######## block 1 ########
**Block 1: clock routing**

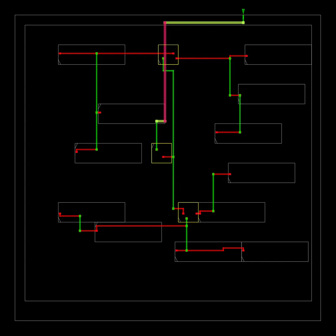

**src/rtl/seq_det_fsm_if.sv**
```systemverilog
// Serial detector bundle: the stream bit from the source and the detect pulse,
// match count and FSM state returned by the detector.
interface seq_det_fsm_if;
  logic       x;
  logic       y;
  logic [7:0] match_cnt;
  logic [2:0] state_dbg;

  modport master (output x, input  y, match_cnt, state_dbg);
  modport slave  (input  x, output y, match_cnt, state_dbg);
endinterface

```
**src/rtl/seq_det_fsm.sv**
```systemverilog
// Serial 1-0-0-1-0 detector with registered pulse and saturating match counter.
// Defining SEQ_DET_OVERLAP_EN makes a match reuse its trailing "10" (overlapping detection).
module seq_det_fsm (
  input  logic          Clk,
  input  logic          rst,
  seq_det_fsm_if.slave  bus
);

  typedef enum logic [2:0] {
    IDLE  = 3'd0,
    S1    = 3'd1,
    S10   = 3'd2,
    S100  = 3'd3,
    S1001 = 3'd4
  } state_e;

`ifdef SEQ_DET_OVERLAP_EN
  localparam state_e MATCH_NEXT = S10;
`else
  localparam state_e MATCH_NEXT = IDLE;
`endif

  state_e     state_q, state_d;
  logic       y_q, y_d;
  logic [7:0] cnt_q, cnt_d;

  always_comb begin
    state_d = IDLE;
    y_d     = 1'b0;
    cnt_d   = cnt_q;
    case (state_q)
      IDLE:  state_d = bus.x ? S1    : IDLE;
      S1:    state_d = bus.x ? S1    : S10;
      S10:   state_d = bus.x ? S1    : S100;
      S100:  state_d = bus.x ? S1001 : IDLE;
      S1001: begin
        if (bus.x) begin
          state_d = S1;
        end else begin
          // Final 0 completes the pattern; the counter sticks at 255.
          state_d = MATCH_NEXT;
          y_d     = 1'b1;
          if (cnt_q != 8'hFF) cnt_d = cnt_q + 8'd1;
        end
      end
      default: state_d = IDLE;
    endcase
  end

  always_ff @(posedge Clk or posedge rst) begin
    if (rst) begin
      state_q <= IDLE;
      y_q     <= 1'b0;
      cnt_q   <= 8'd0;
    end else begin
      state_q <= state_d;
      y_q     <= y_d;
      cnt_q   <= cnt_d;
    end
  end

  assign bus.y         = y_q;
  assign bus.match_cnt = cnt_q;
  assign bus.state_dbg = state_q;

endmodule

```
**src/flat_wrapper.sv**
```systemverilog
// flat-port wrapper written by rule: the top's interface ports become plain ports
module seq_det_fsm_flat 
  (Clk, rst, bus_x, bus_y, bus_match_cnt, bus_state_dbg);
  seq_det_fsm_if bus_i ();
  input  logic Clk;
  input  logic rst;
  input wire logic [$bits(bus_i.x)-1:0] bus_x;
  output wire logic [$bits(bus_i.y)-1:0] bus_y;
  output wire logic [$bits(bus_i.match_cnt)-1:0] bus_match_cnt;
  output wire logic [$bits(bus_i.state_dbg)-1:0] bus_state_dbg;
  assign bus_i.x = bus_x;
  assign bus_y = bus_i.y;
  assign bus_match_cnt = bus_i.match_cnt;
  assign bus_state_dbg = bus_i.state_dbg;
  seq_det_fsm u_core (.Clk(Clk), .rst(rst), .bus(bus_i));
endmodule
```
**config.mk**
```make
export PLATFORM = sky130hd
export DESIGN_NAME = seq_det_fsm_flat
export DESIGN_NICKNAME = d
export VERILOG_FILES = /design/src/rtl/seq_det_fsm_if.sv /design/src/rtl/seq_det_fsm.sv /design/src/flat_wrapper.sv
export SDC_FILE = /design/constraint.sdc
export NUM_CORES = 1
export LEC_CHECK = 0
export CORE_UTILIZATION = 35
export DETAILED_ROUTE_END_ITERATION = 7
export PLACE_DENSITY = 0.61
export SYNTH_ARGS = -nofsm -noshare
export SYNTH_HDL_FRONTEND = slang
export SYNTH_SLANG_ARGS = --single-unit
```
**constraint.sdc**
```tcl
create_clock -name Clk -period 3 [get_ports Clk]
set_input_delay 0.6 -clock Clk [delete_from_list [all_inputs] [get_ports Clk]]
set_output_delay 0.6 -clock Clk [all_outputs]
set_load 0.1 [all_outputs]
```
######## block 2 ########
===== src/rtl/inst_queue.sv =====
// inst_queue: circular FIFO of fetched {instruction, pc} pairs feeding the
// combinational decoder. The head entry is presented with decoder_en_out and
// popped on the same edge; the queue holds under stall and empties on flush.
module inst_queue #(
  parameter int DEPTH_LOG = 4,
  parameter int INST_W    = 32,
  parameter int ADDR_W    = 32
) (
  input  logic              clk_in,
  input  logic              rst_in,
  input  logic              rdy_in,
  input  logic              rob_flush_in,
  input  logic              fetcher_en_in,
  input  logic [INST_W-1:0] fetcher_inst_in,
  input  logic [ADDR_W-1:0] fetcher_pc_in,
  output logic              fetcher_full_out,
  input  logic              stall_in,
  output logic              decoder_en_out,
  output logic [INST_W-1:0] decoder_inst_out,
  output logic [ADDR_W-1:0] decoder_pc_out
);

  localparam int DEPTH = 1 << DEPTH_LOG;
  localparam logic [DEPTH_LOG:0] FULL_COUNT = {1'b1, {DEPTH_LOG{1'b0}}};

  logic [INST_W-1:0]    inst_mem [DEPTH];
  logic [ADDR_W-1:0]    pc_mem   [DEPTH];
  logic [DEPTH_LOG-1:0] head;
  logic [DEPTH_LOG-1:0] tail;
  logic [DEPTH_LOG:0]   count;

  logic not_empty;
  logic full;
  logic push;
  logic pop;

  // Dispatch/accept decisions for the current cycle
  always_comb begin
    not_empty        = (count != '0);
    full             = (count == FULL_COUNT);
    decoder_en_out   = rdy_in & ~rst_in & ~rob_flush_in & ~stall_in & not_empty;
    pop              = decoder_en_out;
    push             = rdy_in & fetcher_en_in & ~rob_flush_in & (~full | pop);
    fetcher_full_out = full;
    decoder_inst_out = not_empty ? inst_mem[head] : '0;
    decoder_pc_out   = not_empty ? pc_mem[head]   : '0;
  end

  // Entry storage; contents are not reset, writes only on accepted pushes
  always_ff @(posedge clk_in) begin
    if (!rst_in && push) begin
      inst_mem[tail] <= fetcher_inst_in;
      pc_mem[tail]   <= fetcher_pc_in;
    end
  end

  // Pointer and occupancy update; reset beats flush, flush beats push/pop
  always_ff @(posedge clk_in) begin
    if (rst_in) begin
      head  <= '0;
      tail  <= '0;
      count <= '0;
    end else if (rdy_in) begin
      if (rob_flush_in) begin
        head  <= '0;
        tail  <= '0;
        count <= '0;
      end else begin
        if (push) tail <= tail + 1'b1;
        if (pop)  head <= head + 1'b1;
        case ({push, pop})
          2'b10:   count <= count + 1'b1;
          2'b01:   count <= count - 1'b1;
          default: count <= count;
        endcase
      end
    end
  end

endmodule

===== config.mk =====
export PLATFORM = sky130hd
export DESIGN_NAME = inst_queue
export DESIGN_NICKNAME = d
export VERILOG_FILES = /design/src/rtl/inst_queue.sv
export SDC_FILE = /design/constraint.sdc
export NUM_CORES = 1
export LEC_CHECK = 0
export CAP_MARGIN = 20
export CELL_PAD_IN_SITES_DETAIL_PLACEMENT = 0
export CELL_PAD_IN_SITES_GLOBAL_PLACEMENT = 1
export CORE_ASPECT_RATIO = 1.75
export CORE_MARGIN = 2
export CORE_UTILIZATION = 55
export DETAILED_ROUTE_END_ITERATION = 7
export PLACE_DENSITY_LB_ADDON = 0.1
export SYNTH_ARGS = -nofsm -noshare
export SYNTH_HDL_FRONTEND = slang
export SYNTH_SLANG_ARGS = --single-unit
export TNS_END_PERCENT = 30

===== constraint.sdc =====
create_clock -name clk_in -period 10.77 [get_ports clk_in]
set_clock_uncertainty 0.15 [all_clocks]
set_input_delay 2.154 -clock clk_in [delete_from_list [all_inputs] [get_ports clk_in]]
set_output_delay 2.154 -clock clk_in [all_outputs]
set_load 0.005 [all_outputs]

######## block 3 ########
## config.mk

```make
export PLATFORM = sky130hd
export DESIGN_NAME = bf_sdf_ctrl
export DESIGN_NICKNAME = d
export VERILOG_FILES = /design/src/rtl/fft_pkg.sv /design/src/rtl/bfly2.sv /design/src/rtl/bf_sdf_ctrl.sv
export SDC_FILE = /design/constraint.sdc
export NUM_CORES = 2
export LEC_CHECK = 0
export ABC_AREA = 1
export CELL_PAD_IN_SITES_DETAIL_PLACEMENT = 0
export CELL_PAD_IN_SITES_GLOBAL_PLACEMENT = 1
export CORE_MARGIN = 10
export CORE_UTILIZATION = 42
export DETAILED_ROUTE_END_ITERATION = 8
export PLACE_DENSITY = 0.75
export SETUP_SLACK_MARGIN = 0.4
export SYNTH_ARGS = -nofsm -noshare
export SYNTH_HDL_FRONTEND = slang
export SYNTH_SLANG_ARGS = --single-unit
export TNS_END_PERCENT = 10
```

## constraint.sdc

```tcl
create_clock -name clk -period 15.89 [get_ports clk]
set_input_delay 2.3835 -clock clk [delete_from_list [all_inputs] [get_ports clk]]
set_output_delay 2.3835 -clock clk [all_outputs]
set_load 0.05 [all_outputs]
```

## src/rtl/fft_pkg.sv

```systemverilog
// Shared FFT definitions: SDF controller state encoding and the
// default sample width, half-block depth and lane count.
package fft_pkg;

  localparam int FFT_WIDTH = 10;
  localparam int FFT_DEPTH = 4;
  localparam int FFT_LANES = 16;

  typedef enum logic {
    FILL = 1'b0,
    CALC = 1'b1
  } state_t;

endpackage

```

## src/rtl/bfly2.sv

```systemverilog
// Radix-2 butterfly, LANES complex lanes, full precision.
// Ports: a_*/b_* WIDTH-bit operands; s_* = a+b, d_* = a-b (WIDTH+1 bits).
module bfly2 #(
  parameter int WIDTH = 10,
  parameter int LANES = 16
) (
  input  logic [LANES-1:0][WIDTH-1:0] a_re,
  input  logic [LANES-1:0][WIDTH-1:0] a_im,
  input  logic [LANES-1:0][WIDTH-1:0] b_re,
  input  logic [LANES-1:0][WIDTH-1:0] b_im,
  output logic [LANES-1:0][WIDTH:0]   s_re,
  output logic [LANES-1:0][WIDTH:0]   s_im,
  output logic [LANES-1:0][WIDTH:0]   d_re,
  output logic [LANES-1:0][WIDTH:0]   d_im
);

  always_comb begin
    for (int l = 0; l < LANES; l++) begin
      s_re[l] = {a_re[l][WIDTH-1], a_re[l]}
              + {b_re[l][WIDTH-1], b_re[l]};
      s_im[l] = {a_im[l][WIDTH-1], a_im[l]}
              + {b_im[l][WIDTH-1], b_im[l]};
      d_re[l] = {a_re[l][WIDTH-1], a_re[l]}
              - {b_re[l][WIDTH-1], b_re[l]};
      d_im[l] = {a_im[l][WIDTH-1], a_im[l]}
              - {b_im[l][WIDTH-1], b_im[l]};
    end
  end

endmodule

```

## src/rtl/bf_sdf_ctrl.sv

```systemverilog
// Single-delay-feedback radix-2 stage: buffers the first half-block,
// emits sums during the second half, then drains the differences.
// Ports: clk/rstn/clr control; in_valid/in_re/in_im input beat;
// out_valid/out_re/out_im/out_half/out_idx output beat; block_done, busy.
module bf_sdf_ctrl
  import fft_pkg::*;
#(
  parameter int WIDTH = FFT_WIDTH,
  parameter int DEPTH = FFT_DEPTH,
  parameter int LANES = FFT_LANES,
  localparam int PW   = $clog2(DEPTH)
) (
  input  logic                       clk,
  input  logic                       rstn,
  input  logic                       clr,
  input  logic                       in_valid,
  input  logic [LANES-1:0][WIDTH-1:0] in_re,
  input  logic [LANES-1:0][WIDTH-1:0] in_im,
  output logic                       out_valid,
  output logic [LANES-1:0][WIDTH:0]  out_re,
  output logic [LANES-1:0][WIDTH:0]  out_im,
  output logic                       out_half,
  output logic [PW-1:0]              out_idx,
  output logic                       block_done,
  output logic                       busy
);

  localparam logic [PW-1:0] LAST = PW'(DEPTH - 1);

  state_t          st, st_n;
  logic [PW-1:0]   ptr, ptr_n;
  logic            drn, drn_n;
  logic [PW-1:0]   dcnt, dcnt_n;
  logic            acc;
  logic            busy_n;

  logic [LANES-1:0][WIDTH:0]   mem_re [DEPTH];
  logic [LANES-1:0][WIDTH:0]   mem_im [DEPTH];
  logic [LANES-1:0][WIDTH:0]   ext_re, ext_im;
  logic [LANES-1:0][WIDTH-1:0] a_re, a_im;
  logic [LANES-1:0][WIDTH:0]   sum_re, sum_im;
  logic [LANES-1:0][WIDTH:0]   dif_re, dif_im;

  // clr drops the beat presented in the same cycle
  assign acc = in_valid && !clr;

  always_comb begin
    for (int l = 0; l < LANES; l++) begin
      ext_re[l] = {in_re[l][WIDTH-1], in_re[l]};
      ext_im[l] = {in_im[l][WIDTH-1], in_im[l]};
      a_re[l]   = mem_re[ptr][l][WIDTH-1:0];
      a_im[l]   = mem_im[ptr][l][WIDTH-1:0];
    end
  end

  bfly2 #(
    .WIDTH (WIDTH),
    .LANES (LANES)
  ) u_bfly (
    .a_re (a_re),
    .a_im (a_im),
    .b_re (in_re),
    .b_im (in_im),
    .s_re (sum_re),
    .s_im (sum_im),
    .d_re (dif_re),
    .d_im (dif_im)
  );

  always_comb begin
    st_n   = st;
    ptr_n  = ptr;
    drn_n  = drn;
    dcnt_n = dcnt;
    if (drn) begin
      if (dcnt == LAST) drn_n = 1'b0;
      else dcnt_n = dcnt + PW'(1);
    end
    if (acc) begin
      ptr_n = ptr + PW'(1);
      if (ptr == LAST) begin
        st_n = (st == FILL) ? CALC : FILL;
        // last difference lands this edge; drain reads from next cycle
        if (st == CALC) begin
          drn_n  = 1'b1;
          dcnt_n = '0;
        end
      end
    end
    if (clr) begin
      st_n   = FILL;
      ptr_n  = '0;
      drn_n  = 1'b0;
      dcnt_n = '0;
    end
    // keep busy through the cycle that shows the final drain beat
    busy_n = (st_n == CALC) || (ptr_n != '0) || drn_n
          || (drn && !clr);
  end

  always_ff @(posedge clk or negedge rstn) begin
    if (!rstn) begin
      st         <= FILL;
      ptr        <= '0;
      drn        <= 1'b0;
      dcnt       <= '0;
      busy       <= 1'b0;
      out_valid  <= 1'b0;
      out_half   <= 1'b0;
      out_idx    <= '0;
      block_done <= 1'b0;
      out_re     <= '0;
      out_im     <= '0;
    end else begin
      st         <= st_n;
      ptr        <= ptr_n;
      drn        <= drn_n;
      dcnt       <= dcnt_n;
      busy       <= busy_n;
      out_valid  <= 1'b0;
      out_half   <= 1'b0;
      out_idx    <= '0;
      block_done <= 1'b0;
      out_re     <= '0;
      out_im     <= '0;
      // sums and drain are disjoint in time by construction
      if (acc && st == CALC) begin
        out_valid <= 1'b1;
        out_idx   <= ptr;
        out_re    <= sum_re;
        out_im    <= sum_im;
      end else if (drn && !clr) begin
        out_valid  <= 1'b1;
        out_half   <= 1'b1;
        out_idx    <= dcnt;
        out_re     <= mem_re[dcnt];
        out_im     <= mem_im[dcnt];
        block_done <= (dcnt == LAST);
      end
    end
  end

  // drain read above sees the old entry when FILL rewrites it
  always_ff @(posedge clk) begin
    if (acc) begin
      if (st == FILL) begin
        mem_re[ptr] <= ext_re;
        mem_im[ptr] <= ext_im;
      end else begin
        mem_re[ptr] <= dif_re;
        mem_im[ptr] <= dif_im;
      end
    end
  end

endmodule
```

**Block 1: clock wires, drivers and flops**

Drawn at 12 px/um.
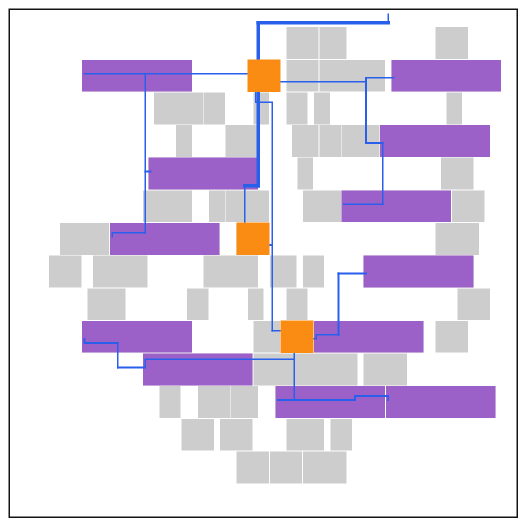
[orange] clock-net drivers | count: 3
[blue] clock wires | length: 158 um
[purple] flip-flops | count: 12
routed clock nets	4
clock group power: 0.0000943 W
Latency at later pin: 0.26 ns

About 'clock routing' of block 1:
TritonCTS Buffers: 3
CLK BUF: 3
CTS sink count: 12
clk_skew: 0.00188 ns

==> ci_impl_report.md, block 1 <==
## Implementation flow summary

| Metric | Value |
|---|---|
| Wirelength, routed | 972 um |
| Bufs w/o clock | 14 |
| PortBufs | 14 |
| Critical Path RT | 3.15 ns |
| Pin count of the biggest net entering global routing | 13 |
| Placed cells | 77 |
| Pwr top | combinational logic |
| Layout cells sized above 1 | 0.344 |
| Syn. warnings | 0 |
| DR pass1 iterations | 2 |
| Yosys Instances | 47 |
| Reg2reg start | u_core.bus.state_dbg[0] |
| Maximum VDD drop | 0.652 mV |
| Hold-fix buffers at CTS | 0 |
| Worst path slowest cell | clkdlybuf4s50_1 |
| Top Layout Cells | 12 x buf_4, 12 x dfrtp_1, 5 x nand2_1, 4 x xnor2_1 |
| Unrepaired setup endpoints after global routing | false |
| Setup TNS Final | 0 ns |
| Crit path kind | input port to flop |
| Clock share of power | 0.145 |
| Top cells by count, synth | 12 x dfrtp_1, 5 x nand2_1, 4 x xnor2_1 |
| Yosys top cell by area | dfrtp_1 |
| Max-slew violation count | 0 |
| WL per Instance | 12.2 um |
| Sw Pwr | 0.000341 W |
| Antenna-violating nets left | 0 |
| Int Pwr | 0.000311 W |
| Fin nets | 70 |
| Post-layout period usage of the worst path | 0.667 |
| Crit path depth | 5 |
| Vias per inst | 4.84 |
| Top area cell types | dfrtp_1 53%, xnor2_1 6.2%, mux2_2 6.0% |
| Minimum clock period | 2.00 ns |
| #FFs+latches synth | 12 |
| Status | complete, no violations |
| CP Launch Point | bus_x |
| WL met2 | 386 um |
| Max stage delay on crit path | 0.49 ns |
| Post-Synthesis Cells | 47 |
| Max FFs per register | 8 |
| Compound Share, Synth | 0.0708 |
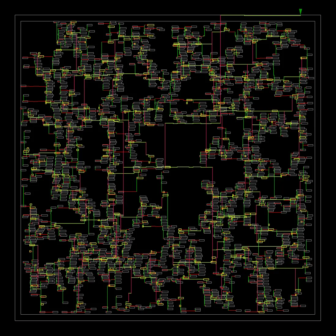
**Above:** block 3 (clock routing).
CLK BUF: 271
clk_skew: 0.0476 ns

==> ci_impl_report.md, block 3 <==
## Implementation flow summary

| Metric | Value |
|---|---|
| Comb. pwr | 0.00296 W |
| Yosys simple share | 0.204 |
| Status | complete, no violations |
| Most common cell in the synthesized netlist | nand2_1 |
| Total power | 0.0130 W |
| WL per Instance | 21.8 um |
| Yosys top cell by area | edfxtp_1 |
| Startpoint types | input port |
| M2 GR Usage | 0.422 |
| Clock group power | 0.00482 W |
| Reg clk slew, reported paths | 0.06 ns |
| Flop pwr share | 0.400 |
| Adder share | 0.0985 |
| XOR/XNOR Area Share | 0.00499 |
| Top cell area share | 0.382 |
| Wirelength, routed | 381000 um |
| CP Launch Point | in_valid |
| Comb power frac | 0.228 |
| Post-Synthesis Net Count | 14612 |
| CTS max path bufs | 3 |
| Max H-tree Level | 4 |
| Hold Path Sink | dcnt[0] |
| Logic area | 0.0510 mm^2 |
| Max Clock Freq | 163 MHz |
| M1 WL | 163000 um |
| Max stage delay on crit path | 0.86 ns |
| Inverter count | 1462 |
| Library cells used by synthesis | 36 |
| Antenna-violating nets left | 0 |
| Post-Synthesis Cells | 13456 |
| Tool warnings | 535 |
| Hold depth | 1 |
| CP arrival | 6.61 ns |
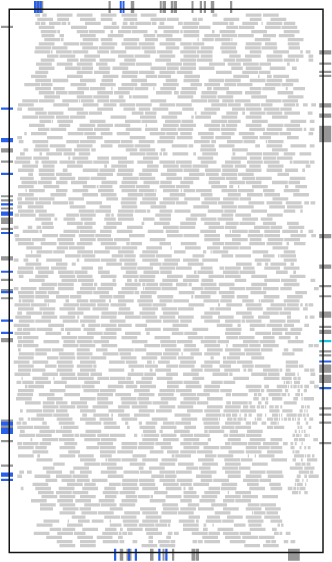
**Above:** block 2 (pin placement).
Drawn at 1.5 px/um. Pins as bars across the die edge, other pins in grey.
colour	port	pins	direction	edge
blue	fetcher_pc_in	32	input	20 left, 5 top, 5 bottom, 2 right
cyan	rdy_in	1	input	right
all pins by edge	46 right, 42 left, 25 bottom, 23 top
die width: 208 um
Die H: 361 um
PortBufs: 135

==> ci_impl_report.md, block 2 <==
## Implementation flow summary

| Metric | Value |
|---|---|
| Status | complete, no violations |
| CP arrival | 4.35 ns |
| Startpoint types | input port |
| All-Layer GR Usage | 0.239 |
| Comb. pwr | 0.000414 W |
| M2 GR Usage | 0.405 |
| Area grow syn2layout | 12.9% |
| Drt first-iter violations | 1742 |
| Int Pwr | 0.00632 W |
| DR pass1 iterations | 7 |
| M1 WL | 34500 um |
| Layout cells sized above 1 | 0.254 |
| Latency at later pin | 0.65 ns |
| Crit path kind | input port to primary output |
| Wirelength, routed | 86900 um |
| Row count | 131 |
| #FFs+latches synth | 1041 |
| XOR/XNOR Area Share | 0.00131 |
| Total power | 0.00796 W |
| Post-Layout Inst Area | 0.0452 mm^2 |
| TritonCTS Buffers | 90 |
| #MultiIn Comb | 495 |
| Adder share | 0.00300 |
| Mapped cell area | 0.0401 mm^2 |
| Inverter count | 7 |
| Pre-CTS WS | 4.15 ns |
| Yosys top cell by area | edfxtp_1 |
| Top cell area share | 0.767 |
| Post-layout period usage of the worst path | 0.618 |
| Comb power frac | 0.052 |
| Sw frac | 0.206 |
| Top Layout Cells | 1024 x edfxtp_1, 295 x mux4_2, 135 x clkdlybuf4s50_1, 92 x clkbuf_16, 67 x nor2b_1 |
| Root buffer cell | clkbuf_16 |
| HPWL Detailed | 43400 um |
| Reg2reg start | count[2] |
| Leak | 13.5 nW |
| GR Util met1 | 0.322 |
| Top cells by count, synth | 1024 x edfxtp_1, 295 x mux4_2, 67 x nor2b_1 |
| Worst setup endpoint | decoder_en_out |
| Biggest registers after layout | inst_mem (512), pc_mem (512), count (5) |
| Routed wl met3 | 5290 um |
| Fin nets | 1888 |
| Pre-Place Util | 0.552 |
| Combinational share of cell area | 0.189 |
| Crit-path most repeated cell | clkdlybuf4s50_1 |
| Post-synth EDFFs | 1024 |
| Vias per inst | 6.33 |
| Bufs w/o clock | 174 |
| Worst r2r path cells | 7 |
| Post-place instance area | 0.0425 mm^2 |
| Seq Cell Count | 1041 |
| CLK BUF | 109 |

==> layout pictures side by side <==
Signal wires by layer.
shot_01.png
Drawn at 1 px/um. Only two layers are drawn.
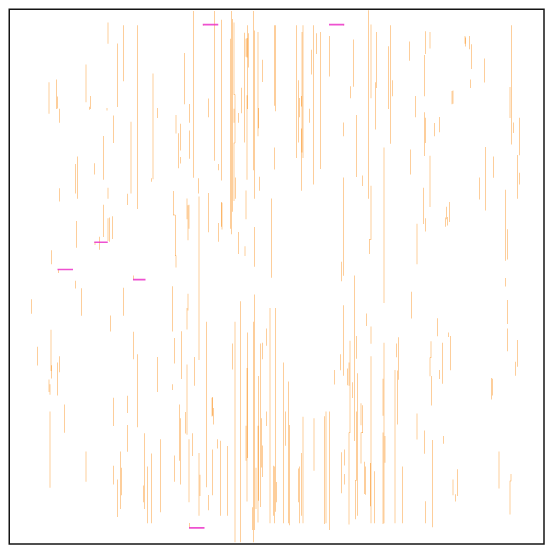
shot_02.png
Drawn at 6 px/um. Only two layers are drawn.
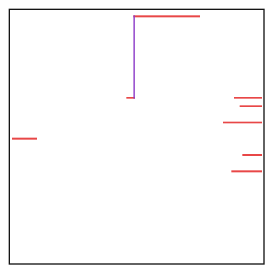
shot_03.png
Drawn at 1 px/um. Only two layers are drawn.
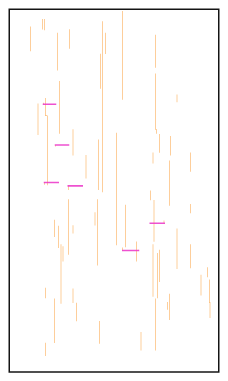
block 1 -> shot_02.png
block 2 -> shot_03.png
block 3 -> shot_01.png
Of these, least wire: shot_02.png
Of these, smallest die: shot_02.png


######## block 4 ########
`src/rtl/rf_forward_unit.sv`:
```
// ============================================================================
// Module   : rf_forward_unit
// Brief    : Register file with EX/MEM/WB tag tracking, operand forwarding
//            and load-use stall detection for the miniRV pipeline.
// Revision : 1.0
// ============================================================================
`default_nettype none

module rf_forward_unit #(
    parameter int NREG = 32,
    parameter int XLEN = 32
) (
    input  logic            clk,
    input  logic            rst,
    input  logic            id_valid,
    input  logic [4:0]      id_rs1,
    input  logic [4:0]      id_rs2,
    input  logic            id_rs1_used,
    input  logic            id_rs2_used,
    input  logic [4:0]      id_rd,
    input  logic            id_we,
    input  logic [1:0]      id_wsel,
    input  logic            flush,
    input  logic [XLEN-1:0] ex_wd,
    input  logic [XLEN-1:0] mem_wd,
    input  logic [XLEN-1:0] wb_wd,
    output logic [XLEN-1:0] rD1,
    output logic [XLEN-1:0] rD2,
    output logic            load_use_stall,
    output logic            wb_we,
    output logic [4:0]      wb_rd
);

    localparam logic [1:0] c_wsel_mem = 2'b01;

    typedef struct packed {
        logic       v;
        logic [4:0] rd;
        logic       we;
        logic [1:0] wsel;
    } tag_t;

    tag_t ex_q, ex_d;
    tag_t mem_q, mem_d;
    tag_t wb_q, wb_d;

    logic [XLEN-1:0] rf_q [NREG];
    logic [XLEN-1:0] rf_d [NREG];

    logic ld_hit1, ld_hit2;

    function automatic logic stage_writes(input tag_t t, input logic [4:0] r);
        return t.v & t.we & (t.rd == r) & (r != 5'd0);
    endfunction

    // Youngest matching stage wins; a load still in EX is unresolved, so
    // the stored value is returned and the stall hides it.
    function automatic logic [XLEN-1:0] fwd(
        input logic [4:0]      rs,
        input tag_t            ex_t,
        input tag_t            mem_t,
        input tag_t            wb_t,
        input logic [XLEN-1:0] ex_val,
        input logic [XLEN-1:0] mem_val,
        input logic [XLEN-1:0] wb_val,
        input logic [XLEN-1:0] rf_val
    );
        if (rs == 5'd0)
            return '0;
        else if (stage_writes(ex_t, rs))
            return (ex_t.wsel != c_wsel_mem) ? ex_val : rf_val;
        else if (stage_writes(mem_t, rs))
            return mem_val;
        else if (stage_writes(wb_t, rs))
            return wb_val;
        else
            return rf_val;
    endfunction

    always_comb begin
        ld_hit1 = stage_writes(ex_q, id_rs1) & (ex_q.wsel == c_wsel_mem);
        ld_hit2 = stage_writes(ex_q, id_rs2) & (ex_q.wsel == c_wsel_mem);
        // A flushed decode instruction is discarded anyway, so it never stalls.
        load_use_stall = id_valid & ~flush &
                         ((id_rs1_used & ld_hit1) | (id_rs2_used & ld_hit2));
    end

    always_comb begin
        rD1 = fwd(id_rs1, ex_q, mem_q, wb_q, ex_wd, mem_wd, wb_wd, rf_q[id_rs1]);
        rD2 = fwd(id_rs2, ex_q, mem_q, wb_q, ex_wd, mem_wd, wb_wd, rf_q[id_rs2]);
    end

    always_comb begin
        wb_we = wb_q.v & wb_q.we & (wb_q.rd != 5'd0);
        wb_rd = wb_q.rd;
    end

    always_comb begin
        ex_d = '0;
        if (id_valid && !flush && !load_use_stall) begin
            ex_d.v    = 1'b1;
            ex_d.rd   = id_rd;
            ex_d.we   = id_we;
            ex_d.wsel = id_wsel;
        end
        mem_d = ex_q;
        wb_d  = mem_q;
    end

    always_comb begin
        rf_d = rf_q;
        if (wb_we)
            rf_d[wb_q.rd] = wb_wd;
    end

    always_ff @(posedge clk or posedge rst) begin
        if (rst) begin
            ex_q  <= '0;
            mem_q <= '0;
            wb_q  <= '0;
            for (int i = 0; i < NREG; i++)
                rf_q[i] <= '0;
        end else begin
            ex_q  <= ex_d;
            mem_q <= mem_d;
            wb_q  <= wb_d;
            rf_q  <= rf_d;
        end
    end

endmodule

`default_nettype wire

```
`config.mk`:
```
export PLATFORM = sky130hd
export DESIGN_NAME = rf_forward_unit
export DESIGN_NICKNAME = d
export VERILOG_FILES = /design/src/rtl/rf_forward_unit.sv
export SDC_FILE = /design/constraint.sdc
export NUM_CORES = 2
export LEC_CHECK = 0
export CORE_UTILIZATION = 62
export DETAILED_ROUTE_END_ITERATION = 8
export PLACE_DENSITY = 0.8
export SLEW_MARGIN = 20
export SYNTH_ARGS = -nofsm -noshare
export SYNTH_HDL_FRONTEND = slang
export SYNTH_SLANG_ARGS = --single-unit
```
`constraint.sdc`:
```
create_clock -name clk -period 48.3 [get_ports clk]
set_input_delay 9.66 -clock clk [delete_from_list [all_inputs] [get_ports clk]]
set_output_delay 9.66 -clock clk [all_outputs]
set_load 0.02 [all_outputs]
```
######## block 5 ########
[config.mk]
export PLATFORM = sky130hd
export DESIGN_NAME = mux_lfmr_sequencer
export DESIGN_NICKNAME = d
export VERILOG_FILES = /design/src/rtl/mux_lfmr_sequencer.sv
export SDC_FILE = /design/constraint.sdc
export NUM_CORES = 1
export LEC_CHECK = 0
export CAP_MARGIN = 25
export CELL_PAD_IN_SITES_DETAIL_PLACEMENT = 1
export CELL_PAD_IN_SITES_GLOBAL_PLACEMENT = 1
export CORE_UTILIZATION = 31
export CTS_CLUSTER_DIAMETER = 100
export CTS_CLUSTER_SIZE = 20
export DETAILED_ROUTE_END_ITERATION = 7
export PLACE_DENSITY_LB_ADDON = 0.1
export SYNTH_ARGS = -nofsm -noshare
export SYNTH_HDL_FRONTEND = slang
export SYNTH_SLANG_ARGS = --single-unit
[constraint.sdc]
create_clock -name clk -period 2.4 [get_ports clk]
set_input_delay 0.48 -clock clk [delete_from_list [all_inputs] [get_ports clk]]
set_output_delay 0.48 -clock clk [all_outputs]
set_load 0.005 [all_outputs]
[src/rtl/mux_lfmr_sequencer.sv]
// Request sequencer for an external pipelined mux: latches one request, waits out the
// mux latency, captures the result and holds it until the downstream handshake.
module mux_lfmr_sequencer #(
    parameter int WIDTH       = 1,
    parameter int INPUT_COUNT = 2,
    parameter int LATENCY     = 0
) (
    input  logic                           clk,
    input  logic                           rst_n,
    input  logic                           s_valid,
    output logic                           s_ready,
    input  logic [$clog2(INPUT_COUNT):0]   s_sel,
    input  logic [WIDTH*INPUT_COUNT-1:0]   s_in,
    output logic [$clog2(INPUT_COUNT):0]   mux_sel,
    output logic [WIDTH*INPUT_COUNT-1:0]   mux_in,
    input  logic [WIDTH-1:0]               mux_out,
    output logic                           m_valid,
    input  logic                           m_ready,
    output logic [WIDTH-1:0]               m_data,
    output logic                           m_err
);
    localparam int SEL_W = $clog2(INPUT_COUNT) + 1;
    localparam int CNT_W = (LATENCY > 0) ? $clog2(LATENCY + 1) : 1;

    typedef enum logic [1:0] {IDLE, WAIT, DONE} state_t;

    state_t             state;
    logic [CNT_W-1:0]   cnt;
    logic               err_q;
    logic               accept;

    // A finishing result and a new request can share one edge, giving LATENCY+2 throughput.
    assign s_ready = rst_n & ((state == IDLE) | ((state == DONE) & m_ready));
    assign accept  = s_valid & s_ready;

    always_ff @(posedge clk) begin
        if (!rst_n) begin
            state   <= IDLE;
            cnt     <= '0;
            err_q   <= 1'b0;
            m_valid <= 1'b0;
            m_data  <= '0;
            m_err   <= 1'b0;
            mux_sel <= '0;
            mux_in  <= '0;
        end else begin
            case (state)
                IDLE: ;
                WAIT: begin
                    if (cnt != '0) begin
                        cnt <= cnt - CNT_W'(1);
                    end else begin
                        m_data  <= err_q ? '0 : mux_out;
                        m_err   <= err_q;
                        m_valid <= 1'b1;
                        state   <= DONE;
                    end
                end
                DONE: begin
                    if (m_ready) begin
                        m_valid <= 1'b0;
                        state   <= IDLE;
                    end
                end
                default: state <= IDLE;
            endcase
            // Accept only happens in IDLE or a completing DONE, so it never races the WAIT branch.
            if (accept) begin
                mux_sel <= s_sel;
                mux_in  <= s_in;
                cnt     <= CNT_W'(LATENCY);
                err_q   <= (s_sel >= SEL_W'(INPUT_COUNT));
                state   <= WAIT;
            end
        end
    end
endmodule

**Block 5: clock wires, drivers and flops**

Drawn at 12 px/um.
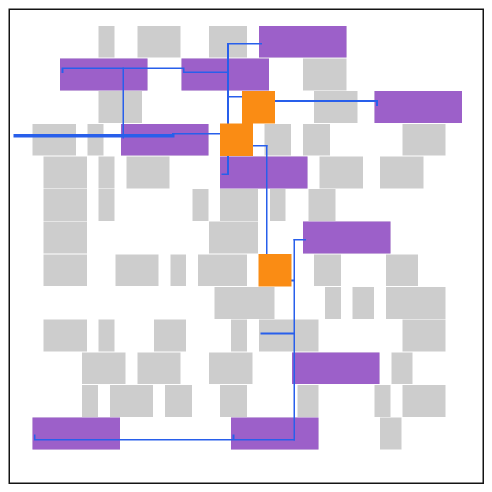
[orange] clock-net drivers | count: 3
[blue] clock wires | length: 121 um
[purple] flip-flops | count: 10
routed clock nets	4
clock group power: 0.000147 W
clock share of power: 0.371

==> ci_impl_report.md, block 5 <==
## Implementation flow summary

| Metric | Value |
|---|---|
| Die H | 39.4 um |
| Pre-CTS WS | 0.0967 ns |
| Reg clk slew, reported paths | 0.06 ns |
| Rel. slew slack | 0.858 |
| Status | complete, no violations |
| Post-synth EDFFs | 0 |
| Yosys top cell by area | dfxtp_1 |
| All-Layer GR Usage | 0.133 |
| M2 GR Usage | 0.217 |
| Top cells by count, synth | 10 x dfxtp_1, 9 x nand2_1, 5 x mux2i_1 |
| Post-route core utilization | 0.500 |
| WL met2 | 415 um |
| Antenna cells | 0 |
| Minimum clock period | 2.31 ns |
| Vias per inst | 4.53 |
| Routed wl met3 | 50 um |
| XOR/XNOR Area Share | 0 |
| Mux share | 0.116 |
| M1 WL | 386 um |
| Min Hold Slack | 0.458 ns |
| Worst path slowest cell | clkdlybuf4s50_1 |
| Hold Fails Final Rpt | 0 |
| TritonCTS Buffers | 3 |
| Mapped cell area | 433 um^2 |
| Number of global-route vias before repair | 326 |
| Antenna-violating nets left | 0 |
| Hold-fix buffers at CTS | 0 |
| PortBufs | 16 |
| Pre-Place Util | 0.333 |
| CP arrival | 1.83 ns |
| Seq Cell Count | 10 |
| CP Launch Point | m_ready |
| Core region area | 0.00130 mm^2 |
| DR DRC count | 0 |
| Chip area | 0.00155 mm^2 |
| Most frequent logic cell in the layout | clkdlybuf4s50_1 |
| Comb. pwr | 0.0000655 W |
| Avg Cell Area, Syn | 9.62 um^2 |
| Hold path startpoint | mux_in[0] |
| Tap Count | 15 |
| R2R setup slack | 1.38 ns |
| Max-slew violation count | 0 |
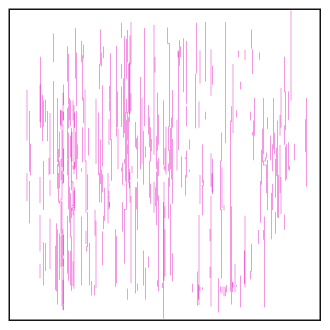
**Above:** block 4 (M4 wires).
Drawn at 1 px/um.
nets with wire on the layer	129
longest straight run	171 um
total number of vias: 41283
wirelength, routed: 192000 um

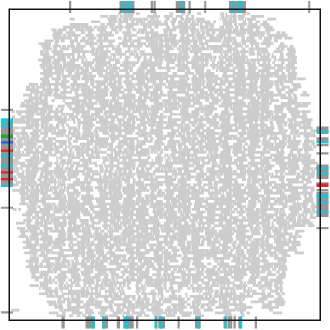
**Above:** block 4 (pin placement).
Drawn at 1 px/um. Pins as bars across the die edge, other pins in grey.
colour	port	pins	direction	edge
green	id_wsel	2	input	left
cyan	ex_wd	32	input	10 bottom, 8 right, 7 left, 7 top
blue	id_rs2_used	1	input	left
red	wb_rd	5	output	3 left, 2 right
Die H: 310 um
die width: 310 um

==> ci_impl_report.md, block 4 <==
## Implementation flow summary

| Metric | Value |
|---|---|
| Post-place instance area | 0.0609 mm^2 |
| Layout cells sized above 1 | 0.441 |
| Max_cap viols | 0 |
| Crit-path leading delay family | buffers and inverters |
| GRT busiest layer | met2 |
| Clock share of power | 0.443 |
| Reg2reg start | wb_rd[2] |
| Grt met3 use | 0.142 |
| Non-Clock Buffer Area Fraction | 0.0390 |
| Root buffer cell | clkbuf_16 |
| Post-synth EDFFs | 0 |
| Maximum VDD drop | 0.0323 mV |
| Top Layout Cells | 1047 x dfrtp_1, 996 x mux2_2, 438 x mux4_2, 355 x mux2i_1, 176 x clkdlybuf4s50_1 |
| Setup TNS Final | 0 ns |
| # setup viols final | 0 |
| CTS sink count | 1047 |
| Sequential fraction of total cell area | 0.403 |
| Crit path kind | input port to primary output |
| Logic area | 0.0306 mm^2 |
| Drt first-iter violations | 5962 |
| Fraction of registers with async set/reset | 1.00 |
| Tool warnings | 42 |
| Adder share | 0 |
| Critical Path RT | 38.64 ns |
| Min Hold Slack | 0.376 ns |
| #MultiIn Comb | 2610 |
| Yosys simple share | 0.0291 |
| Startpoint types | input port |
| Pwr Density | 32.8 mW/mm^2 |
| First-pass GRT wire length | 280000 um |
| DR pass1 iterations | 6 |
| Number of global-route vias before repair | 41226 |
| Comb. pwr | 0.000257 W |
| End of the worst register-to-register path | rf_q[810] |
| Pre-Place Util | 0.628 |
| Combinational share of cell area | 0.471 |
| Seq pwr | 0.000931 W |
| Hold-fix buffers at CTS | 0 |
| Status | complete, no violations |
| Tap Count | 1254 |
| Top reg by flops | rf_q |
| Hold depth | 0 |
| Pwr top | the clock network |
| Max FFs per register | 1024 |
| Row count | 112 |
| WL met2 | 83000 um |
| Flop area | 0.0262 mm^2 |
| M2 GR Usage | 0.581 |
| Flop pwr share | 0.437 |
| Initial antenna violation count | 6 |
| Post-Synthesis Cells | 4149 |
| Sw Pwr | 0.000541 W |
| Hold Fails Final Rpt | 0 |
| Latency at later pin | 0.73 ns |
| Inverter count | 7 |
| Most common cell in the synthesized netlist | dfrtp_1 |
| Placed cells | 5187 |
| Seq Cell Count | 1047 |
| Fill cells | 6253 |
| GRT overflow | 0 |
| Worst path slowest cell | buf_4 |
| Pin count of the biggest net entering global routing | 182 |

==> layout pictures side by side <==
Signal wires by layer.
picture 1
Drawn at 8 px/um. Only two layers are drawn.
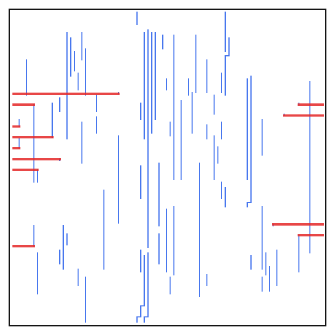
picture 2
Drawn at 1 px/um. Only two layers are drawn.
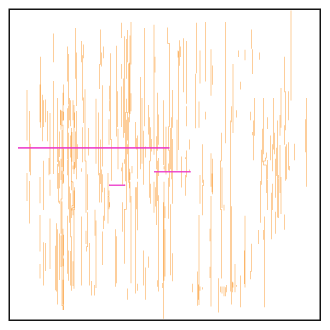
The one with the largest die is picture 2.
The one with the most wire is picture 2.
- picture 2 = block 4
- picture 1 = block 5

Key to picture 2:
colour	layer	wire length
magenta	M5	200 um
orange	M4	11800 um


######## block 6 ########
**Block 6: clock routing**

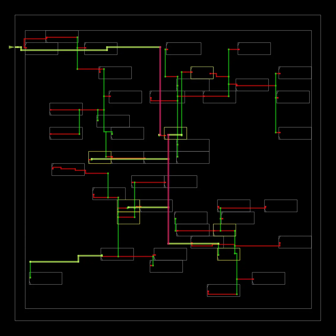

**config.mk**
```make
export PLATFORM = sky130hd
export DESIGN_NAME = gpr_ctrl
export DESIGN_NICKNAME = d
export VERILOG_FILES = /design/src/rtl/gpr_ctrl.sv
export SDC_FILE = /design/constraint.sdc
export NUM_CORES = 1
export LEC_CHECK = 0
export ABC_AREA = 1
export ABC_CLOCK_PERIOD_IN_PS = 1900
export CORE_MARGIN = 2
export CORE_UTILIZATION = 47
export DETAILED_ROUTE_END_ITERATION = 10
export PLACE_DENSITY_LB_ADDON = 0.12
export REMOVE_ABC_BUFFERS = 1
export SLEW_MARGIN = 20
export SYNTH_ARGS = -nofsm -noshare
export SYNTH_HDL_FRONTEND = slang
export SYNTH_SLANG_ARGS = --single-unit
export TNS_END_PERCENT = 100
```
**constraint.sdc**
```tcl
create_clock -name clk -period 1.9 [get_ports clk]
set_input_delay 0.19 -clock clk [delete_from_list [all_inputs] [get_ports clk]]
set_output_delay 0.19 -clock clk [all_outputs]
set_load 0.005 [all_outputs]
```
**src/rtl/gpr_ctrl.sv**
```systemverilog
// gpr_ctrl: 4-cycle MIPS R/I decode controller driving GPR addresses, ALU op and write strobe.
// Optional feature: define GPR_CTRL_TRAP_EN to stall acceptance permanently after an illegal instruction.
module gpr_ctrl (
    input  logic        clk,
    input  logic        rst,
    input  logic [31:0] inst,
    input  logic        inst_valid,
    output logic        inst_ready,
    output logic [4:0]  R_Addr_A,
    output logic [4:0]  R_Addr_B,
    output logic [4:0]  W_Addr,
    output logic        Write_Reg,
    output logic [2:0]  ALU_OP,
    output logic        rd_rt_s,
    output logic        rt_imm_s,
    output logic        imm_s,
    output logic        done,
    output logic        illegal,
    output logic [15:0] retired
);
    typedef enum logic [1:0] {IDLE, DECODE, EXEC, WB} state_t;
    state_t state, state_nx;
    logic [5:0] op, funct;
    logic [2:0] d_alu;
    logic d_ill, d_imm_s, d_rt, cur_ill, accept;
    assign op = inst[31:26];
    assign funct = inst[5:0];
`ifdef GPR_CTRL_TRAP_EN
    assign inst_ready = (state == IDLE) && !illegal;
`else
    assign inst_ready = (state == IDLE);
`endif
    assign accept = inst_valid && inst_ready;
    assign done = (state == WB);
    assign Write_Reg = done && (W_Addr != 5'd0) && !cur_ill;
    // decode the offered word; illegal encodings fall back to neutral selects
    always_comb begin
        d_alu = 3'b000;
        d_ill = 1'b0;
        d_imm_s = 1'b0;
        if (op == 6'h00) begin
            case (funct)
                6'h24: d_alu = 3'b000;
                6'h25: d_alu = 3'b001;
                6'h26: d_alu = 3'b010;
                6'h27: d_alu = 3'b011;
                6'h20: d_alu = 3'b100;
                6'h22: d_alu = 3'b101;
                6'h2A: d_alu = 3'b110;
                6'h04: d_alu = 3'b111;
                default: d_ill = 1'b1;
            endcase
        end else begin
            case (op)
                6'h08: begin d_alu = 3'b100; d_imm_s = 1'b1; end
                6'h0A: begin d_alu = 3'b110; d_imm_s = 1'b1; end
                6'h0C: d_alu = 3'b000;
                6'h0D: d_alu = 3'b001;
                6'h0E: d_alu = 3'b010;
                default: d_ill = 1'b1;
            endcase
        end
        d_rt = (op != 6'h00) && !d_ill;
    end
    // next-state: accept only from IDLE, then walk DECODE/EXEC/WB unconditionally
    always_comb begin
        state_nx = state;
        case (state)
            IDLE:    state_nx = accept ? DECODE : IDLE;
            DECODE:  state_nx = EXEC;
            EXEC:    state_nx = WB;
            default: state_nx = IDLE;
        endcase
    end
    // state, decoded-output latch on acceptance, sticky illegal and retire counter
    always_ff @(posedge clk) begin
        if (!rst) begin
            state    <= IDLE;
            R_Addr_A <= 5'd0;
            R_Addr_B <= 5'd0;
            W_Addr   <= 5'd0;
            ALU_OP   <= 3'b000;
            rd_rt_s  <= 1'b0;
            rt_imm_s <= 1'b0;
            imm_s    <= 1'b0;
            cur_ill  <= 1'b0;
            illegal  <= 1'b0;
            retired  <= 16'd0;
        end else begin
            state <= state_nx;
            if (accept) begin
                R_Addr_A <= inst[25:21];
                R_Addr_B <= inst[20:16];
                W_Addr   <= d_rt ? inst[20:16] : inst[15:11];
                ALU_OP   <= d_alu;
                rd_rt_s  <= d_rt;
                rt_imm_s <= d_rt;
                imm_s    <= d_imm_s;
                cur_ill  <= d_ill;
                illegal  <= illegal | d_ill;
            end
            if (done)
                retired <= retired + 16'd1;
        end
    end
endmodule

```
######## block 7 ########
### src/rtl/i2s_master_tx.sv
// i2s_master_tx: Philips I2S master transmitter deriving BCLK/LRCLK from MCLK,
// with a one-pair holding register that feeds the active shift words at each frame boundary.
module i2s_master_tx #(
    parameter int BITSIZE  = 16,
    parameter int MCLK_DIV = 4,
    parameter int SLOT     = 32
) (
    input  logic               clk,
    input  logic               resetn,
    input  logic [BITSIZE-1:0] in_l,
    input  logic [BITSIZE-1:0] in_r,
    input  logic               in_valid,
    output logic               in_ready,
    output logic               bclk,
    output logic               lrclk,
    output logic               sdata,
    output logic               frame_start,
    output logic               underrun
);
    localparam int DW = $clog2(MCLK_DIV);
    localparam int BW = $clog2(2 * SLOT);
    localparam int IW = $clog2(BITSIZE);

    logic [DW-1:0]      div_cnt_q, div_cnt_d;
    logic [BW-1:0]      bit_cnt_q, bit_cnt_d;
    logic               bclk_q, bclk_d;
    logic               lrclk_q, lrclk_d;
    logic               sdata_q, sdata_d;
    logic               frame_start_q, frame_start_d;
    logic               underrun_q, underrun_d;
    logic               hold_full_q, hold_full_d;
    logic [BITSIZE-1:0] hold_l_q, hold_l_d, hold_r_q, hold_r_d;
    logic [BITSIZE-1:0] act_l_q, act_l_d, act_r_q, act_r_d;
    logic               fall, boundary, accept;
    logic [BW-1:0]      s;
    logic [IW-1:0]      idx;
    logic [BITSIZE-1:0] word;

    always_comb begin
        fall          = div_cnt_q == DW'(MCLK_DIV - 1);
        boundary      = fall && bit_cnt_q == BW'(2 * SLOT - 1);
        accept        = in_valid && !hold_full_q;
        div_cnt_d     = fall ? '0 : div_cnt_q + DW'(1);
        bit_cnt_d     = !fall ? bit_cnt_q : boundary ? '0 : bit_cnt_q + BW'(1);
        bclk_d        = div_cnt_d >= DW'(MCLK_DIV / 2);
        lrclk_d       = bit_cnt_d >= BW'(SLOT);
        // s = position within the slot; slot bit 0 is the Philips one-bit delay
        s             = lrclk_d ? bit_cnt_d - BW'(SLOT) : bit_cnt_d;
        idx           = IW'(BW'(BITSIZE) - s);
        word          = lrclk_d ? act_r_q : act_l_q;
        sdata_d       = fall ? (s != '0 && s <= BW'(BITSIZE)) && word[idx] : sdata_q;
        frame_start_d = boundary;
        underrun_d    = boundary && !hold_full_q;
        act_l_d       = boundary ? (hold_full_q ? hold_l_q : '0) : act_l_q;
        act_r_d       = boundary ? (hold_full_q ? hold_r_q : '0) : act_r_q;
        hold_l_d      = accept ? in_l : hold_l_q;
        hold_r_d      = accept ? in_r : hold_r_q;
        // a pair captured on an empty boundary survives into the next frame
        hold_full_d   = accept || (hold_full_q && !boundary);
    end

    always_ff @(posedge clk or negedge resetn) begin
        if (!resetn) begin
            div_cnt_q     <= '0;
            bit_cnt_q     <= '0;
            bclk_q        <= 1'b0;
            lrclk_q       <= 1'b0;
            sdata_q       <= 1'b0;
            frame_start_q <= 1'b0;
            underrun_q    <= 1'b0;
            hold_full_q   <= 1'b0;
            hold_l_q      <= '0;
            hold_r_q      <= '0;
            act_l_q       <= '0;
            act_r_q       <= '0;
        end else begin
            div_cnt_q     <= div_cnt_d;
            bit_cnt_q     <= bit_cnt_d;
            bclk_q        <= bclk_d;
            lrclk_q       <= lrclk_d;
            sdata_q       <= sdata_d;
            frame_start_q <= frame_start_d;
            underrun_q    <= underrun_d;
            hold_full_q   <= hold_full_d;
            hold_l_q      <= hold_l_d;
            hold_r_q      <= hold_r_d;
            act_l_q       <= act_l_d;
            act_r_q       <= act_r_d;
        end
    end

    assign in_ready    = !hold_full_q;
    assign bclk        = bclk_q;
    assign lrclk       = lrclk_q;
    assign sdata       = sdata_q;
    assign frame_start = frame_start_q;
    assign underrun    = underrun_q;
endmodule

### config.mk
export PLATFORM = sky130hd
export DESIGN_NAME = i2s_master_tx
export DESIGN_NICKNAME = d
export VERILOG_FILES = /design/src/rtl/i2s_master_tx.sv
export SDC_FILE = /design/constraint.sdc
export NUM_CORES = 1
export LEC_CHECK = 0
export CAP_MARGIN = 30
export CORE_MARGIN = 2
export CORE_UTILIZATION = 40
export CTS_CLUSTER_DIAMETER = 120
export CTS_CLUSTER_SIZE = 10
export DETAILED_ROUTE_END_ITERATION = 6
export SLEW_MARGIN = 20
export SYNTH_ARGS = -nofsm -noshare
export SYNTH_HDL_FRONTEND = slang
export SYNTH_SLANG_ARGS = --single-unit
### constraint.sdc
create_clock -name clk -period 2.78 [get_ports clk]
set_input_delay 0.556 -clock clk [delete_from_list [all_inputs] [get_ports clk]]
set_output_delay 0.556 -clock clk [all_outputs]
set_load 0.05 [all_outputs]
######## block 8 ########
`src/rtl/drygascon128_seq_pkg.sv`:
```
// Shared types and field widths for the drygascon128 command sequencer.
package drygascon128_seq_pkg;

    localparam int unsigned WORD_W   = 32;
    localparam int unsigned DS_W     = 4;
    localparam int unsigned ROUNDS_W = 4;
    localparam int unsigned LEN_W    = 4;

    typedef enum logic [2:0] {
        OP_WR_C  = 3'd0,
        OP_WR_X  = 3'd1,
        OP_WR_I  = 3'd2,
        OP_START = 3'd3,
        OP_RD_R  = 3'd4,
        OP_RD_C  = 3'd5
    } op_e;

    typedef enum logic [2:0] {
        StIdle,
        StWaitc,
        StWrite,
        StStart,
        StRun,
        StRdreq,
        StRdwait,
        StRdout
    } state_e;

    function automatic logic op_is_write(op_e op);
        return (op == OP_WR_C) || (op == OP_WR_X) || (op == OP_WR_I);
    endfunction

endpackage

```
`src/rtl/drygascon128_seq.sv`:
```
// Command sequencer turning a valid/ready command stream into drygascon128 core strobes.
// Optional RUN watchdog enabled by defining DRYGASCON128_SEQ_TIMEOUT_EN.
module drygascon128_seq
    import drygascon128_seq_pkg::*;
#(
    parameter int unsigned RD_LAT         = 1,
    parameter int unsigned TIMEOUT_CYCLES = 1023
) (
    input  logic                clk,
    input  logic                rst_n,
    input  logic                cmd_valid,
    output logic                cmd_ready,
    input  logic [2:0]          cmd_op,
    input  logic [LEN_W-1:0]    cmd_len,
    input  logic [DS_W-1:0]     cmd_ds,
    input  logic [ROUNDS_W-1:0] cmd_rounds,
    input  logic                wdata_valid,
    output logic                wdata_ready,
    input  logic [WORD_W-1:0]   wdata,
    output logic                rdata_valid,
    input  logic                rdata_ready,
    output logic [WORD_W-1:0]   rdata,
    output logic                rdata_last,
    output logic                busy,
    output logic                err,
    output logic [WORD_W-1:0]   core_din,
    output logic [DS_W-1:0]     core_ds,
    output logic [ROUNDS_W-1:0] core_rounds,
    output logic                core_wr_i,
    output logic                core_wr_c,
    output logic                core_wr_x,
    output logic                core_start,
    output logic                core_rd_r,
    output logic                core_rd_c,
    input  logic [WORD_W-1:0]   core_dout,
    input  logic                core_idle
);

    localparam logic [1:0] LatLast = 2'(RD_LAT - 1);

    state_e               state_q;
    op_e                  op_q;
    logic [LEN_W-1:0]     len_q;
    logic [DS_W-1:0]      ds_q;
    logic [ROUNDS_W-1:0]  rounds_q;
    logic                 cmd_ready_q, wdata_ready_q, rdata_valid_q, rdata_last_q, err_q;
    logic [WORD_W-1:0]    core_din_q, rdata_q;
    logic [DS_W-1:0]      core_ds_q;
    logic [ROUNDS_W-1:0]  core_rounds_q;
    logic                 wr_i_q, wr_c_q, wr_x_q, start_q, rd_r_q, rd_c_q;
    logic [1:0]           lat_q;
    logic                 run_first_q;

`ifdef DRYGASCON128_SEQ_TIMEOUT_EN
    localparam logic [9:0] ToLast = 10'(TIMEOUT_CYCLES - 1);
    logic [9:0] to_cnt_q;
`else
    logic unused_timeout;
    assign unused_timeout = ^TIMEOUT_CYCLES;
`endif

    always_ff @(posedge clk) begin
        if (!rst_n) begin
            state_q       <= StIdle;
            op_q          <= OP_WR_C;
            len_q         <= '0;
            ds_q          <= '0;
            rounds_q      <= '0;
            cmd_ready_q   <= 1'b0;
            wdata_ready_q <= 1'b0;
            rdata_valid_q <= 1'b0;
            rdata_last_q  <= 1'b0;
            err_q         <= 1'b0;
            core_din_q    <= '0;
            rdata_q       <= '0;
            core_ds_q     <= '0;
            core_rounds_q <= '0;
            wr_i_q        <= 1'b0;
            wr_c_q        <= 1'b0;
            wr_x_q        <= 1'b0;
            start_q       <= 1'b0;
            rd_r_q        <= 1'b0;
            rd_c_q        <= 1'b0;
            lat_q         <= '0;
            run_first_q   <= 1'b0;
`ifdef DRYGASCON128_SEQ_TIMEOUT_EN
            to_cnt_q      <= '0;
`endif
        end else begin
            // Strobes are single-cycle unless re-armed below.
            wr_i_q  <= 1'b0;
            wr_c_q  <= 1'b0;
            wr_x_q  <= 1'b0;
            start_q <= 1'b0;
            rd_r_q  <= 1'b0;
            rd_c_q  <= 1'b0;

            case (state_q)
                StIdle: begin
                    cmd_ready_q <= 1'b1;
                    if (cmd_valid && cmd_ready_q) begin
                        if (cmd_op > 3'd5) begin
                            err_q <= 1'b1;
                        end else begin
                            op_q        <= op_e'(cmd_op);
                            len_q       <= cmd_len;
                            ds_q        <= cmd_ds;
                            rounds_q    <= cmd_rounds;
                            cmd_ready_q <= 1'b0;
                            state_q     <= StWaitc;
                        end
                    end
                end
                StWaitc: begin
                    if (core_idle) begin
                        if (op_q == OP_START) begin
                            core_ds_q     <= ds_q;
                            core_rounds_q <= rounds_q;
                            state_q       <= StStart;
                        end else if (len_q == '0) begin
                            cmd_ready_q <= 1'b1;
                            state_q     <= StIdle;
                        end else if (op_is_write(op_q)) begin
                            wdata_ready_q <= 1'b1;
                            state_q       <= StWrite;
                        end else begin
                            // The read strobe is high for the whole RDREQ cycle.
                            rd_c_q  <= (op_q == OP_RD_C);
                            rd_r_q  <= (op_q != OP_RD_C);
                            state_q <= StRdreq;
                        end
                    end
                end
                StWrite: begin
                    if (wdata_ready_q) begin
                        if (wdata_valid) begin
                            core_din_q <= wdata;
                            case (op_q)
                                OP_WR_C: wr_c_q <= 1'b1;
                                OP_WR_X: wr_x_q <= 1'b1;
                                default: wr_i_q <= 1'b1;
                            endcase
                            len_q <= len_q - 4'd1;
                            if (len_q == 4'd1) wdata_ready_q <= 1'b0;
                        end
                    end else begin
                        cmd_ready_q <= 1'b1;
                        state_q     <= StIdle;
                    end
                end
                StStart: begin
                    start_q     <= 1'b1;
                    run_first_q <= 1'b1;
                    state_q     <= StRun;
`ifdef DRYGASCON128_SEQ_TIMEOUT_EN
                    to_cnt_q    <= '0;
`endif
                end
                StRun: begin
                    run_first_q <= 1'b0;
                    // core_idle still reflects the pre-start state in the first cycle.
                    if (!run_first_q) begin
                        if (core_idle) begin
                            cmd_ready_q <= 1'b1;
                            state_q     <= StIdle;
                        end
`ifdef DRYGASCON128_SEQ_TIMEOUT_EN
                        else if (to_cnt_q == ToLast) begin
                            err_q       <= 1'b1;
                            cmd_ready_q <= 1'b1;
                            state_q     <= StIdle;
                        end else begin
                            to_cnt_q <= to_cnt_q + 10'd1;
                        end
`endif
                    end
                end
                StRdreq: begin
                    lat_q   <= '0;
                    state_q <= StRdwait;
                end
                StRdwait: begin
                    if (lat_q == LatLast) begin
                        rdata_q       <= core_dout;
                        rdata_valid_q <= 1'b1;
                        rdata_last_q  <= (len_q == 4'd1);
                        state_q       <= StRdout;
                    end else begin
                        lat_q <= lat_q + 2'd1;
                    end
                end
                StRdout: begin
                    if (rdata_ready) begin
                        rdata_valid_q <= 1'b0;
                        rdata_last_q  <= 1'b0;
                        len_q         <= len_q - 4'd1;
                        if (len_q == 4'd1) begin
                            cmd_ready_q <= 1'b1;
                            state_q     <= StIdle;
                        end else begin
                            rd_c_q  <= (op_q == OP_RD_C);
                            rd_r_q  <= (op_q != OP_RD_C);
                            state_q <= StRdreq;
                        end
                    end
                end
                default: state_q <= StIdle;
            endcase
        end
    end

    assign cmd_ready   = cmd_ready_q;
    assign wdata_ready = wdata_ready_q;
    assign rdata_valid = rdata_valid_q;
    assign rdata_last  = rdata_last_q;
    assign rdata       = rdata_q;
    assign busy        = (state_q != StIdle);
    assign err         = err_q;
    assign core_din    = core_din_q;
    assign core_ds     = core_ds_q;
    assign core_rounds = core_rounds_q;
    assign core_wr_i   = wr_i_q;
    assign core_wr_c   = wr_c_q;
    assign core_wr_x   = wr_x_q;
    assign core_start  = start_q;
    assign core_rd_r   = rd_r_q;
    assign core_rd_c   = rd_c_q;

    strobe_onehot: assert property (@(posedge clk) disable iff (!rst_n)
        $onehot0({wr_i_q, wr_c_q, wr_x_q, start_q, rd_r_q, rd_c_q}));

endmodule
```
`config.mk`:
```
export PLATFORM = sky130hd
export DESIGN_NAME = drygascon128_seq
export DESIGN_NICKNAME = d
export VERILOG_FILES = /design/src/rtl/drygascon128_seq_pkg.sv /design/src/rtl/drygascon128_seq.sv
export SDC_FILE = /design/constraint.sdc
export NUM_CORES = 1
export LEC_CHECK = 0
export CAP_MARGIN = 20
export CELL_PAD_IN_SITES_DETAIL_PLACEMENT = 2
export CELL_PAD_IN_SITES_GLOBAL_PLACEMENT = 2
export CORE_MARGIN = 5
export CORE_UTILIZATION = 25
export CTS_CLUSTER_SIZE = 16
export DETAILED_ROUTE_END_ITERATION = 10
export PLACE_DENSITY_LB_ADDON = 0.1
export SLEW_MARGIN = 30
export SYNTH_ARGS = -nofsm -noshare
export SYNTH_HDL_FRONTEND = slang
export SYNTH_SLANG_ARGS = --single-unit
```
`constraint.sdc`:
```
create_clock -name clk -period 2.9 [get_ports clk]
set_input_delay 0.58 -clock clk [delete_from_list [all_inputs] [get_ports clk]]
set_output_delay 0.58 -clock clk [all_outputs]
set_load 0.03 [all_outputs]
```
**Block 7: signal wires by layer**

Drawn at 3 px/um. Only two layers are drawn.
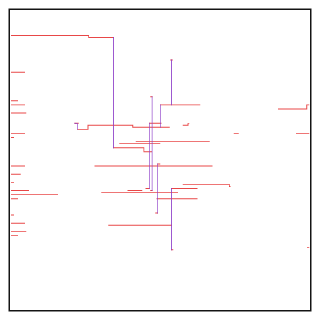
colour	layer	wire length
red	M3	353 um
purple	M4	152 um
wirelength, routed: 8220 um
total number of vias: 2805
All-Layer GR Usage: 0.183

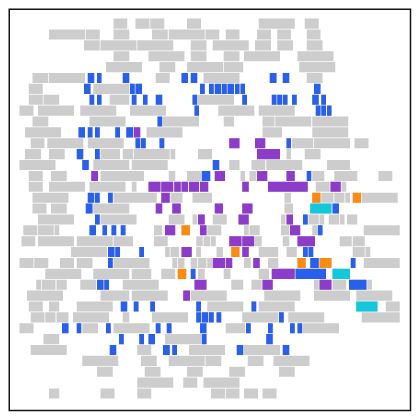
**Above:** block 7 (selected gate families).
Drawn at 4 px/um.
colour	family	cells	most used
cyan	fa/ha/maj cells	3	ha_2
blue	nand cells	106	nand2_1
purple	aoi and oai cells	41	o21ai_0
orange	and/or cells	7	or3_1
fin cells: 508
combinational share of cell area: 0.368

==> ci_impl_report.md, block 7 <==
## Implementation flow summary

| Metric | Value |
|---|---|
| Flop pwr share | 0.531 |
| Max_cap viols | 0 |
| Total power | 0.00262 W |
| Vias per inst | 5.52 |
| Adder share | 0.0102 |
| Tool warnings | 26 |
| Main flop type | dfrtp_1 |
| Drt first-iter violations | 279 |
| Antenna-violating nets left | 0 |
| WL met2 | 3850 um |
| Non-Clock Buffer Area Fraction | 0.109 |
| Post-synthesis sequential area ratio | 0.523 |
| Int Pwr | 0.00200 W |
| Clock group power | 0.000950 W |
| RePlAce Congestion | 0.904 |
| Seq pwr | 0.00139 W |
| Setup TNS Final | 0 ns |
| IO Pins | 41 |
| CTS max path bufs | 2 |
| Leak | 1.95 nW |
| Chip area | 0.00999 mm^2 |
| Yosys top cell by area | dfrtp_1 |
| Latency at later pin | 0.36 ns |
| Worst path slowest cell | dfrtp_1 |
| Post-Layout Inst Area | 0.00445 mm^2 |
| R2R setup slack | 0.23 ns |
| Crit path kind | flop to flop |
| Post-Synthesis Net Count | 394 |
| WL per Instance | 16.2 um |
| Comb. pwr | 0.000281 W |
| XOR/XNOR Area Share | 0.0166 |
| Max-slew violation count | 0 |
| Maximum VDD drop | 0.299 mV |
| Status | complete, no violations |
| Pre-CTS WS | 0.142 ns |
| Sw frac | 0.239 |
| Initial antenna violation count | 0 |
| Clk_skew | 0.00856 ns |
| TritonCTS Buffers | 9 |
| CTS tree | yes |
| GRT busiest layer | met2 |
| Seq Cell Count | 77 |
| Largest class | registers |
| Worst slew pin tran | 0.613 ns |
| Post-synth EDFFs | 0 |
| Pwr top | sequential cells |
| YS chip area | 0.00368 mm^2 |
| Tap Count | 111 |
| Crit path buf inv count | 0 |
| HP Class | input port to async pin |
| Post-place instance area | 0.00422 mm^2 |
| #FFs+latches synth | 77 |
| First-pass GRT wire length | 14200 um |
| Pre-Place Util | 0.406 |
| Reg clk slew, reported paths | 0.08 ns |
| Syn. warnings | 0 |
| Unrepaired setup endpoints after global routing | false |
| Inverter count | 9 |
| Core region area | 0.00906 mm^2 |
| Slack of the critical path | 0.227 ns |
| Hold Fails Final Rpt | 0 |
| Sw Pwr | 0.000626 W |
| Pwr Density | 590 mW/mm^2 |
| Startpoint types | flop |
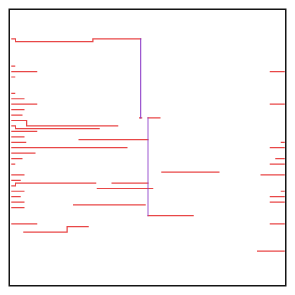
**Above:** block 6 (signal wires by layer).
Drawn at 4 px/um. Only two layers are drawn.
colour	layer	wire length
red	M3	345 um
purple	M4	44.2 um
wirelength, routed: 4590 um
WL per Instance: 11.4 um
All-Layer GR Usage: 0.209
total number of vias: 2021

## Picture notes: 'clock routing' of block 6
CLK BUF: 7
Latency at later pin: 0.29 ns
CTS sink count: 40

==> ci_impl_report.md, block 6 <==
## Implementation flow summary

| Metric | Value |
|---|---|
| M1 WL | 1850 um |
| Fill cells | 372 |
| Post-CTS Setup Repair Bufs | 0 |
| Rel. slew slack | 0.643 |
| Comb power frac | 0.226 |
| Pwr top | sequential cells |
| CTS max path bufs | 2 |
| Top area cell types | dfxtp_1 41%, nand2_1 9.1%, a21oi_1 7.1% |
| Status | complete, no violations |
| Hold-fix buffers at CTS | 0 |
| Crit path buf inv count | 2 |
| YS chip area | 0.00197 mm^2 |
| Unrepaired setup endpoints after global routing | false |
| Sw frac | 0.260 |
| Top cells by count, synth | 48 x nand2_1, 40 x dfxtp_1, 37 x inv_1 |
| CTS resizes | 2 |
| Clk_skew | 0.00255 ns |
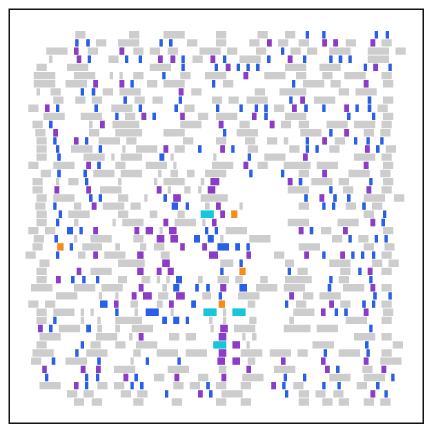
**Above:** block 8 (selected gate families).
Drawn at 3 px/um.
colour	family	cells	most used	where
orange	and/or cells	4	and2_1	centre
cyan	fa/ha/maj cells	4	ha_1	bottom centre
purple	aoi and oai cells	114	a21oi_1	spread over the die
blue	nand cells	180	nand2_1	spread over the die
fin cells: 891
most frequent logic cell in the layout: clkdlybuf4s50_1

==> ci_impl_report.md, block 8 <==
## Implementation flow summary

| Metric | Value |
|---|---|
| Worst path slowest cell | dfxtp_1 |
| Post-synthesis sequential area ratio | 0.513 |
| PortBufs | 168 |
| GRT overflow | 0 |
| Leak | 2.17 nW |
| Fill cells | 1837 |
| Flop pwr share | 0.435 |
| Post-Synthesis Cells | 510 |
| IO Pins | 169 |
| Non-Clock Buffer Area Fraction | 0.290 |
| Antenna cells | 0 |
| Slack of the critical path | 0.371 ns |
| Flop area | 0.00208 mm^2 |
| Pre-Place Util | 0.256 |
| Clk_skew | 0.00755 ns |
| Comb. pwr | 0.000989 W |
| Worst setup endpoint | busy |
| Hold path startpoint | rounds_q[0] |
| M1 WL | 6440 um |
| XOR/XNOR Area Share | 0.00216 |
| Setup TNS Final | 0 ns |
| Top cells by count, synth | 164 x nand2_1, 104 x dfxtp_1, 86 x a21oi_1 |
| Seq Cell Count | 104 |
| Max stage delay on crit path | 0.67 ns |
| Largest fanout on the critical path | 13 |
| Yosys Instances | 510 |
| Max_cap viols | 0 |
| CP Launch Point | state_q[2] |
| Total power | 0.00374 W |
| Inverter count | 11 |
| GR Util met1 | 0.191 |
| Library cells used by synthesis | 43 |
| CTS resizes | 0 |
| Combinational share of cell area | 0.288 |
| Mux share | 0.0225 |
| Int Pwr | 0.00252 W |
| CTS sink count | 104 |
| Syn. warnings | 0 |
| Initial antenna violation count | 0 |
| Clock network area share | 0.0422 |
| Unrepaired setup endpoints after global routing | false |
| Hold Path Sink | rounds_q[0] |
| WL met2 | 7490 um |
| Layout cells sized above 1 | 0.0533 |
| Post-place instance area | 0.00602 mm^2 |
| Tap Count | 216 |
| Fin nets | 759 |
| DR pass1 iterations | 4 |
| Adder share | 0.0123 |
| Top area cell types | dfxtp_1 51%, nand2_1 15%, a21oi_1 11% |
| Total number of vias | 4149 |
| Wirelength, routed | 15000 um |
| Avg Cell Area, Syn | 7.96 um^2 |
| #MultiIn Comb | 364 |
| DR DRC count | 0 |
| Status | complete, no violations |
| Worst r2r path cells | 6 |
| Tool warnings | 28 |
| Sw frac | 0.326 |
| Compound Share, Synth | 0.168 |
| Max Clock Freq | 395 MHz |
| Number of global-route vias before repair | 4548 |
| Pre-CTS WS | 0.564 ns |

==> notes/layouts.md <==
Pictures saved along the way, in no particular order.

Pin placement.
image #1
Drawn at 6 px/um. Pins as bars across the die edge, other pins in grey.
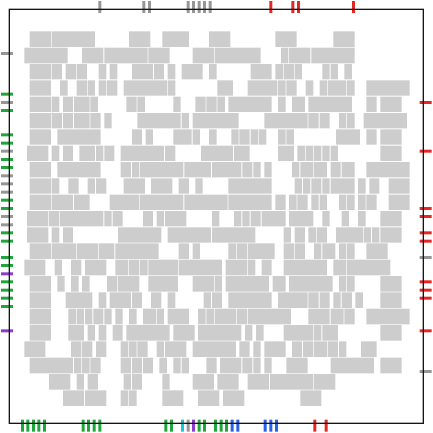
image #2
Drawn at 3 px/um. Pins as bars across the die edge, other pins in grey.
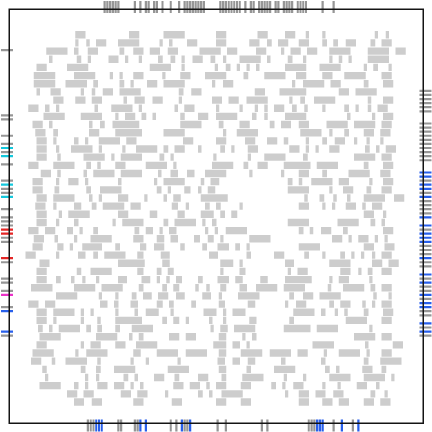
image #3
Drawn at 4 px/um. Pins as bars across the die edge, other pins in grey.
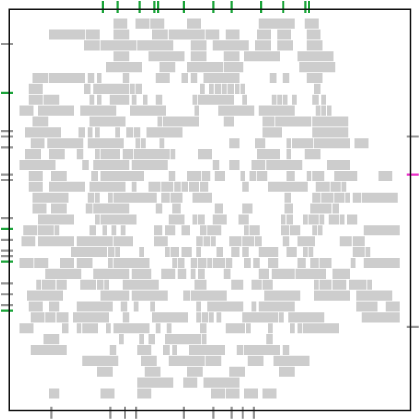
| picture | from |
|---|---|
| image #1 | block 6 |
| image #2 | block 8 |
| image #3 | block 7 |
- fewest pins: image #3


######## block 9 ########
**Block 9: pin placement**

Drawn at 2 px/um. Pins as bars across the die edge, other pins in grey.
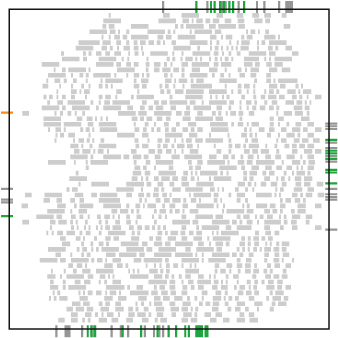

==> config.mk <==
export PLATFORM = sky130hd
export DESIGN_NAME = capsense_touch_detector
export DESIGN_NICKNAME = d
export VERILOG_FILES = /design/src/rtl/capsense_pkg.sv /design/src/rtl/capsense_baseline_avg.sv /design/src/rtl/capsense_touch_detector.sv
export SDC_FILE = /design/constraint.sdc
export NUM_CORES = 1
export LEC_CHECK = 0
export CAP_MARGIN = 30
export CELL_PAD_IN_SITES_DETAIL_PLACEMENT = 1
export CELL_PAD_IN_SITES_GLOBAL_PLACEMENT = 2
export CORE_UTILIZATION = 37
export DETAILED_ROUTE_END_ITERATION = 7
export PLACE_DENSITY = 0.93
export SYNTH_ARGS = -nofsm -noshare
export SYNTH_HDL_FRONTEND = slang
export SYNTH_SLANG_ARGS = --single-unit
==> constraint.sdc <==
create_clock -name clock -period 5.7 [get_ports clock]
set_input_delay 0.855 -clock clock [delete_from_list [all_inputs] [get_ports clock]]
set_output_delay 0.855 -clock clock [all_outputs]
set_load 0.1 [all_outputs]
==> src/rtl/capsense_pkg.sv <==
// ============================================================================
// Module      : capsense_pkg
// Description : Shared types and default thresholds for the capsense touch path.
// Revision    : 1.0 - initial release
// ============================================================================
`default_nettype none

package capsense_pkg;

  typedef enum logic [1:0] {
    CAL     = 2'd0,
    IDLE    = 2'd1,
    TOUCHED = 2'd2
  } cs_state_t;

  localparam int DEB_W = 4;

  localparam int DEF_COUNT_W        = 32;
  localparam int DEF_CAL_SHIFT      = 3;
  localparam int DEF_PRESS_DELTA    = 200;
  localparam int DEF_HYST           = 50;
  localparam int DEF_DEBOUNCE_N     = 3;
  localparam int DEF_TIMEOUT_CYCLES = 1000000;

endpackage

`default_nettype wire

==> src/rtl/capsense_baseline_avg.sv <==
// ============================================================================
// Module      : capsense_baseline_avg
// Description : Averages 2^CAL_SHIFT samples; strobes done with the mean.
// Revision    : 1.0 - initial release
// ============================================================================
`default_nettype none

module capsense_baseline_avg
  import capsense_pkg::*;
#(
  parameter int COUNT_W   = DEF_COUNT_W,
  parameter int CAL_SHIFT = DEF_CAL_SHIFT
) (
  input  logic               clock,
  input  logic               resetn,
  input  logic               clear,
  input  logic               valid,
  input  logic [COUNT_W-1:0] count,
  output logic               done,
  output logic [COUNT_W-1:0] avg
);

  localparam int ACC_W = COUNT_W + CAL_SHIFT;
  localparam int CNT_W = CAL_SHIFT + 1;
  localparam logic [CNT_W-1:0] LAST = CNT_W'((1 << CAL_SHIFT) - 1);

  logic [ACC_W-1:0] acc;
  logic [ACC_W-1:0] sum;
  logic [CNT_W-1:0] n;

  // The done strobe carries the sum including the sample arriving this cycle.
  assign sum  = acc + ACC_W'(count);
  assign done = valid && !clear && (n == LAST);
  assign avg  = COUNT_W'(sum >> CAL_SHIFT);

  always_ff @(posedge clock or negedge resetn) begin
    if (!resetn) begin
      acc <= '0;
      n   <= '0;
    end else if (clear || done) begin
      acc <= '0;
      n   <= '0;
    end else if (valid) begin
      acc <= sum;
      n   <= n + CNT_W'(1);
    end
  end

endmodule

`default_nettype wire

==> src/rtl/capsense_touch_detector.sv <==
// ============================================================================
// Module      : capsense_touch_detector
// Description : Baseline calibration, hysteretic debounced touch detection
//               and sample-timeout fault for one capacitive pad.
// Revision    : 1.0 - initial release
// ============================================================================
`default_nettype none

module capsense_touch_detector
  import capsense_pkg::*;
#(
  parameter int COUNT_W        = DEF_COUNT_W,
  parameter int CAL_SHIFT      = DEF_CAL_SHIFT,
  parameter int PRESS_DELTA    = DEF_PRESS_DELTA,
  parameter int HYST           = DEF_HYST,
  parameter int DEBOUNCE_N     = DEF_DEBOUNCE_N,
  parameter int TIMEOUT_CYCLES = DEF_TIMEOUT_CYCLES
) (
  input  logic               clock,
  input  logic               resetn,
  input  logic               sample_valid,
  input  logic [COUNT_W-1:0] sample_count,
  input  logic               recalibrate,
  output logic               calibrated,
  output logic [COUNT_W-1:0] baseline,
  output logic               touched,
  output logic               press_pulse,
  output logic               release_pulse,
  output logic               sensor_fault
);

  localparam int TO_W = $clog2(TIMEOUT_CYCLES + 1);
  localparam logic [TO_W-1:0]  TO_MAX   = TO_W'(TIMEOUT_CYCLES);
  localparam logic [DEB_W-1:0] DEB_LAST = DEB_W'(DEBOUNCE_N - 1);

  cs_state_t        state;
  logic [DEB_W-1:0] deb;
  logic [TO_W-1:0]  to_cnt;

  logic               sample_ok;
  logic [COUNT_W:0]   press_thr;
  logic [COUNT_W:0]   rel_thr;
  logic               hot;
  logic               cold;
  logic               avg_done;
  logic [COUNT_W-1:0] avg_value;

  assign sample_ok = sample_valid && (sample_count != '0);
  assign press_thr = {1'b0, baseline} + (COUNT_W+1)'(PRESS_DELTA);
  assign rel_thr   = press_thr - (COUNT_W+1)'(HYST);
  assign hot       = {1'b0, sample_count} >= press_thr;
  assign cold      = {1'b0, sample_count} <  rel_thr;

  capsense_baseline_avg #(
    .COUNT_W   (COUNT_W),
    .CAL_SHIFT (CAL_SHIFT)
  ) u_avg (
    .clock  (clock),
    .resetn (resetn),
    .clear  (recalibrate),
    .valid  (sample_ok && (state == CAL)),
    .count  (sample_count),
    .done   (avg_done),
    .avg    (avg_value)
  );

  always_ff @(posedge clock or negedge resetn) begin
    if (!resetn) begin
      state         <= CAL;
      deb           <= '0;
      calibrated    <= 1'b0;
      baseline      <= '0;
      touched       <= 1'b0;
      press_pulse   <= 1'b0;
      release_pulse <= 1'b0;
    end else if (recalibrate) begin
      // Old baseline stays visible until calibration writes a new one.
      state         <= CAL;
      deb           <= '0;
      calibrated    <= 1'b0;
      touched       <= 1'b0;
      press_pulse   <= 1'b0;
      release_pulse <= touched;
    end else begin
      press_pulse   <= 1'b0;
      release_pulse <= 1'b0;
      case (state)
        CAL: begin
          if (avg_done) begin
            baseline   <= avg_value;
            calibrated <= 1'b1;
            state      <= IDLE;
          end
        end
        IDLE: begin
          if (sample_ok) begin
            if (!hot) begin
              deb <= '0;
            end else if (deb == DEB_LAST) begin
              deb         <= '0;
              state       <= TOUCHED;
              touched     <= 1'b1;
              press_pulse <= 1'b1;
            end else begin
              deb <= deb + DEB_W'(1);
            end
          end
        end
        TOUCHED: begin
          if (sample_ok) begin
            if (!cold) begin
              deb <= '0;
            end else if (deb == DEB_LAST) begin
              deb           <= '0;
              state         <= IDLE;
              touched       <= 1'b0;
              release_pulse <= 1'b1;
            end else begin
              deb <= deb + DEB_W'(1);
            end
          end
        end
        default: begin
          state <= CAL;
          deb   <= '0;
        end
      endcase
    end
  end

  // Zero counts are treated as no sample at all, so they do not feed the watchdog.
  always_ff @(posedge clock or negedge resetn) begin
    if (!resetn) begin
      to_cnt       <= '0;
      sensor_fault <= 1'b0;
    end else if (sample_ok) begin
      to_cnt       <= '0;
      sensor_fault <= 1'b0;
    end else if (to_cnt != TO_MAX) begin
      to_cnt <= to_cnt + TO_W'(1);
      if (to_cnt == TO_MAX - TO_W'(1)) begin
        sensor_fault <= 1'b1;
      end
    end
  end

endmodule

`default_nettype wire
######## block 10 ########
`config.mk`:
```
export PLATFORM = sky130hd
export DESIGN_NAME = dmr_fault_monitor_flat
export DESIGN_NICKNAME = d
export VERILOG_FILES = /design/src/rtl/dmr_fault_monitor_if.sv /design/src/rtl/dmr_fault_monitor.sv /design/src/flat_wrapper.sv
export SDC_FILE = /design/constraint.sdc
export NUM_CORES = 1
export LEC_CHECK = 0
export ABC_AREA = 1
export ABC_CLOCK_PERIOD_IN_PS = 1900
export CAP_MARGIN = 20
export CELL_PAD_IN_SITES_DETAIL_PLACEMENT = 2
export CELL_PAD_IN_SITES_GLOBAL_PLACEMENT = 2
export CORE_MARGIN = 4
export CORE_UTILIZATION = 26
export CTS_CLUSTER_DIAMETER = 30
export DETAILED_ROUTE_END_ITERATION = 7
export PLACE_DENSITY = 0.87
export SLEW_MARGIN = 20
export SYNTH_ARGS = -nofsm -noshare
export SYNTH_HDL_FRONTEND = slang
export SYNTH_SLANG_ARGS = --single-unit
```
`constraint.sdc`:
```
create_clock -name clk -period 1.9 [get_ports clk]
set_input_delay 0.285 -clock clk [delete_from_list [all_inputs] [get_ports clk]]
set_output_delay 0.285 -clock clk [all_outputs]
set_load 0.05 [all_outputs]
```
`src/rtl/dmr_fault_monitor_if.sv`:
```
// Sample and status bundle between the lockstep ALU pair, the DMR fault
// monitor and the management side. The master drives the ALU sample and
// the clear. The slave (the monitor) returns the registered status.
interface dmr_fault_monitor_if #(
    parameter int CNT_W = 8
);
    logic             in_valid;
    logic [7:0]       alu_out1;
    logic [7:0]       alu_out2;
    logic             carry1;
    logic             carry2;
    logic             clr;
    logic             mismatch;
    logic [8:0]       syndrome;
    logic [8:0]       first_syn;
    logic             first_vld;
    logic [CNT_W-1:0] fault_cnt;
    logic [1:0]       state;
    logic             alarm;

    modport master (
        output in_valid, alu_out1, alu_out2, carry1, carry2, clr,
        input  mismatch, syndrome, first_syn, first_vld, fault_cnt, state, alarm
    );

    modport slave (
        input  in_valid, alu_out1, alu_out2, carry1, carry2, clr,
        output mismatch, syndrome, first_syn, first_vld, fault_cnt, state, alarm
    );
endinterface

```
`src/rtl/dmr_fault_monitor.sv`:
```
// DMR fault monitor: compares the two lockstep ALU outputs every valid cycle.
// It keeps a saturating fault count and a sticky first-fault syndrome.
// It escalates OK -> SUSPECT -> ALARM after THRESH consecutive mismatches.
// ALARM is sticky until clr or reset.
module dmr_fault_monitor #(
    parameter int CNT_W  = 8,
    parameter int THRESH = 3
) (
    input  logic                 clk,
    input  logic                 rst_n,
    dmr_fault_monitor_if.slave   bus
);
    typedef enum logic [1:0] {
        ST_OK      = 2'b00,
        ST_SUSPECT = 2'b01,
        ST_ALARM   = 2'b10
    } state_e;

    localparam logic [3:0]       THRESH_C = 4'(THRESH);
    localparam logic [CNT_W-1:0] CNT_MAX  = {CNT_W{1'b1}};

    logic             accept_s;
    logic [8:0]       syn_s;
    logic             miss_s;
    logic             match_s;

    state_e           state_q,     state_d;
    logic [3:0]       consec_q,    consec_d;
    logic             mismatch_q,  mismatch_d;
    logic [8:0]       syndrome_q,  syndrome_d;
    logic [8:0]       first_syn_q, first_syn_d;
    logic             first_vld_q, first_vld_d;
    logic [CNT_W-1:0] fault_cnt_q, fault_cnt_d;
    logic             alarm_q,     alarm_d;

    // Classify the current sample; clr suppresses acceptance of the sample.
    always_comb begin
        accept_s = bus.in_valid & ~bus.clr;
        syn_s    = {bus.carry1 ^ bus.carry2, bus.alu_out1 ^ bus.alu_out2};
        miss_s   = accept_s & (syn_s != 9'h000);
        match_s  = accept_s & (syn_s == 9'h000);
    end

    // Datapath next state: syndrome, pulse, saturating counters, sticky capture.
    always_comb begin
        syndrome_d  = syndrome_q;
        mismatch_d  = miss_s;
        fault_cnt_d = fault_cnt_q;
        first_syn_d = first_syn_q;
        first_vld_d = first_vld_q;
        consec_d    = consec_q;
        if (bus.clr) begin
            fault_cnt_d = {CNT_W{1'b0}};
            first_syn_d = 9'h000;
            first_vld_d = 1'b0;
            consec_d    = 4'd0;
        end else if (miss_s) begin
            syndrome_d = syn_s;
            if (fault_cnt_q != CNT_MAX) begin
                fault_cnt_d = fault_cnt_q + CNT_W'(1);
            end else begin
                fault_cnt_d = fault_cnt_q;
            end
            if (!first_vld_q) begin
                first_syn_d = syn_s;
                first_vld_d = 1'b1;
            end else begin
                first_syn_d = first_syn_q;
                first_vld_d = first_vld_q;
            end
            if (consec_q < THRESH_C) begin
                consec_d = consec_q + 4'd1;
            end else begin
                consec_d = consec_q;
            end
        end else if (match_s) begin
            syndrome_d = syn_s;
            consec_d   = 4'd0;
        end else begin
            syndrome_d = syndrome_q;
        end
    end

    // Escalation FSM next state; ALARM is left only by clr, code 11 falls to OK.
    always_comb begin
        state_d = state_q;
        if (bus.clr) begin
            state_d = ST_OK;
        end else begin
            case (state_q)
                ST_OK: begin
                    if (miss_s) begin
                        state_d = (THRESH_C == 4'd1) ? ST_ALARM : ST_SUSPECT;
                    end else begin
                        state_d = ST_OK;
                    end
                end
                ST_SUSPECT: begin
                    if (match_s) begin
                        state_d = ST_OK;
                    end else if (miss_s && (consec_d == THRESH_C)) begin
                        state_d = ST_ALARM;
                    end else begin
                        state_d = ST_SUSPECT;
                    end
                end
                ST_ALARM: state_d = ST_ALARM;
                default:  state_d = ST_OK;
            endcase
        end
        alarm_d = (state_d == ST_ALARM);
    end

    // State and status registers with asynchronous active-low reset.
    always_ff @(posedge clk or negedge rst_n) begin
        if (!rst_n) begin
            state_q     <= ST_OK;
            consec_q    <= 4'd0;
            mismatch_q  <= 1'b0;
            syndrome_q  <= 9'h000;
            first_syn_q <= 9'h000;
            first_vld_q <= 1'b0;
            fault_cnt_q <= {CNT_W{1'b0}};
            alarm_q     <= 1'b0;
        end else begin
            state_q     <= state_d;
            consec_q    <= consec_d;
            mismatch_q  <= mismatch_d;
            syndrome_q  <= syndrome_d;
            first_syn_q <= first_syn_d;
            first_vld_q <= first_vld_d;
            fault_cnt_q <= fault_cnt_d;
            alarm_q     <= alarm_d;
        end
    end

    assign bus.mismatch  = mismatch_q;
    assign bus.syndrome  = syndrome_q;
    assign bus.first_syn = first_syn_q;
    assign bus.first_vld = first_vld_q;
    assign bus.fault_cnt = fault_cnt_q;
    assign bus.state     = state_q;
    assign bus.alarm     = alarm_q;
endmodule
```
`src/flat_wrapper.sv`:
```
// flat-port wrapper written by rule: the top's interface ports become plain ports
module dmr_fault_monitor_flat 
#(
    parameter int CNT_W  = 8,
    parameter int THRESH = 3
)
  (clk, rst_n, bus_in_valid, bus_alu_out1, bus_alu_out2, bus_carry1, bus_carry2, bus_clr, bus_mismatch, bus_syndrome, bus_first_syn, bus_first_vld, bus_fault_cnt, bus_state, bus_alarm);
  dmr_fault_monitor_if #(.CNT_W(CNT_W)) bus_i ();
  input  logic clk;
  input  logic rst_n;
  input wire logic [$bits(bus_i.in_valid)-1:0] bus_in_valid;
  input wire logic [$bits(bus_i.alu_out1)-1:0] bus_alu_out1;
  input wire logic [$bits(bus_i.alu_out2)-1:0] bus_alu_out2;
  input wire logic [$bits(bus_i.carry1)-1:0] bus_carry1;
  input wire logic [$bits(bus_i.carry2)-1:0] bus_carry2;
  input wire logic [$bits(bus_i.clr)-1:0] bus_clr;
  output wire logic [$bits(bus_i.mismatch)-1:0] bus_mismatch;
  output wire logic [$bits(bus_i.syndrome)-1:0] bus_syndrome;
  output wire logic [$bits(bus_i.first_syn)-1:0] bus_first_syn;
  output wire logic [$bits(bus_i.first_vld)-1:0] bus_first_vld;
  output wire logic [$bits(bus_i.fault_cnt)-1:0] bus_fault_cnt;
  output wire logic [$bits(bus_i.state)-1:0] bus_state;
  output wire logic [$bits(bus_i.alarm)-1:0] bus_alarm;
  assign bus_i.in_valid = bus_in_valid;
  assign bus_i.alu_out1 = bus_alu_out1;
  assign bus_i.alu_out2 = bus_alu_out2;
  assign bus_i.carry1 = bus_carry1;
  assign bus_i.carry2 = bus_carry2;
  assign bus_i.clr = bus_clr;
  assign bus_mismatch = bus_i.mismatch;
  assign bus_syndrome = bus_i.syndrome;
  assign bus_first_syn = bus_i.first_syn;
  assign bus_first_vld = bus_i.first_vld;
  assign bus_fault_cnt = bus_i.fault_cnt;
  assign bus_state = bus_i.state;
  assign bus_alarm = bus_i.alarm;
  dmr_fault_monitor #(.CNT_W(CNT_W), .THRESH(THRESH)) u_core (.clk(clk), .rst_n(rst_n), .bus(bus_i));
endmodule
```
######## block 11 ########
[src/rtl/zreg_readout.sv]
// Z register readout: captures an ALU result and drains it onto the bus as one or two beats.
// Optional macro ZREG_FLAGS_EN enables capture-time zero/negative flags; otherwise they are tied to 0.
module zreg_readout #(
  parameter int DATA_W = 32
) (
  input  logic              clk,
  input  logic              clr,
  input  logic              alu_valid,
  output logic              alu_ready,
  input  logic              alu_wide,
  input  logic [DATA_W-1:0] alu_rz_lo,
  input  logic [DATA_W-1:0] alu_rz_hi,
  output logic [DATA_W-1:0] bus_data,
  output logic              bus_valid,
  input  logic              bus_ready,
  output logic              bus_hi,
  output logic              bus_last,
  output logic              busy,
  output logic              z_flag,
  output logic              n_flag
);

  typedef enum logic [1:0] {IDLE, LO, HI} state_t;

  state_t            state_q, state_d;
  logic [DATA_W-1:0] zlo_q, zlo_d;
  logic [DATA_W-1:0] zhi_q, zhi_d;
  logic              wide_q, wide_d;
  logic              cap;

  assign cap = (state_q == IDLE) && alu_valid;

  always_comb begin
    state_d = state_q;
    zlo_d   = zlo_q;
    zhi_d   = zhi_q;
    wide_d  = wide_q;
    case (state_q)
      IDLE: begin
        if (alu_valid) begin
          zlo_d   = alu_rz_lo;
          zhi_d   = alu_wide ? alu_rz_hi : '0;
          wide_d  = alu_wide;
          state_d = LO;
        end
      end
      LO: if (bus_ready) state_d = wide_q ? HI : IDLE;
      HI: if (bus_ready) state_d = IDLE;
      default: state_d = IDLE;
    endcase
  end

  always_ff @(posedge clk or posedge clr) begin
    if (clr) begin
      state_q <= IDLE;
      zlo_q   <= '0;
      zhi_q   <= '0;
      wide_q  <= 1'b0;
    end else begin
      state_q <= state_d;
      zlo_q   <= zlo_d;
      zhi_q   <= zhi_d;
      wide_q  <= wide_d;
    end
  end

  // Outputs decode from held state only, so bus_ready never reaches bus_valid combinationally.
  assign alu_ready = (state_q == IDLE) && !clr;
  assign busy      = (state_q != IDLE);
  assign bus_valid = busy;
  assign bus_hi    = (state_q == HI);
  assign bus_last  = (state_q == HI) || ((state_q == LO) && !wide_q);
  assign bus_data  = (state_q == LO) ? zlo_q :
                     (state_q == HI) ? zhi_q : '0;

`ifdef ZREG_FLAGS_EN
  logic z_q, z_d, n_q, n_d;

  always_comb begin
    z_d = z_q;
    n_d = n_q;
    if (cap) begin
      if (alu_wide) begin
        z_d = ({alu_rz_hi, alu_rz_lo} == '0);
        n_d = alu_rz_hi[DATA_W-1];
      end else begin
        z_d = (alu_rz_lo == '0);
        n_d = alu_rz_lo[DATA_W-1];
      end
    end
  end

  always_ff @(posedge clk or posedge clr) begin
    if (clr) begin
      z_q <= 1'b0;
      n_q <= 1'b0;
    end else begin
      z_q <= z_d;
      n_q <= n_d;
    end
  end

  assign z_flag = z_q;
  assign n_flag = n_q;
`else
  logic unused_cap;
  assign unused_cap = cap;
  assign z_flag     = 1'b0;
  assign n_flag     = 1'b0;
`endif

endmodule

[config.mk]
export PLATFORM = sky130hd
export DESIGN_NAME = zreg_readout
export DESIGN_NICKNAME = d
export VERILOG_FILES = /design/src/rtl/zreg_readout.sv
export SDC_FILE = /design/constraint.sdc
export NUM_CORES = 1
export LEC_CHECK = 0
export CORE_MARGIN = 5
export CORE_UTILIZATION = 49
export DETAILED_ROUTE_END_ITERATION = 6
export HOLD_SLACK_MARGIN = 0.15
export PLACE_DENSITY_LB_ADDON = 0.1
export SKIP_CTS_REPAIR_TIMING = 1
export SYNTH_ARGS = -nofsm -noshare
export SYNTH_HDL_FRONTEND = slang
export SYNTH_SLANG_ARGS = --single-unit
[constraint.sdc]
create_clock -name clk -period 5.19 [get_ports clk]
set_clock_uncertainty 0.15 [all_clocks]
set_input_delay 1.038 -clock clk [delete_from_list [all_inputs] [get_ports clk]]
set_output_delay 1.038 -clock clk [all_outputs]
set_load 0.005 [all_outputs]
**Block 11: selected gate families**

Drawn at 4 px/um.
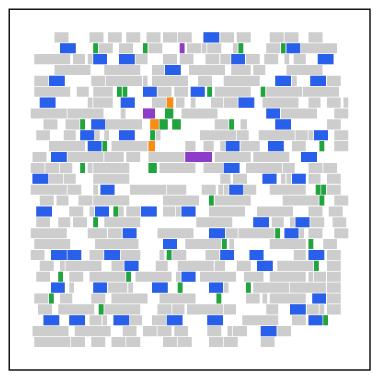
colour	family	cells
purple	nor cells	3
blue	mux cells	65
green	nand cells	37
orange	aoi and oai cells	3
combinational share of cell area: 0.271
fin cells: 446
most frequent logic cell in the layout: clkdlybuf4s50_1

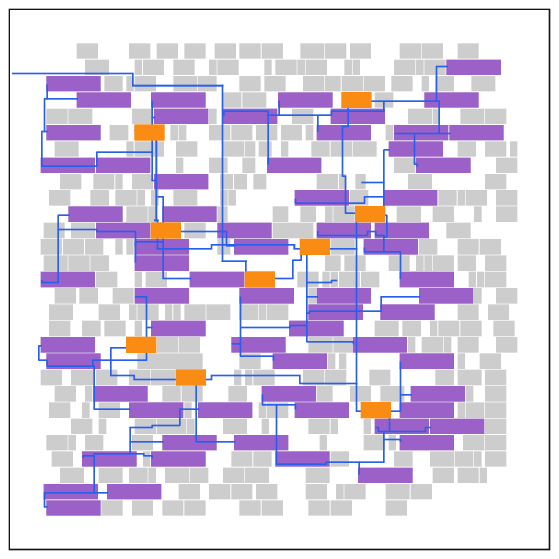
**Above:** block 11 (clock wires, drivers and flops).
Drawn at 6 px/um.
[blue] clock wires | length: 808 um
[purple] flip-flops | count: 67
[orange] clock-net drivers | count: 9
flops lie	spread over the die
routed clock nets	10
clock group power: 0.000424 W
clock share of power: 0.179
Latency at later pin: 0.33 ns

==> ci_impl_report.md, block 11 <==
## Implementation flow summary

| Metric | Value |
|---|---|
| Comb. pwr | 0.00102 W |
| Post-layout period usage of the worst path | 0.749 |
| Worst setup endpoint | bus_data[31] |
| GRT overflow | 0 |
| Hold depth | 1 |
| Inverter count | 34 |
| Fin nets | 434 |
| Chip area | 0.00806 mm^2 |
| Pwr Density | 543 mW/mm^2 |
| Status | complete, no violations |
| DR pass1 iterations | 4 |
| CP Launch Point | state_q[0] |
| Mapped cell area | 0.00312 mm^2 |
| R2R setup slack | 3.29 ns |
| Routed wl met3 | 532 um |
| CTS sink count | 67 |
| Hold Fails Final Rpt | 0 |
| Top area cell types | dfrtp_1 54%, mux2i_1 10%, a22o_1 9.0% |
| Max stage delay on crit path | 0.88 ns |
| Yosys Instances | 264 |
| Comb area leader | multiplexers |
| Sequential fraction of total cell area | 0.384 |
| Hold path startpoint | zlo_q[1] |
| Yosys top cell by area | dfrtp_1 |
| Logic area | 0.00118 mm^2 |
| First-pass GRT wire length | 11700 um |
| Die H | 89.8 um |
| Post-Layout Inst Area | 0.00437 mm^2 |
| Total number of vias | 2268 |
| Crit-path leading delay family | buffers and inverters |
| All-Layer GR Usage | 0.179 |
| Reg2reg start | state_q[0] |
| Post-synth EDFFs | 0 |
| GRT busiest layer | met2 |
| M2 GR Usage | 0.291 |
| Adder share | 0 |
| Bufs w/o clock | 110 |
| #MultiIn Comb | 143 |
| CTS tree | yes |
| Critical Path RT | 4.00 ns |
| Non-Clock Buffer Area Fraction | 0.249 |
| Pwr top | combinational logic |
| XOR/XNOR Area Share | 0 |
| Crit-path cells | nand2b_1, inv_1, a22o_1, clkdlybuf4s50_1 |
| Post-synthesis sequential area ratio | 0.537 |
| Max Clock Freq | 257 MHz |
| Pre-CTS WS | 1.63 ns |
| Crit path buf inv count | 2 |
| Startpoint types | flop |
| Max-slew violation count | 0 |
| Pre-Place Util | 0.497 |
| Max H-tree Level | 3 |
| Post-place instance area | 0.00417 mm^2 |
| Rel. slew slack | 0.202 |
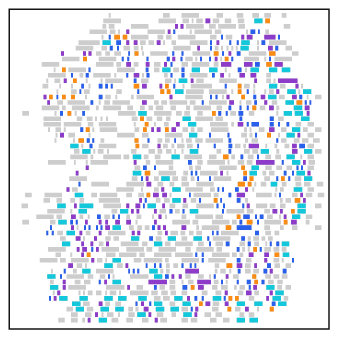
**Above:** block 9 (selected gate families).
Drawn at 2 px/um.
colour	family	cells	most used
purple	aoi and oai cells	160	a21oi_1
orange	and/or cells	62	and3_1
cyan	fa/ha/maj cells	100	ha_1
blue	nand cells	202	nand2_1
fin cells: 1449
most frequent logic cell in the layout: nand2_1
combinational share of cell area: 0.593

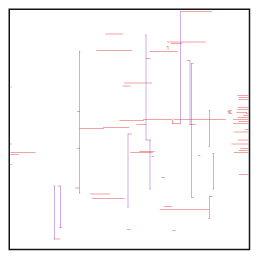
**Above:** block 9 (signal wires by layer).
Drawn at 1.5 px/um. Only two layers are drawn.
colour	layer	wire length
purple	M4	579 um
red	M3	556 um
WL per Instance: 19.2 um
total number of vias: 8232
wirelength, routed: 27800 um
All-Layer GR Usage: 0.226

## Picture notes: 'pin placement' of block 9
colour	port	pins	direction	edge
green	baseline	32	output	16 bottom, 8 top, 7 right, 1 left
orange	sensor_fault	1	output	left
all pins by edge	29 bottom, 20 top, 19 right, 5 left
PortBufs: 72
Die H: 159 um
die width: 159 um

==> ci_impl_report.md, block 9 <==
## Implementation flow summary

| Metric | Value |
|---|---|
| Status | complete, no violations |
| Yosys Instances | 1055 |
| Top cell area share | 0.279 |
| Comb power frac | 0.371 |
| Placed cells | 1431 |
| Max FFs per register | 35 |
| Seq pwr | 0.000846 W |
| Top area cell types | dfrtp_1 28%, ha_1 13%, xnor2_1 7.7% |
| Max Used Layer | met4 |
| Hold Path Sink | u_avg.acc[2] |
| IO Pins | 73 |
| Drt first-iter violations | 411 |
| Minimum clock period | 5.33 ns |
| #FFs+latches synth | 102 |
| RePlAce Congestion | 0.871 |
| Fill cells | 2851 |
| CLK BUF | 10 |
| Compound Share, Synth | 0.198 |
| Top reg by flops | u_avg.acc |
| Post-layout period usage of the worst path | 0.935 |
| Latency at later pin | 0.36 ns |
| Root buffer cell | clkbuf_16 |
| Pwr top | combinational logic |
| First-pass GRT wire length | 46100 um |
| Fin nets | 1251 |
| Area grow syn2layout | 16.7% |
| Largest class | combinational gates |
| Crit path capture type | flop |
| Setup TNS Final | 0 ns |
| Bufs w/o clock | 95 |
| Post-Synthesis Net Count | 1186 |
| YS chip area | 0.00913 mm^2 |
| Core region area | 0.0242 mm^2 |
| Initial antenna violation count | 0 |
| Max stage delay on crit path | 0.56 ns |
| Total power | 0.00250 W |
| Sequential fraction of total cell area | 0.240 |
| Critical Path RT | 5.97 ns |
| Flop pwr share | 0.339 |
| HP Class | flop to flop |
| M2 GR Usage | 0.385 |
| Syn. warnings | 0 |
| Crit-path leading delay family | AND-OR/OR-AND gates |
| Tap Count | 324 |
| Tool warnings | 34 |
| Hold depth | 2 |
| Pre-CTS WS | -0.0771 ns |
| Crit path kind | flop to flop |
| Antenna-violating nets left | 0 |
| Most common cell in the synthesized netlist | nand2_1 |
| Number of global-route vias before repair | 8656 |
| Antenna cells | 0 |
| Inverter count | 35 |
| Non-Clock Buffer Area Fraction | 0.0836 |
| Sw frac | 0.352 |
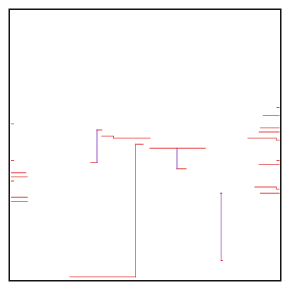
**Above:** block 10 (signal wires by layer).
Drawn at 3 px/um. Only two layers are drawn.
colour	layer	wire length
red	M3	142 um
purple	M4	84.3 um
WL per Instance: 15.5 um
wirelength, routed: 5720 um

==> ci_impl_report.md, block 10 <==
## Implementation flow summary

| Metric | Value |
|---|---|
| Yosys simple share | 0.287 |
| Worst path slowest cell | clkdlybuf4s50_1 |
| CTS max path bufs | 2 |
| Flop pwr share | 0.423 |
| Status | complete, no violations |
| Top area cell types | dfrtp_1 50%, nand2_1 17%, inv_1 7.1% |
| Number of global-route vias before repair | 1900 |
| Adder share | 0.0143 |
| Vias per inst | 4.57 |
| Seq Cell Count | 35 |
| Mapped cell area | 0.00175 mm^2 |
| #MultiIn Comb | 150 |
| Post-route core utilization | 0.393 |
| Initial antenna violation count | 0 |
| Worst r2r path cells | 10 |
| All-Layer GR Usage | 0.146 |
| XOR/XNOR Area Share | 0.0351 |
| Drt first-iter violations | 65 |
| Reg clk slew, reported paths | 0.07 ns |
| Max Clock Freq | 546 MHz |
| Tool warnings | 26 |
| Main flop type | dfrtp_1 |
| Largest fanout on the critical path | 4 |
| CLK BUF | 8 |
| Avg Cell Area, Syn | 7.83 um^2 |
| DR DRC count | 0 |
| Sequential fraction of total cell area | 0.347 |
| CTS resizes | 0 |
| Pwr Density | 794 mW/mm^2 |
| Tap Count | 77 |
| Post-synth EDFFs | 0 |
| Crit-path cells | clkdlybuf4s50_1 |
| Largest class | registers |
| Total number of vias | 1682 |
| Routed wl met3 | 141 um |
| Core region area | 0.00642 mm^2 |
| Layout cells sized above 1 | 0.113 |
| Fin cells | 368 |
| Worst slew pin tran | 0.545 ns |
| Comb. pwr | 0.000556 W |
| CP Launch Point | u_core.bus.fault_cnt[4] |
| Top Layout Cells | 77 x nand2_1, 46 x clkdlybuf4s50_1, 35 x dfrtp_1, 33 x inv_1, 16 x o21ai_0 |
| Rel. slew slack | 0.636 |
| Top cells by count, synth | 77 x nand2_1, 35 x dfrtp_1, 33 x inv_1 |
| Post-Synthesis Cells | 223 |

######## block 12 ########
**Block 12: selected gate families**

Drawn at 6 px/um.
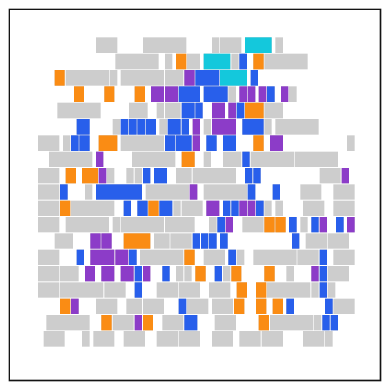

## src/rtl/alarm_pkg.sv

```systemverilog
`default_nettype none
// ----------------------------------------------------------------------
// alarm_pkg : state enum and time-of-day limits shared by alarm_ctrl
// Rev 1.0
// ----------------------------------------------------------------------
package alarm_pkg;

  typedef enum logic [1:0] {
    DISARMED = 2'd0,
    ARMED    = 2'd1,
    RINGING  = 2'd2,
    SNOOZE   = 2'd3
  } alarm_state_t;

  localparam logic [4:0] HR_MAX  = 5'd23;
  localparam logic [5:0] MIN_MAX = 6'd59;

  function automatic int max_int(input int a, input int b);
    return (a > b) ? a : b;
  endfunction

endpackage
`default_nettype wire

```

## src/rtl/sec_countdown.sv

```systemverilog
`default_nettype none
// ----------------------------------------------------------------------
// sec_countdown : loadable seconds down-counter, saturates at zero
// Rev 1.0
// ----------------------------------------------------------------------
module sec_countdown #(
  parameter int WIDTH = 9
) (
  input  logic             CLK,
  input  logic             RST_N,
  input  logic             clr,
  input  logic             load,
  input  logic [WIDTH-1:0] load_val,
  input  logic             tick,
  output logic [WIDTH-1:0] value,
  output logic             zero
);

  logic [WIDTH-1:0] r_value;

  // load wins over a coincident tick so a fresh period starts with its full count
  always_ff @(posedge CLK) begin
    if (!RST_N || clr) begin
      r_value <= '0;
    end else if (load) begin
      r_value <= load_val;
    end else if (tick && (r_value != '0)) begin
      r_value <= r_value - WIDTH'(1);
    end
  end

  assign value = r_value;
  assign zero  = (r_value == '0);

endmodule
`default_nettype wire

```

## src/rtl/alarm_ctrl.sv

```systemverilog
`default_nettype none
// ----------------------------------------------------------------------
// alarm_ctrl : alarm time store, match detect and ring/snooze/dismiss FSM
// Optional snooze support built when ALARM_SNOOZE_EN is defined. Rev 1.0
// ----------------------------------------------------------------------
module alarm_ctrl
  import alarm_pkg::*;
#(
  parameter int RING_SEC   = 60,
  parameter int SNOOZE_SEC = 300,
  parameter int MAX_SNOOZE = 3
) (
  input  logic       CLK,
  input  logic       RST_N,
  input  logic       tick_1hz,
  input  logic [4:0] cur_hr,
  input  logic [5:0] cur_min,
  input  logic [5:0] cur_sec,
  input  logic       set_en,
  input  logic [4:0] set_hr,
  input  logic [5:0] set_min,
  input  logic       arm,
  input  logic       snooze,
  input  logic       dismiss,
  output logic       alarmFlag,
  output logic       snoozing,
  output logic [4:0] alm_hr,
  output logic [5:0] alm_min
);

  localparam int c_cnt_w = $clog2(max_int(RING_SEC, SNOOZE_SEC) + 1);

  alarm_state_t       r_state;
  alarm_state_t       w_next;
  logic [4:0]         r_alm_hr;
  logic [5:0]         r_alm_min;
  logic               r_match_d;
  logic               r_alarm_flag;
  logic               w_match;
  logic               w_trigger;
  logic               w_expire;
  logic               w_cnt_load;
  logic               w_cnt_clr;
  logic [c_cnt_w-1:0] w_load_val;
  logic [c_cnt_w-1:0] w_cnt_val;
  logic               w_cnt_zero;

`ifdef ALARM_SNOOZE_EN
  localparam int                 c_snz_w   = (MAX_SNOOZE < 1) ? 1 : $clog2(MAX_SNOOZE + 1);
  localparam logic [c_snz_w-1:0] c_max_snz = c_snz_w'(MAX_SNOOZE);

  logic [c_snz_w-1:0] r_snz_cnt;
  logic               r_snoozing;
  logic               w_snz_inc;
  logic               w_snz_clr;
`else
  localparam int c_unused_max_snooze = MAX_SNOOZE;
  logic w_unused_snooze;
  assign w_unused_snooze = snooze;
`endif

  // rising edge only, so one minute-match fires once even if ARMED is re-entered
  assign w_match   = (cur_hr == r_alm_hr) && (cur_min == r_alm_min) && (cur_sec == 6'd0);
  assign w_trigger = w_match && !r_match_d;
  assign w_expire  = tick_1hz && (w_cnt_zero || (w_cnt_val == c_cnt_w'(1)));

  sec_countdown #(
    .WIDTH (c_cnt_w)
  ) u_sec_countdown (
    .CLK      (CLK),
    .RST_N    (RST_N),
    .clr      (w_cnt_clr),
    .load     (w_cnt_load),
    .load_val (w_load_val),
    .tick     (tick_1hz),
    .value    (w_cnt_val),
    .zero     (w_cnt_zero)
  );

  always_comb begin
    w_next     = r_state;
    w_cnt_load = 1'b0;
    w_cnt_clr  = 1'b0;
    w_load_val = c_cnt_w'(RING_SEC);
`ifdef ALARM_SNOOZE_EN
    w_snz_inc  = 1'b0;
    w_snz_clr  = 1'b0;
`endif
    if (!arm) begin
      w_next    = DISARMED;
      w_cnt_clr = 1'b1;
`ifdef ALARM_SNOOZE_EN
      w_snz_clr = 1'b1;
`endif
    end else begin
      case (r_state)
        DISARMED: w_next = ARMED;
        ARMED: begin
          if (w_trigger) begin
            w_next     = RINGING;
            w_cnt_load = 1'b1;
`ifdef ALARM_SNOOZE_EN
            w_snz_clr  = 1'b1;
`endif
          end
        end
        RINGING: begin
          // button presses take priority over a coincident expiry
          if (dismiss) begin
            w_next = ARMED;
          end
`ifdef ALARM_SNOOZE_EN
          else if (snooze && (r_snz_cnt < c_max_snz)) begin
            w_next     = SNOOZE;
            w_cnt_load = 1'b1;
            w_load_val = c_cnt_w'(SNOOZE_SEC);
            w_snz_inc  = 1'b1;
          end
`endif
          else if (w_expire) begin
            w_next = ARMED;
          end
        end
`ifdef ALARM_SNOOZE_EN
        SNOOZE: begin
          if (dismiss) begin
            w_next = ARMED;
          end else if (w_expire) begin
            w_next     = RINGING;
            w_cnt_load = 1'b1;
          end
        end
`endif
        default: w_next = DISARMED;
      endcase
    end
  end

  always_ff @(posedge CLK) begin
    if (!RST_N) begin
      r_state      <= DISARMED;
      r_alarm_flag <= 1'b0;
      r_match_d    <= 1'b0;
    end else begin
      r_state      <= w_next;
      r_alarm_flag <= (w_next == RINGING);
      r_match_d    <= w_match;
    end
  end

  always_ff @(posedge CLK) begin
    if (!RST_N) begin
      r_alm_hr  <= 5'd0;
      r_alm_min <= 6'd0;
    end else if (set_en && (set_hr <= HR_MAX) && (set_min <= MIN_MAX)) begin
      r_alm_hr  <= set_hr;
      r_alm_min <= set_min;
    end
  end

`ifdef ALARM_SNOOZE_EN
  always_ff @(posedge CLK) begin
    if (!RST_N) begin
      r_snz_cnt  <= '0;
      r_snoozing <= 1'b0;
    end else begin
      r_snoozing <= (w_next == SNOOZE);
      if (w_snz_clr) begin
        r_snz_cnt <= '0;
      end else if (w_snz_inc) begin
        r_snz_cnt <= r_snz_cnt + c_snz_w'(1);
      end
    end
  end

  assign snoozing = r_snoozing;
`else
  assign snoozing = 1'b0;
`endif

  assign alarmFlag = r_alarm_flag;
  assign alm_hr    = r_alm_hr;
  assign alm_min   = r_alm_min;

endmodule
`default_nettype wire
```

## config.mk

```make
export PLATFORM = sky130hd
export DESIGN_NAME = alarm_ctrl
export DESIGN_NICKNAME = d
export VERILOG_FILES = /design/src/rtl/alarm_pkg.sv /design/src/rtl/sec_countdown.sv /design/src/rtl/alarm_ctrl.sv
export SDC_FILE = /design/constraint.sdc
export NUM_CORES = 1
export LEC_CHECK = 0
export ABC_AREA = 1
export CAP_MARGIN = 10
export CORE_MARGIN = 4
export CORE_UTILIZATION = 48
export DETAILED_ROUTE_END_ITERATION = 12
export PLACE_DENSITY = 0.84
export SKIP_LAST_GASP = 1
export SLEW_MARGIN = 20
export SYNTH_ARGS = -nofsm -noshare
export SYNTH_HDL_FRONTEND = slang
export SYNTH_SLANG_ARGS = --single-unit
```

## constraint.sdc

```tcl
create_clock -name CLK -period 4.7 [get_ports CLK]
set_clock_uncertainty 0.15 [all_clocks]
set_input_delay 0.47 -clock CLK [delete_from_list [all_inputs] [get_ports CLK]]
set_output_delay 0.47 -clock CLK [all_outputs]
set_load 0.005 [all_outputs]
```

######## block 13 ########
$ cat src/rtl/press_counter_pkg.sv
// Shared types and constants for the press_counter block.
//   state_e    : press-classification FSM states
//   MODE_CLEAR : LONG_MODE value, a long press clears the count
//   MODE_DEC   : LONG_MODE value, a long press decrements the count
package press_counter_pkg;

   typedef enum logic [1:0] {
      ST_IDLE,
      ST_TIMING,
      ST_LONG_HELD
   } state_e;

   localparam int MODE_CLEAR = 0;
   localparam int MODE_DEC   = 1;

endpackage

$ cat src/rtl/press_debounce.sv
// Two-flop synchroniser followed by a stability-counter debouncer for an
// active-low pushbutton.
//   clk          : system clock
//   reset        : asynchronous active-high reset, forces the open level
//   button       : raw pushbutton, 1 = open, 0 = pressed
//   pressed      : debounced pressed level (1 = pressed)
//   press_edge   : one-cycle pulse when the debounced level becomes pressed
//   release_edge : one-cycle pulse when the debounced level becomes open
module press_debounce #(
   parameter int DEB_CYCLES = 16
) (
   input  logic clk,
   input  logic reset,
   input  logic button,
   output logic pressed,
   output logic press_edge,
   output logic release_edge
);

   localparam int CNT_W = $clog2(DEB_CYCLES + 1);

   logic             sync1_q, sync2_q;
   logic             deb_q, deb_d;
   logic [CNT_W-1:0] cnt_q, cnt_d;
   logic             press_edge_q, press_edge_d;
   logic             release_edge_q, release_edge_d;

   // The counter tracks consecutive cycles where the synchronised input
   // disagrees with the accepted level; any agreeing cycle clears it.
   always_comb begin
      cnt_d          = '0;
      deb_d          = deb_q;
      press_edge_d   = 1'b0;
      release_edge_d = 1'b0;
      if (sync2_q != deb_q) begin
         if (cnt_q == CNT_W'(DEB_CYCLES - 1)) begin
            deb_d          = sync2_q;
            press_edge_d   = ~sync2_q;
            release_edge_d = sync2_q;
         end else begin
            cnt_d = cnt_q + 1'b1;
         end
      end
   end

   always_ff @(posedge clk or posedge reset) begin
      if (reset) begin
         sync1_q        <= 1'b1;
         sync2_q        <= 1'b1;
         deb_q          <= 1'b1;
         cnt_q          <= '0;
         press_edge_q   <= 1'b0;
         release_edge_q <= 1'b0;
      end else begin
         sync1_q        <= button;
         sync2_q        <= sync1_q;
         deb_q          <= deb_d;
         cnt_q          <= cnt_d;
         press_edge_q   <= press_edge_d;
         release_edge_q <= release_edge_d;
      end
   end

   assign pressed      = ~deb_q;
   assign press_edge   = press_edge_q;
   assign release_edge = release_edge_q;

endmodule

$ cat src/rtl/press_counter.sv
// Pushbutton press counter: debounces the button, classifies each press
// as short, void (dead zone) or long by its duration, and updates a
// wrapping counter from short and long presses.
//   clk         : system clock
//   reset       : asynchronous active-high reset
//   button      : raw pushbutton, 1 = open, 0 = pressed
//   en          : 1 = presses modify count, 0 = count frozen
//   count       : current count value
//   held        : debounced pressed level, one register of latency
//   press_short : one-cycle pulse on a short press
//   press_long  : one-cycle pulse when a press becomes long (while held)
//   press_void  : one-cycle pulse on release of a dead-zone press
//   wrap        : one-cycle pulse when count wraps in either direction
module press_counter
   import press_counter_pkg::*;
#(
   parameter int WIDTH      = 3,
   parameter int MAX_COUNT  = 7,
   parameter int DEB_CYCLES = 16,
   parameter int SHORT_MAX  = 2000,
   parameter int LONG_MIN   = 4000,
   parameter int LONG_MODE  = MODE_CLEAR,
   parameter int TIMER_W    = 17
) (
   input  logic             clk,
   input  logic             reset,
   input  logic             button,
   input  logic             en,
   output logic [WIDTH-1:0] count,
   output logic             held,
   output logic             press_short,
   output logic             press_long,
   output logic             press_void,
   output logic             wrap
);

   logic deb_pressed, deb_press, deb_release;

   press_debounce #(
      .DEB_CYCLES(DEB_CYCLES)
   ) u_debounce (
      .clk         (clk),
      .reset       (reset),
      .button      (button),
      .pressed     (deb_pressed),
      .press_edge  (deb_press),
      .release_edge(deb_release)
   );

   state_e               state_q, state_d;
   logic [TIMER_W-1:0]   timer_q, timer_d;
   logic [WIDTH-1:0]     count_q, count_d;
   logic                 held_q, held_d;
   logic                 short_q, short_d;
   logic                 long_q, long_d;
   logic                 void_q, void_d;
   logic                 wrap_q, wrap_d;

   always_comb begin
      state_d = state_q;
      timer_d = timer_q;
      short_d = 1'b0;
      long_d  = 1'b0;
      void_d  = 1'b0;
      case (state_q)
         ST_IDLE: begin
            timer_d = '0;
            if (deb_press) begin
               state_d = ST_TIMING;
               timer_d = TIMER_W'(1);
            end
         end
         ST_TIMING: begin
            // Release is resolved before the long threshold so a press
            // never produces two classifications.
            if (deb_release) begin
               state_d = ST_IDLE;
               timer_d = '0;
               if (timer_q < TIMER_W'(SHORT_MAX)) short_d = 1'b1;
               else                               void_d  = 1'b1;
            end else begin
               timer_d = timer_q + 1'b1;
               if (timer_d == TIMER_W'(LONG_MIN)) begin
                  state_d = ST_LONG_HELD;
                  long_d  = 1'b1;
               end
            end
         end
         ST_LONG_HELD: begin
            timer_d = TIMER_W'(LONG_MIN);
            if (deb_release) begin
               state_d = ST_IDLE;
               timer_d = '0;
            end
         end
         default: begin
            state_d = ST_IDLE;
            timer_d = '0;
         end
      endcase
   end

   always_comb begin
      count_d = count_q;
      wrap_d  = 1'b0;
      held_d  = deb_pressed;
      if (en) begin
         if (short_d) begin
            if (count_q == WIDTH'(MAX_COUNT)) begin
               count_d = '0;
               wrap_d  = 1'b1;
            end else begin
               count_d = count_q + 1'b1;
            end
         end else if (long_d) begin
            if (LONG_MODE == MODE_DEC) begin
               if (count_q == '0) begin
                  count_d = WIDTH'(MAX_COUNT);
                  wrap_d  = 1'b1;
               end else begin
                  count_d = count_q - 1'b1;
               end
            end else begin
               count_d = '0;
            end
         end
      end
   end

   always_ff @(posedge clk or posedge reset) begin
      if (reset) begin
         state_q <= ST_IDLE;
         timer_q <= '0;
         count_q <= '0;
         held_q  <= 1'b0;
         short_q <= 1'b0;
         long_q  <= 1'b0;
         void_q  <= 1'b0;
         wrap_q  <= 1'b0;
      end else begin
         state_q <= state_d;
         timer_q <= timer_d;
         count_q <= count_d;
         held_q  <= held_d;
         short_q <= short_d;
         long_q  <= long_d;
         void_q  <= void_d;
         wrap_q  <= wrap_d;
      end
   end

   assign count       = count_q;
   assign held        = held_q;
   assign press_short = short_q;
   assign press_long  = long_q;
   assign press_void  = void_q;
   assign wrap        = wrap_q;

endmodule

$ cat config.mk
export PLATFORM = sky130hd
export DESIGN_NAME = press_counter
export DESIGN_NICKNAME = d
export VERILOG_FILES = /design/src/rtl/press_counter_pkg.sv /design/src/rtl/press_debounce.sv /design/src/rtl/press_counter.sv
export SDC_FILE = /design/constraint.sdc
export NUM_CORES = 1
export LEC_CHECK = 0
export ABC_AREA = 1
export CELL_PAD_IN_SITES_DETAIL_PLACEMENT = 0
export CELL_PAD_IN_SITES_GLOBAL_PLACEMENT = 1
export CORE_MARGIN = 3
export CORE_UTILIZATION = 40
export CTS_CLUSTER_SIZE = 30
export DETAILED_ROUTE_END_ITERATION = 16
export PLACE_DENSITY_LB_ADDON = 0.1
export SETUP_SLACK_MARGIN = 0.5
export SLEW_MARGIN = 0
export SYNTH_ARGS = -nofsm -noshare
export SYNTH_HDL_FRONTEND = slang
export SYNTH_HIERARCHICAL = 1
export SYNTH_SLANG_ARGS = --single-unit
$ cat constraint.sdc
create_clock -name clk -period 3.33 [get_ports clk]
set_input_delay 0.666 -clock clk [delete_from_list [all_inputs] [get_ports clk]]
set_output_delay 0.666 -clock clk [all_outputs]
set_load 0.02 [all_outputs]
**Block 13: clock wires, drivers and flops**

Drawn at 6 px/um.
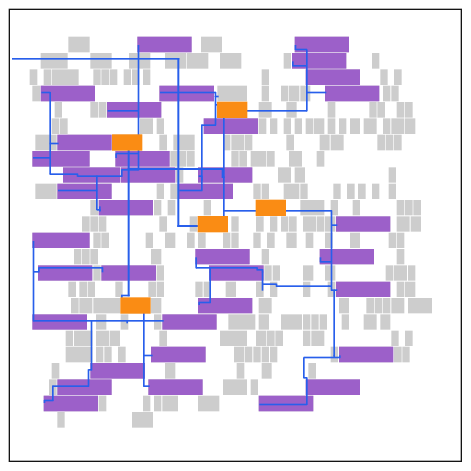
[blue] clock wires | length: 462 um
[orange] clock-net drivers | count: 5
[purple] flip-flops | count: 37
flops lie	spread over the die
Latency at later pin: 0.28 ns
clock group power: 0.000315 W
clock share of power: 0.396

==> ci_impl_report.md, block 13 <==
## Implementation flow summary

| Metric | Value |
|---|---|
| Post-layout period usage of the worst path | 0.592 |
| XOR/XNOR Area Share | 0.00458 |
| Die width | 75.1 um |
| Non-Clock Buffer Area Fraction | 0.0540 |
| Clk_skew | 0.00782 ns |
| Unrepaired setup endpoints after global routing | false |
| Max H-tree Level | 2 |
| Mapped cell area | 0.00191 mm^2 |
| Fin cells | 322 |
| Flop pwr share | 0.577 |
| Post-synthesis sequential area ratio | 0.487 |
| Grt met3 use | 0.0294 |
| Comb power frac | 0.027 |
| Status | complete, no violations |
| GRT overflow | 0 |
| Largest class | registers |
| Comb area leader | simple AND/OR/NAND/NOR gates |
| Worst r2r path cells | 14 |
| Worst path slowest cell | dfrtp_1 |
| Min Hold Slack | 0.357 ns |
| Clock network area share | 0.0413 |
| Placed cells | 314 |
| Reg2reg start | timer_q[0] |
| Top cell area share | 0.445 |
| Fraction of registers with async set/reset | 1.00 |
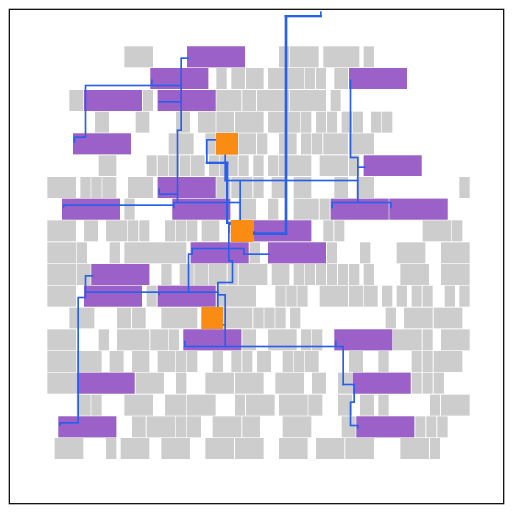
**Above:** block 12 (clock wires, drivers and flops).
Drawn at 8 px/um.
[blue] clock wires | length: 295 um
[orange] clock-net drivers | count: 3
[purple] flip-flops | count: 24
routed clock nets	4
clock group power: 0.000112 W
Latency at later pin: 0.32 ns
clock share of power: 0.101

About 'selected gate families' of block 12:
colour	family	cells	most used
orange	aoi and oai cells	30	a21oi_1
blue	nand cells	63	nand2_1
cyan	fa/ha/maj cells	3	ha_1
purple	nor cells	34	nor2_1
fin cells: 277
combinational share of cell area: 0.399

==> ci_impl_report.md, block 12 <==
## Implementation flow summary

| Metric | Value |
|---|---|
| Status | complete, no violations |
| HPWL Detailed | 2450 um |
| CP arrival | 1.26 ns |
| Seq Cell Count | 24 |
| Max Clock Freq | 533 MHz |
| Post-synthesis sequential area ratio | 0.348 |
| Yosys Instances | 200 |
| WL met2 | 1420 um |
| Root buffer cell | clkbuf_4 |
| Pre-CTS WS | 2.59 ns |
| Post-CTS Setup Repair Bufs | 0 |
| Top cell area share | 0.348 |
| Top cells by count, synth | 45 x nand2_1, 30 x inv_1, 24 x dfxtp_1 |
| Number of global-route vias before repair | 1193 |
| Post-Synthesis Net Count | 238 |
| Largest class | combinational gates |
| CTS resizes | 0 |
| CLK BUF | 4 |
| Mapped cell area | 0.00138 mm^2 |
| Top area cell types | dfxtp_1 35%, nand2_1 12%, inv_1 8.2% |
| Worst path slowest cell | clkdlybuf4s50_1 |
| Post-route core utilization | 0.684 |
| Vias per inst | 4.91 |
| Crit-path leading delay family | buffers and inverters |
| Hold path startpoint | alm_min[2] |
| Max H-tree Level | 1 |
| Adder share | 0.0272 |
| Comb. pwr | 0.000697 W |
| Compound Share, Synth | 0.128 |
| Wirelength, routed | 3140 um |
| Total power | 0.00110 W |
| Max Used Layer | met4 |
| Most common cell in the synthesized netlist | nand2_1 |
| Max FFs per register | 9 |
| Leak | 0.822 nW |
| Pwr Density | 585 mW/mm^2 |
| Flop area | 480 um^2 |
| HP Class | flop to flop |
| CTS max path bufs | 2 |
| Tap Count | 31 |
| DR DRC count | 0 |
| Yosys top cell by area | dfxtp_1 |
| Antenna-violating nets left | 0 |
| Pwr top | combinational logic |
| Hold depth | 2 |
| Chip area | 0.00380 mm^2 |
| Total number of vias | 1359 |
| Routed wl met3 | 171 um |
| Crit-path cells | clkdlybuf4s50_1 |
| Pre-Place Util | 0.500 |
| Sw frac | 0.473 |


==> notes/layouts.md <==
Pictures saved along the way, in no particular order.

Pin placement.
Plate I
Drawn at 4 px/um. Pins as bars across the die edge, other pins in grey.
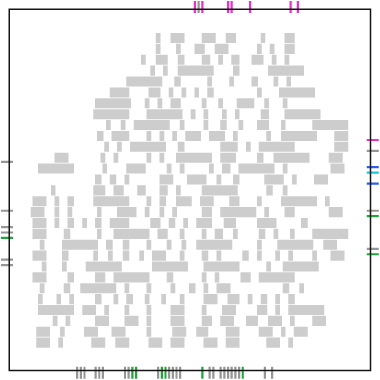
Plate II
Drawn at 4 px/um. Pins as bars across the die edge, other pins in grey.
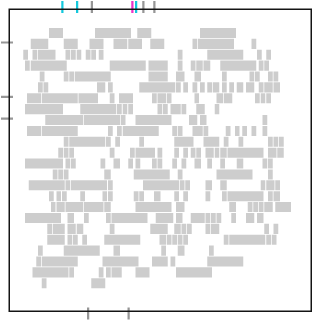
Plate III
Drawn at 4 px/um. Pins as bars across the die edge, other pins in grey.
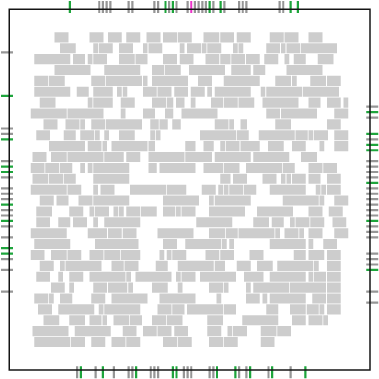
Plate IV
Pins as bars across the die edge, other pins in grey.
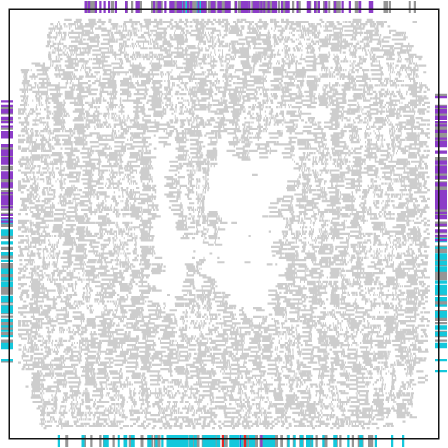
Plate V
Drawn at 10 px/um. Pins as bars across the die edge, other pins in grey.
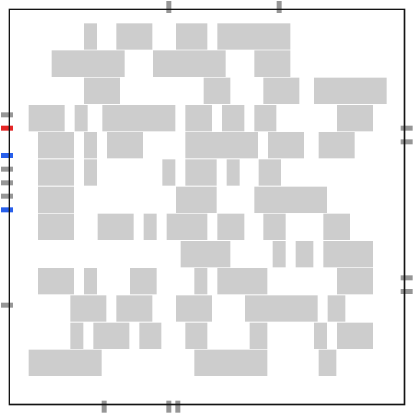
Plate VI
Drawn at 10 px/um. Pins as bars across the die edge, other pins in grey.
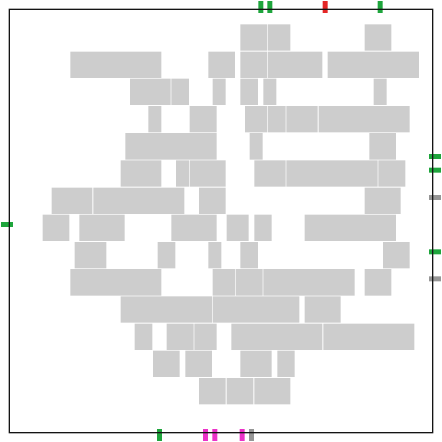
| from | picture |
|---|---|
| block 3 | Plate IV |
| block 10 | Plate I |
| block 5 | Plate V |
| block 11 | Plate III |
| block 1 | Plate VI |
| block 13 | Plate II |
The one with the most pins is Plate IV.
The one with the largest die is Plate IV.


==> screenshots <==
Selected gate families.
(a)
Drawn at 1.5 px/um.
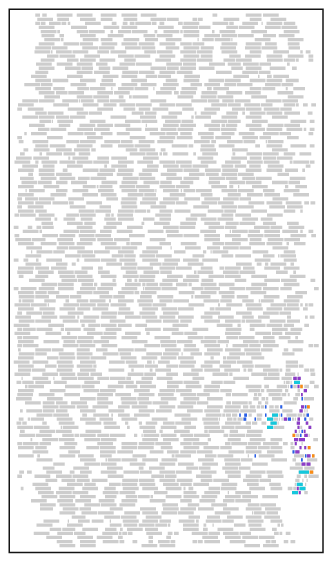
(b)
Drawn at 10 px/um.
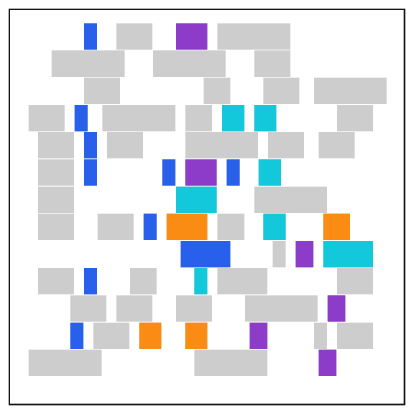
(c)
Drawn at 4 px/um.
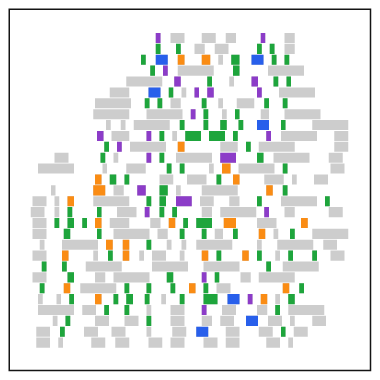
(d)
Drawn at 10 px/um.
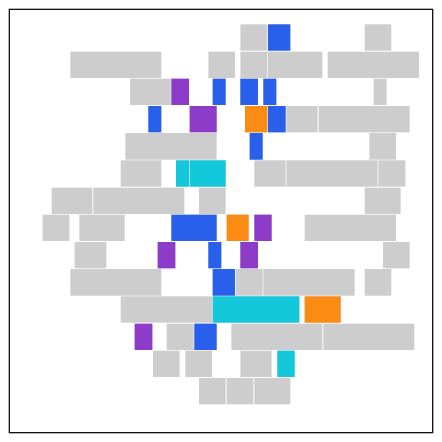
(e)
Drawn at 6 px/um.
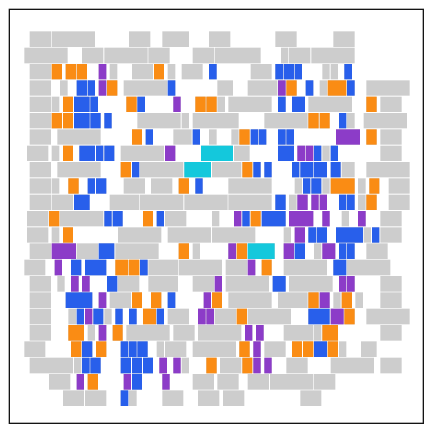
(f)
Drawn at 4 px/um.
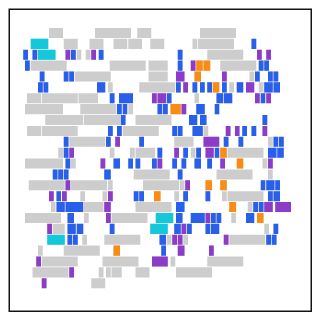
(a): block 2
(e): block 6
(f): block 13
(c): block 10
(d): block 1
(b): block 5
Of these, most cells: (a)
Of these, largest die: (a)

No activity file was given, so power comes from the tool's default toggle rates.
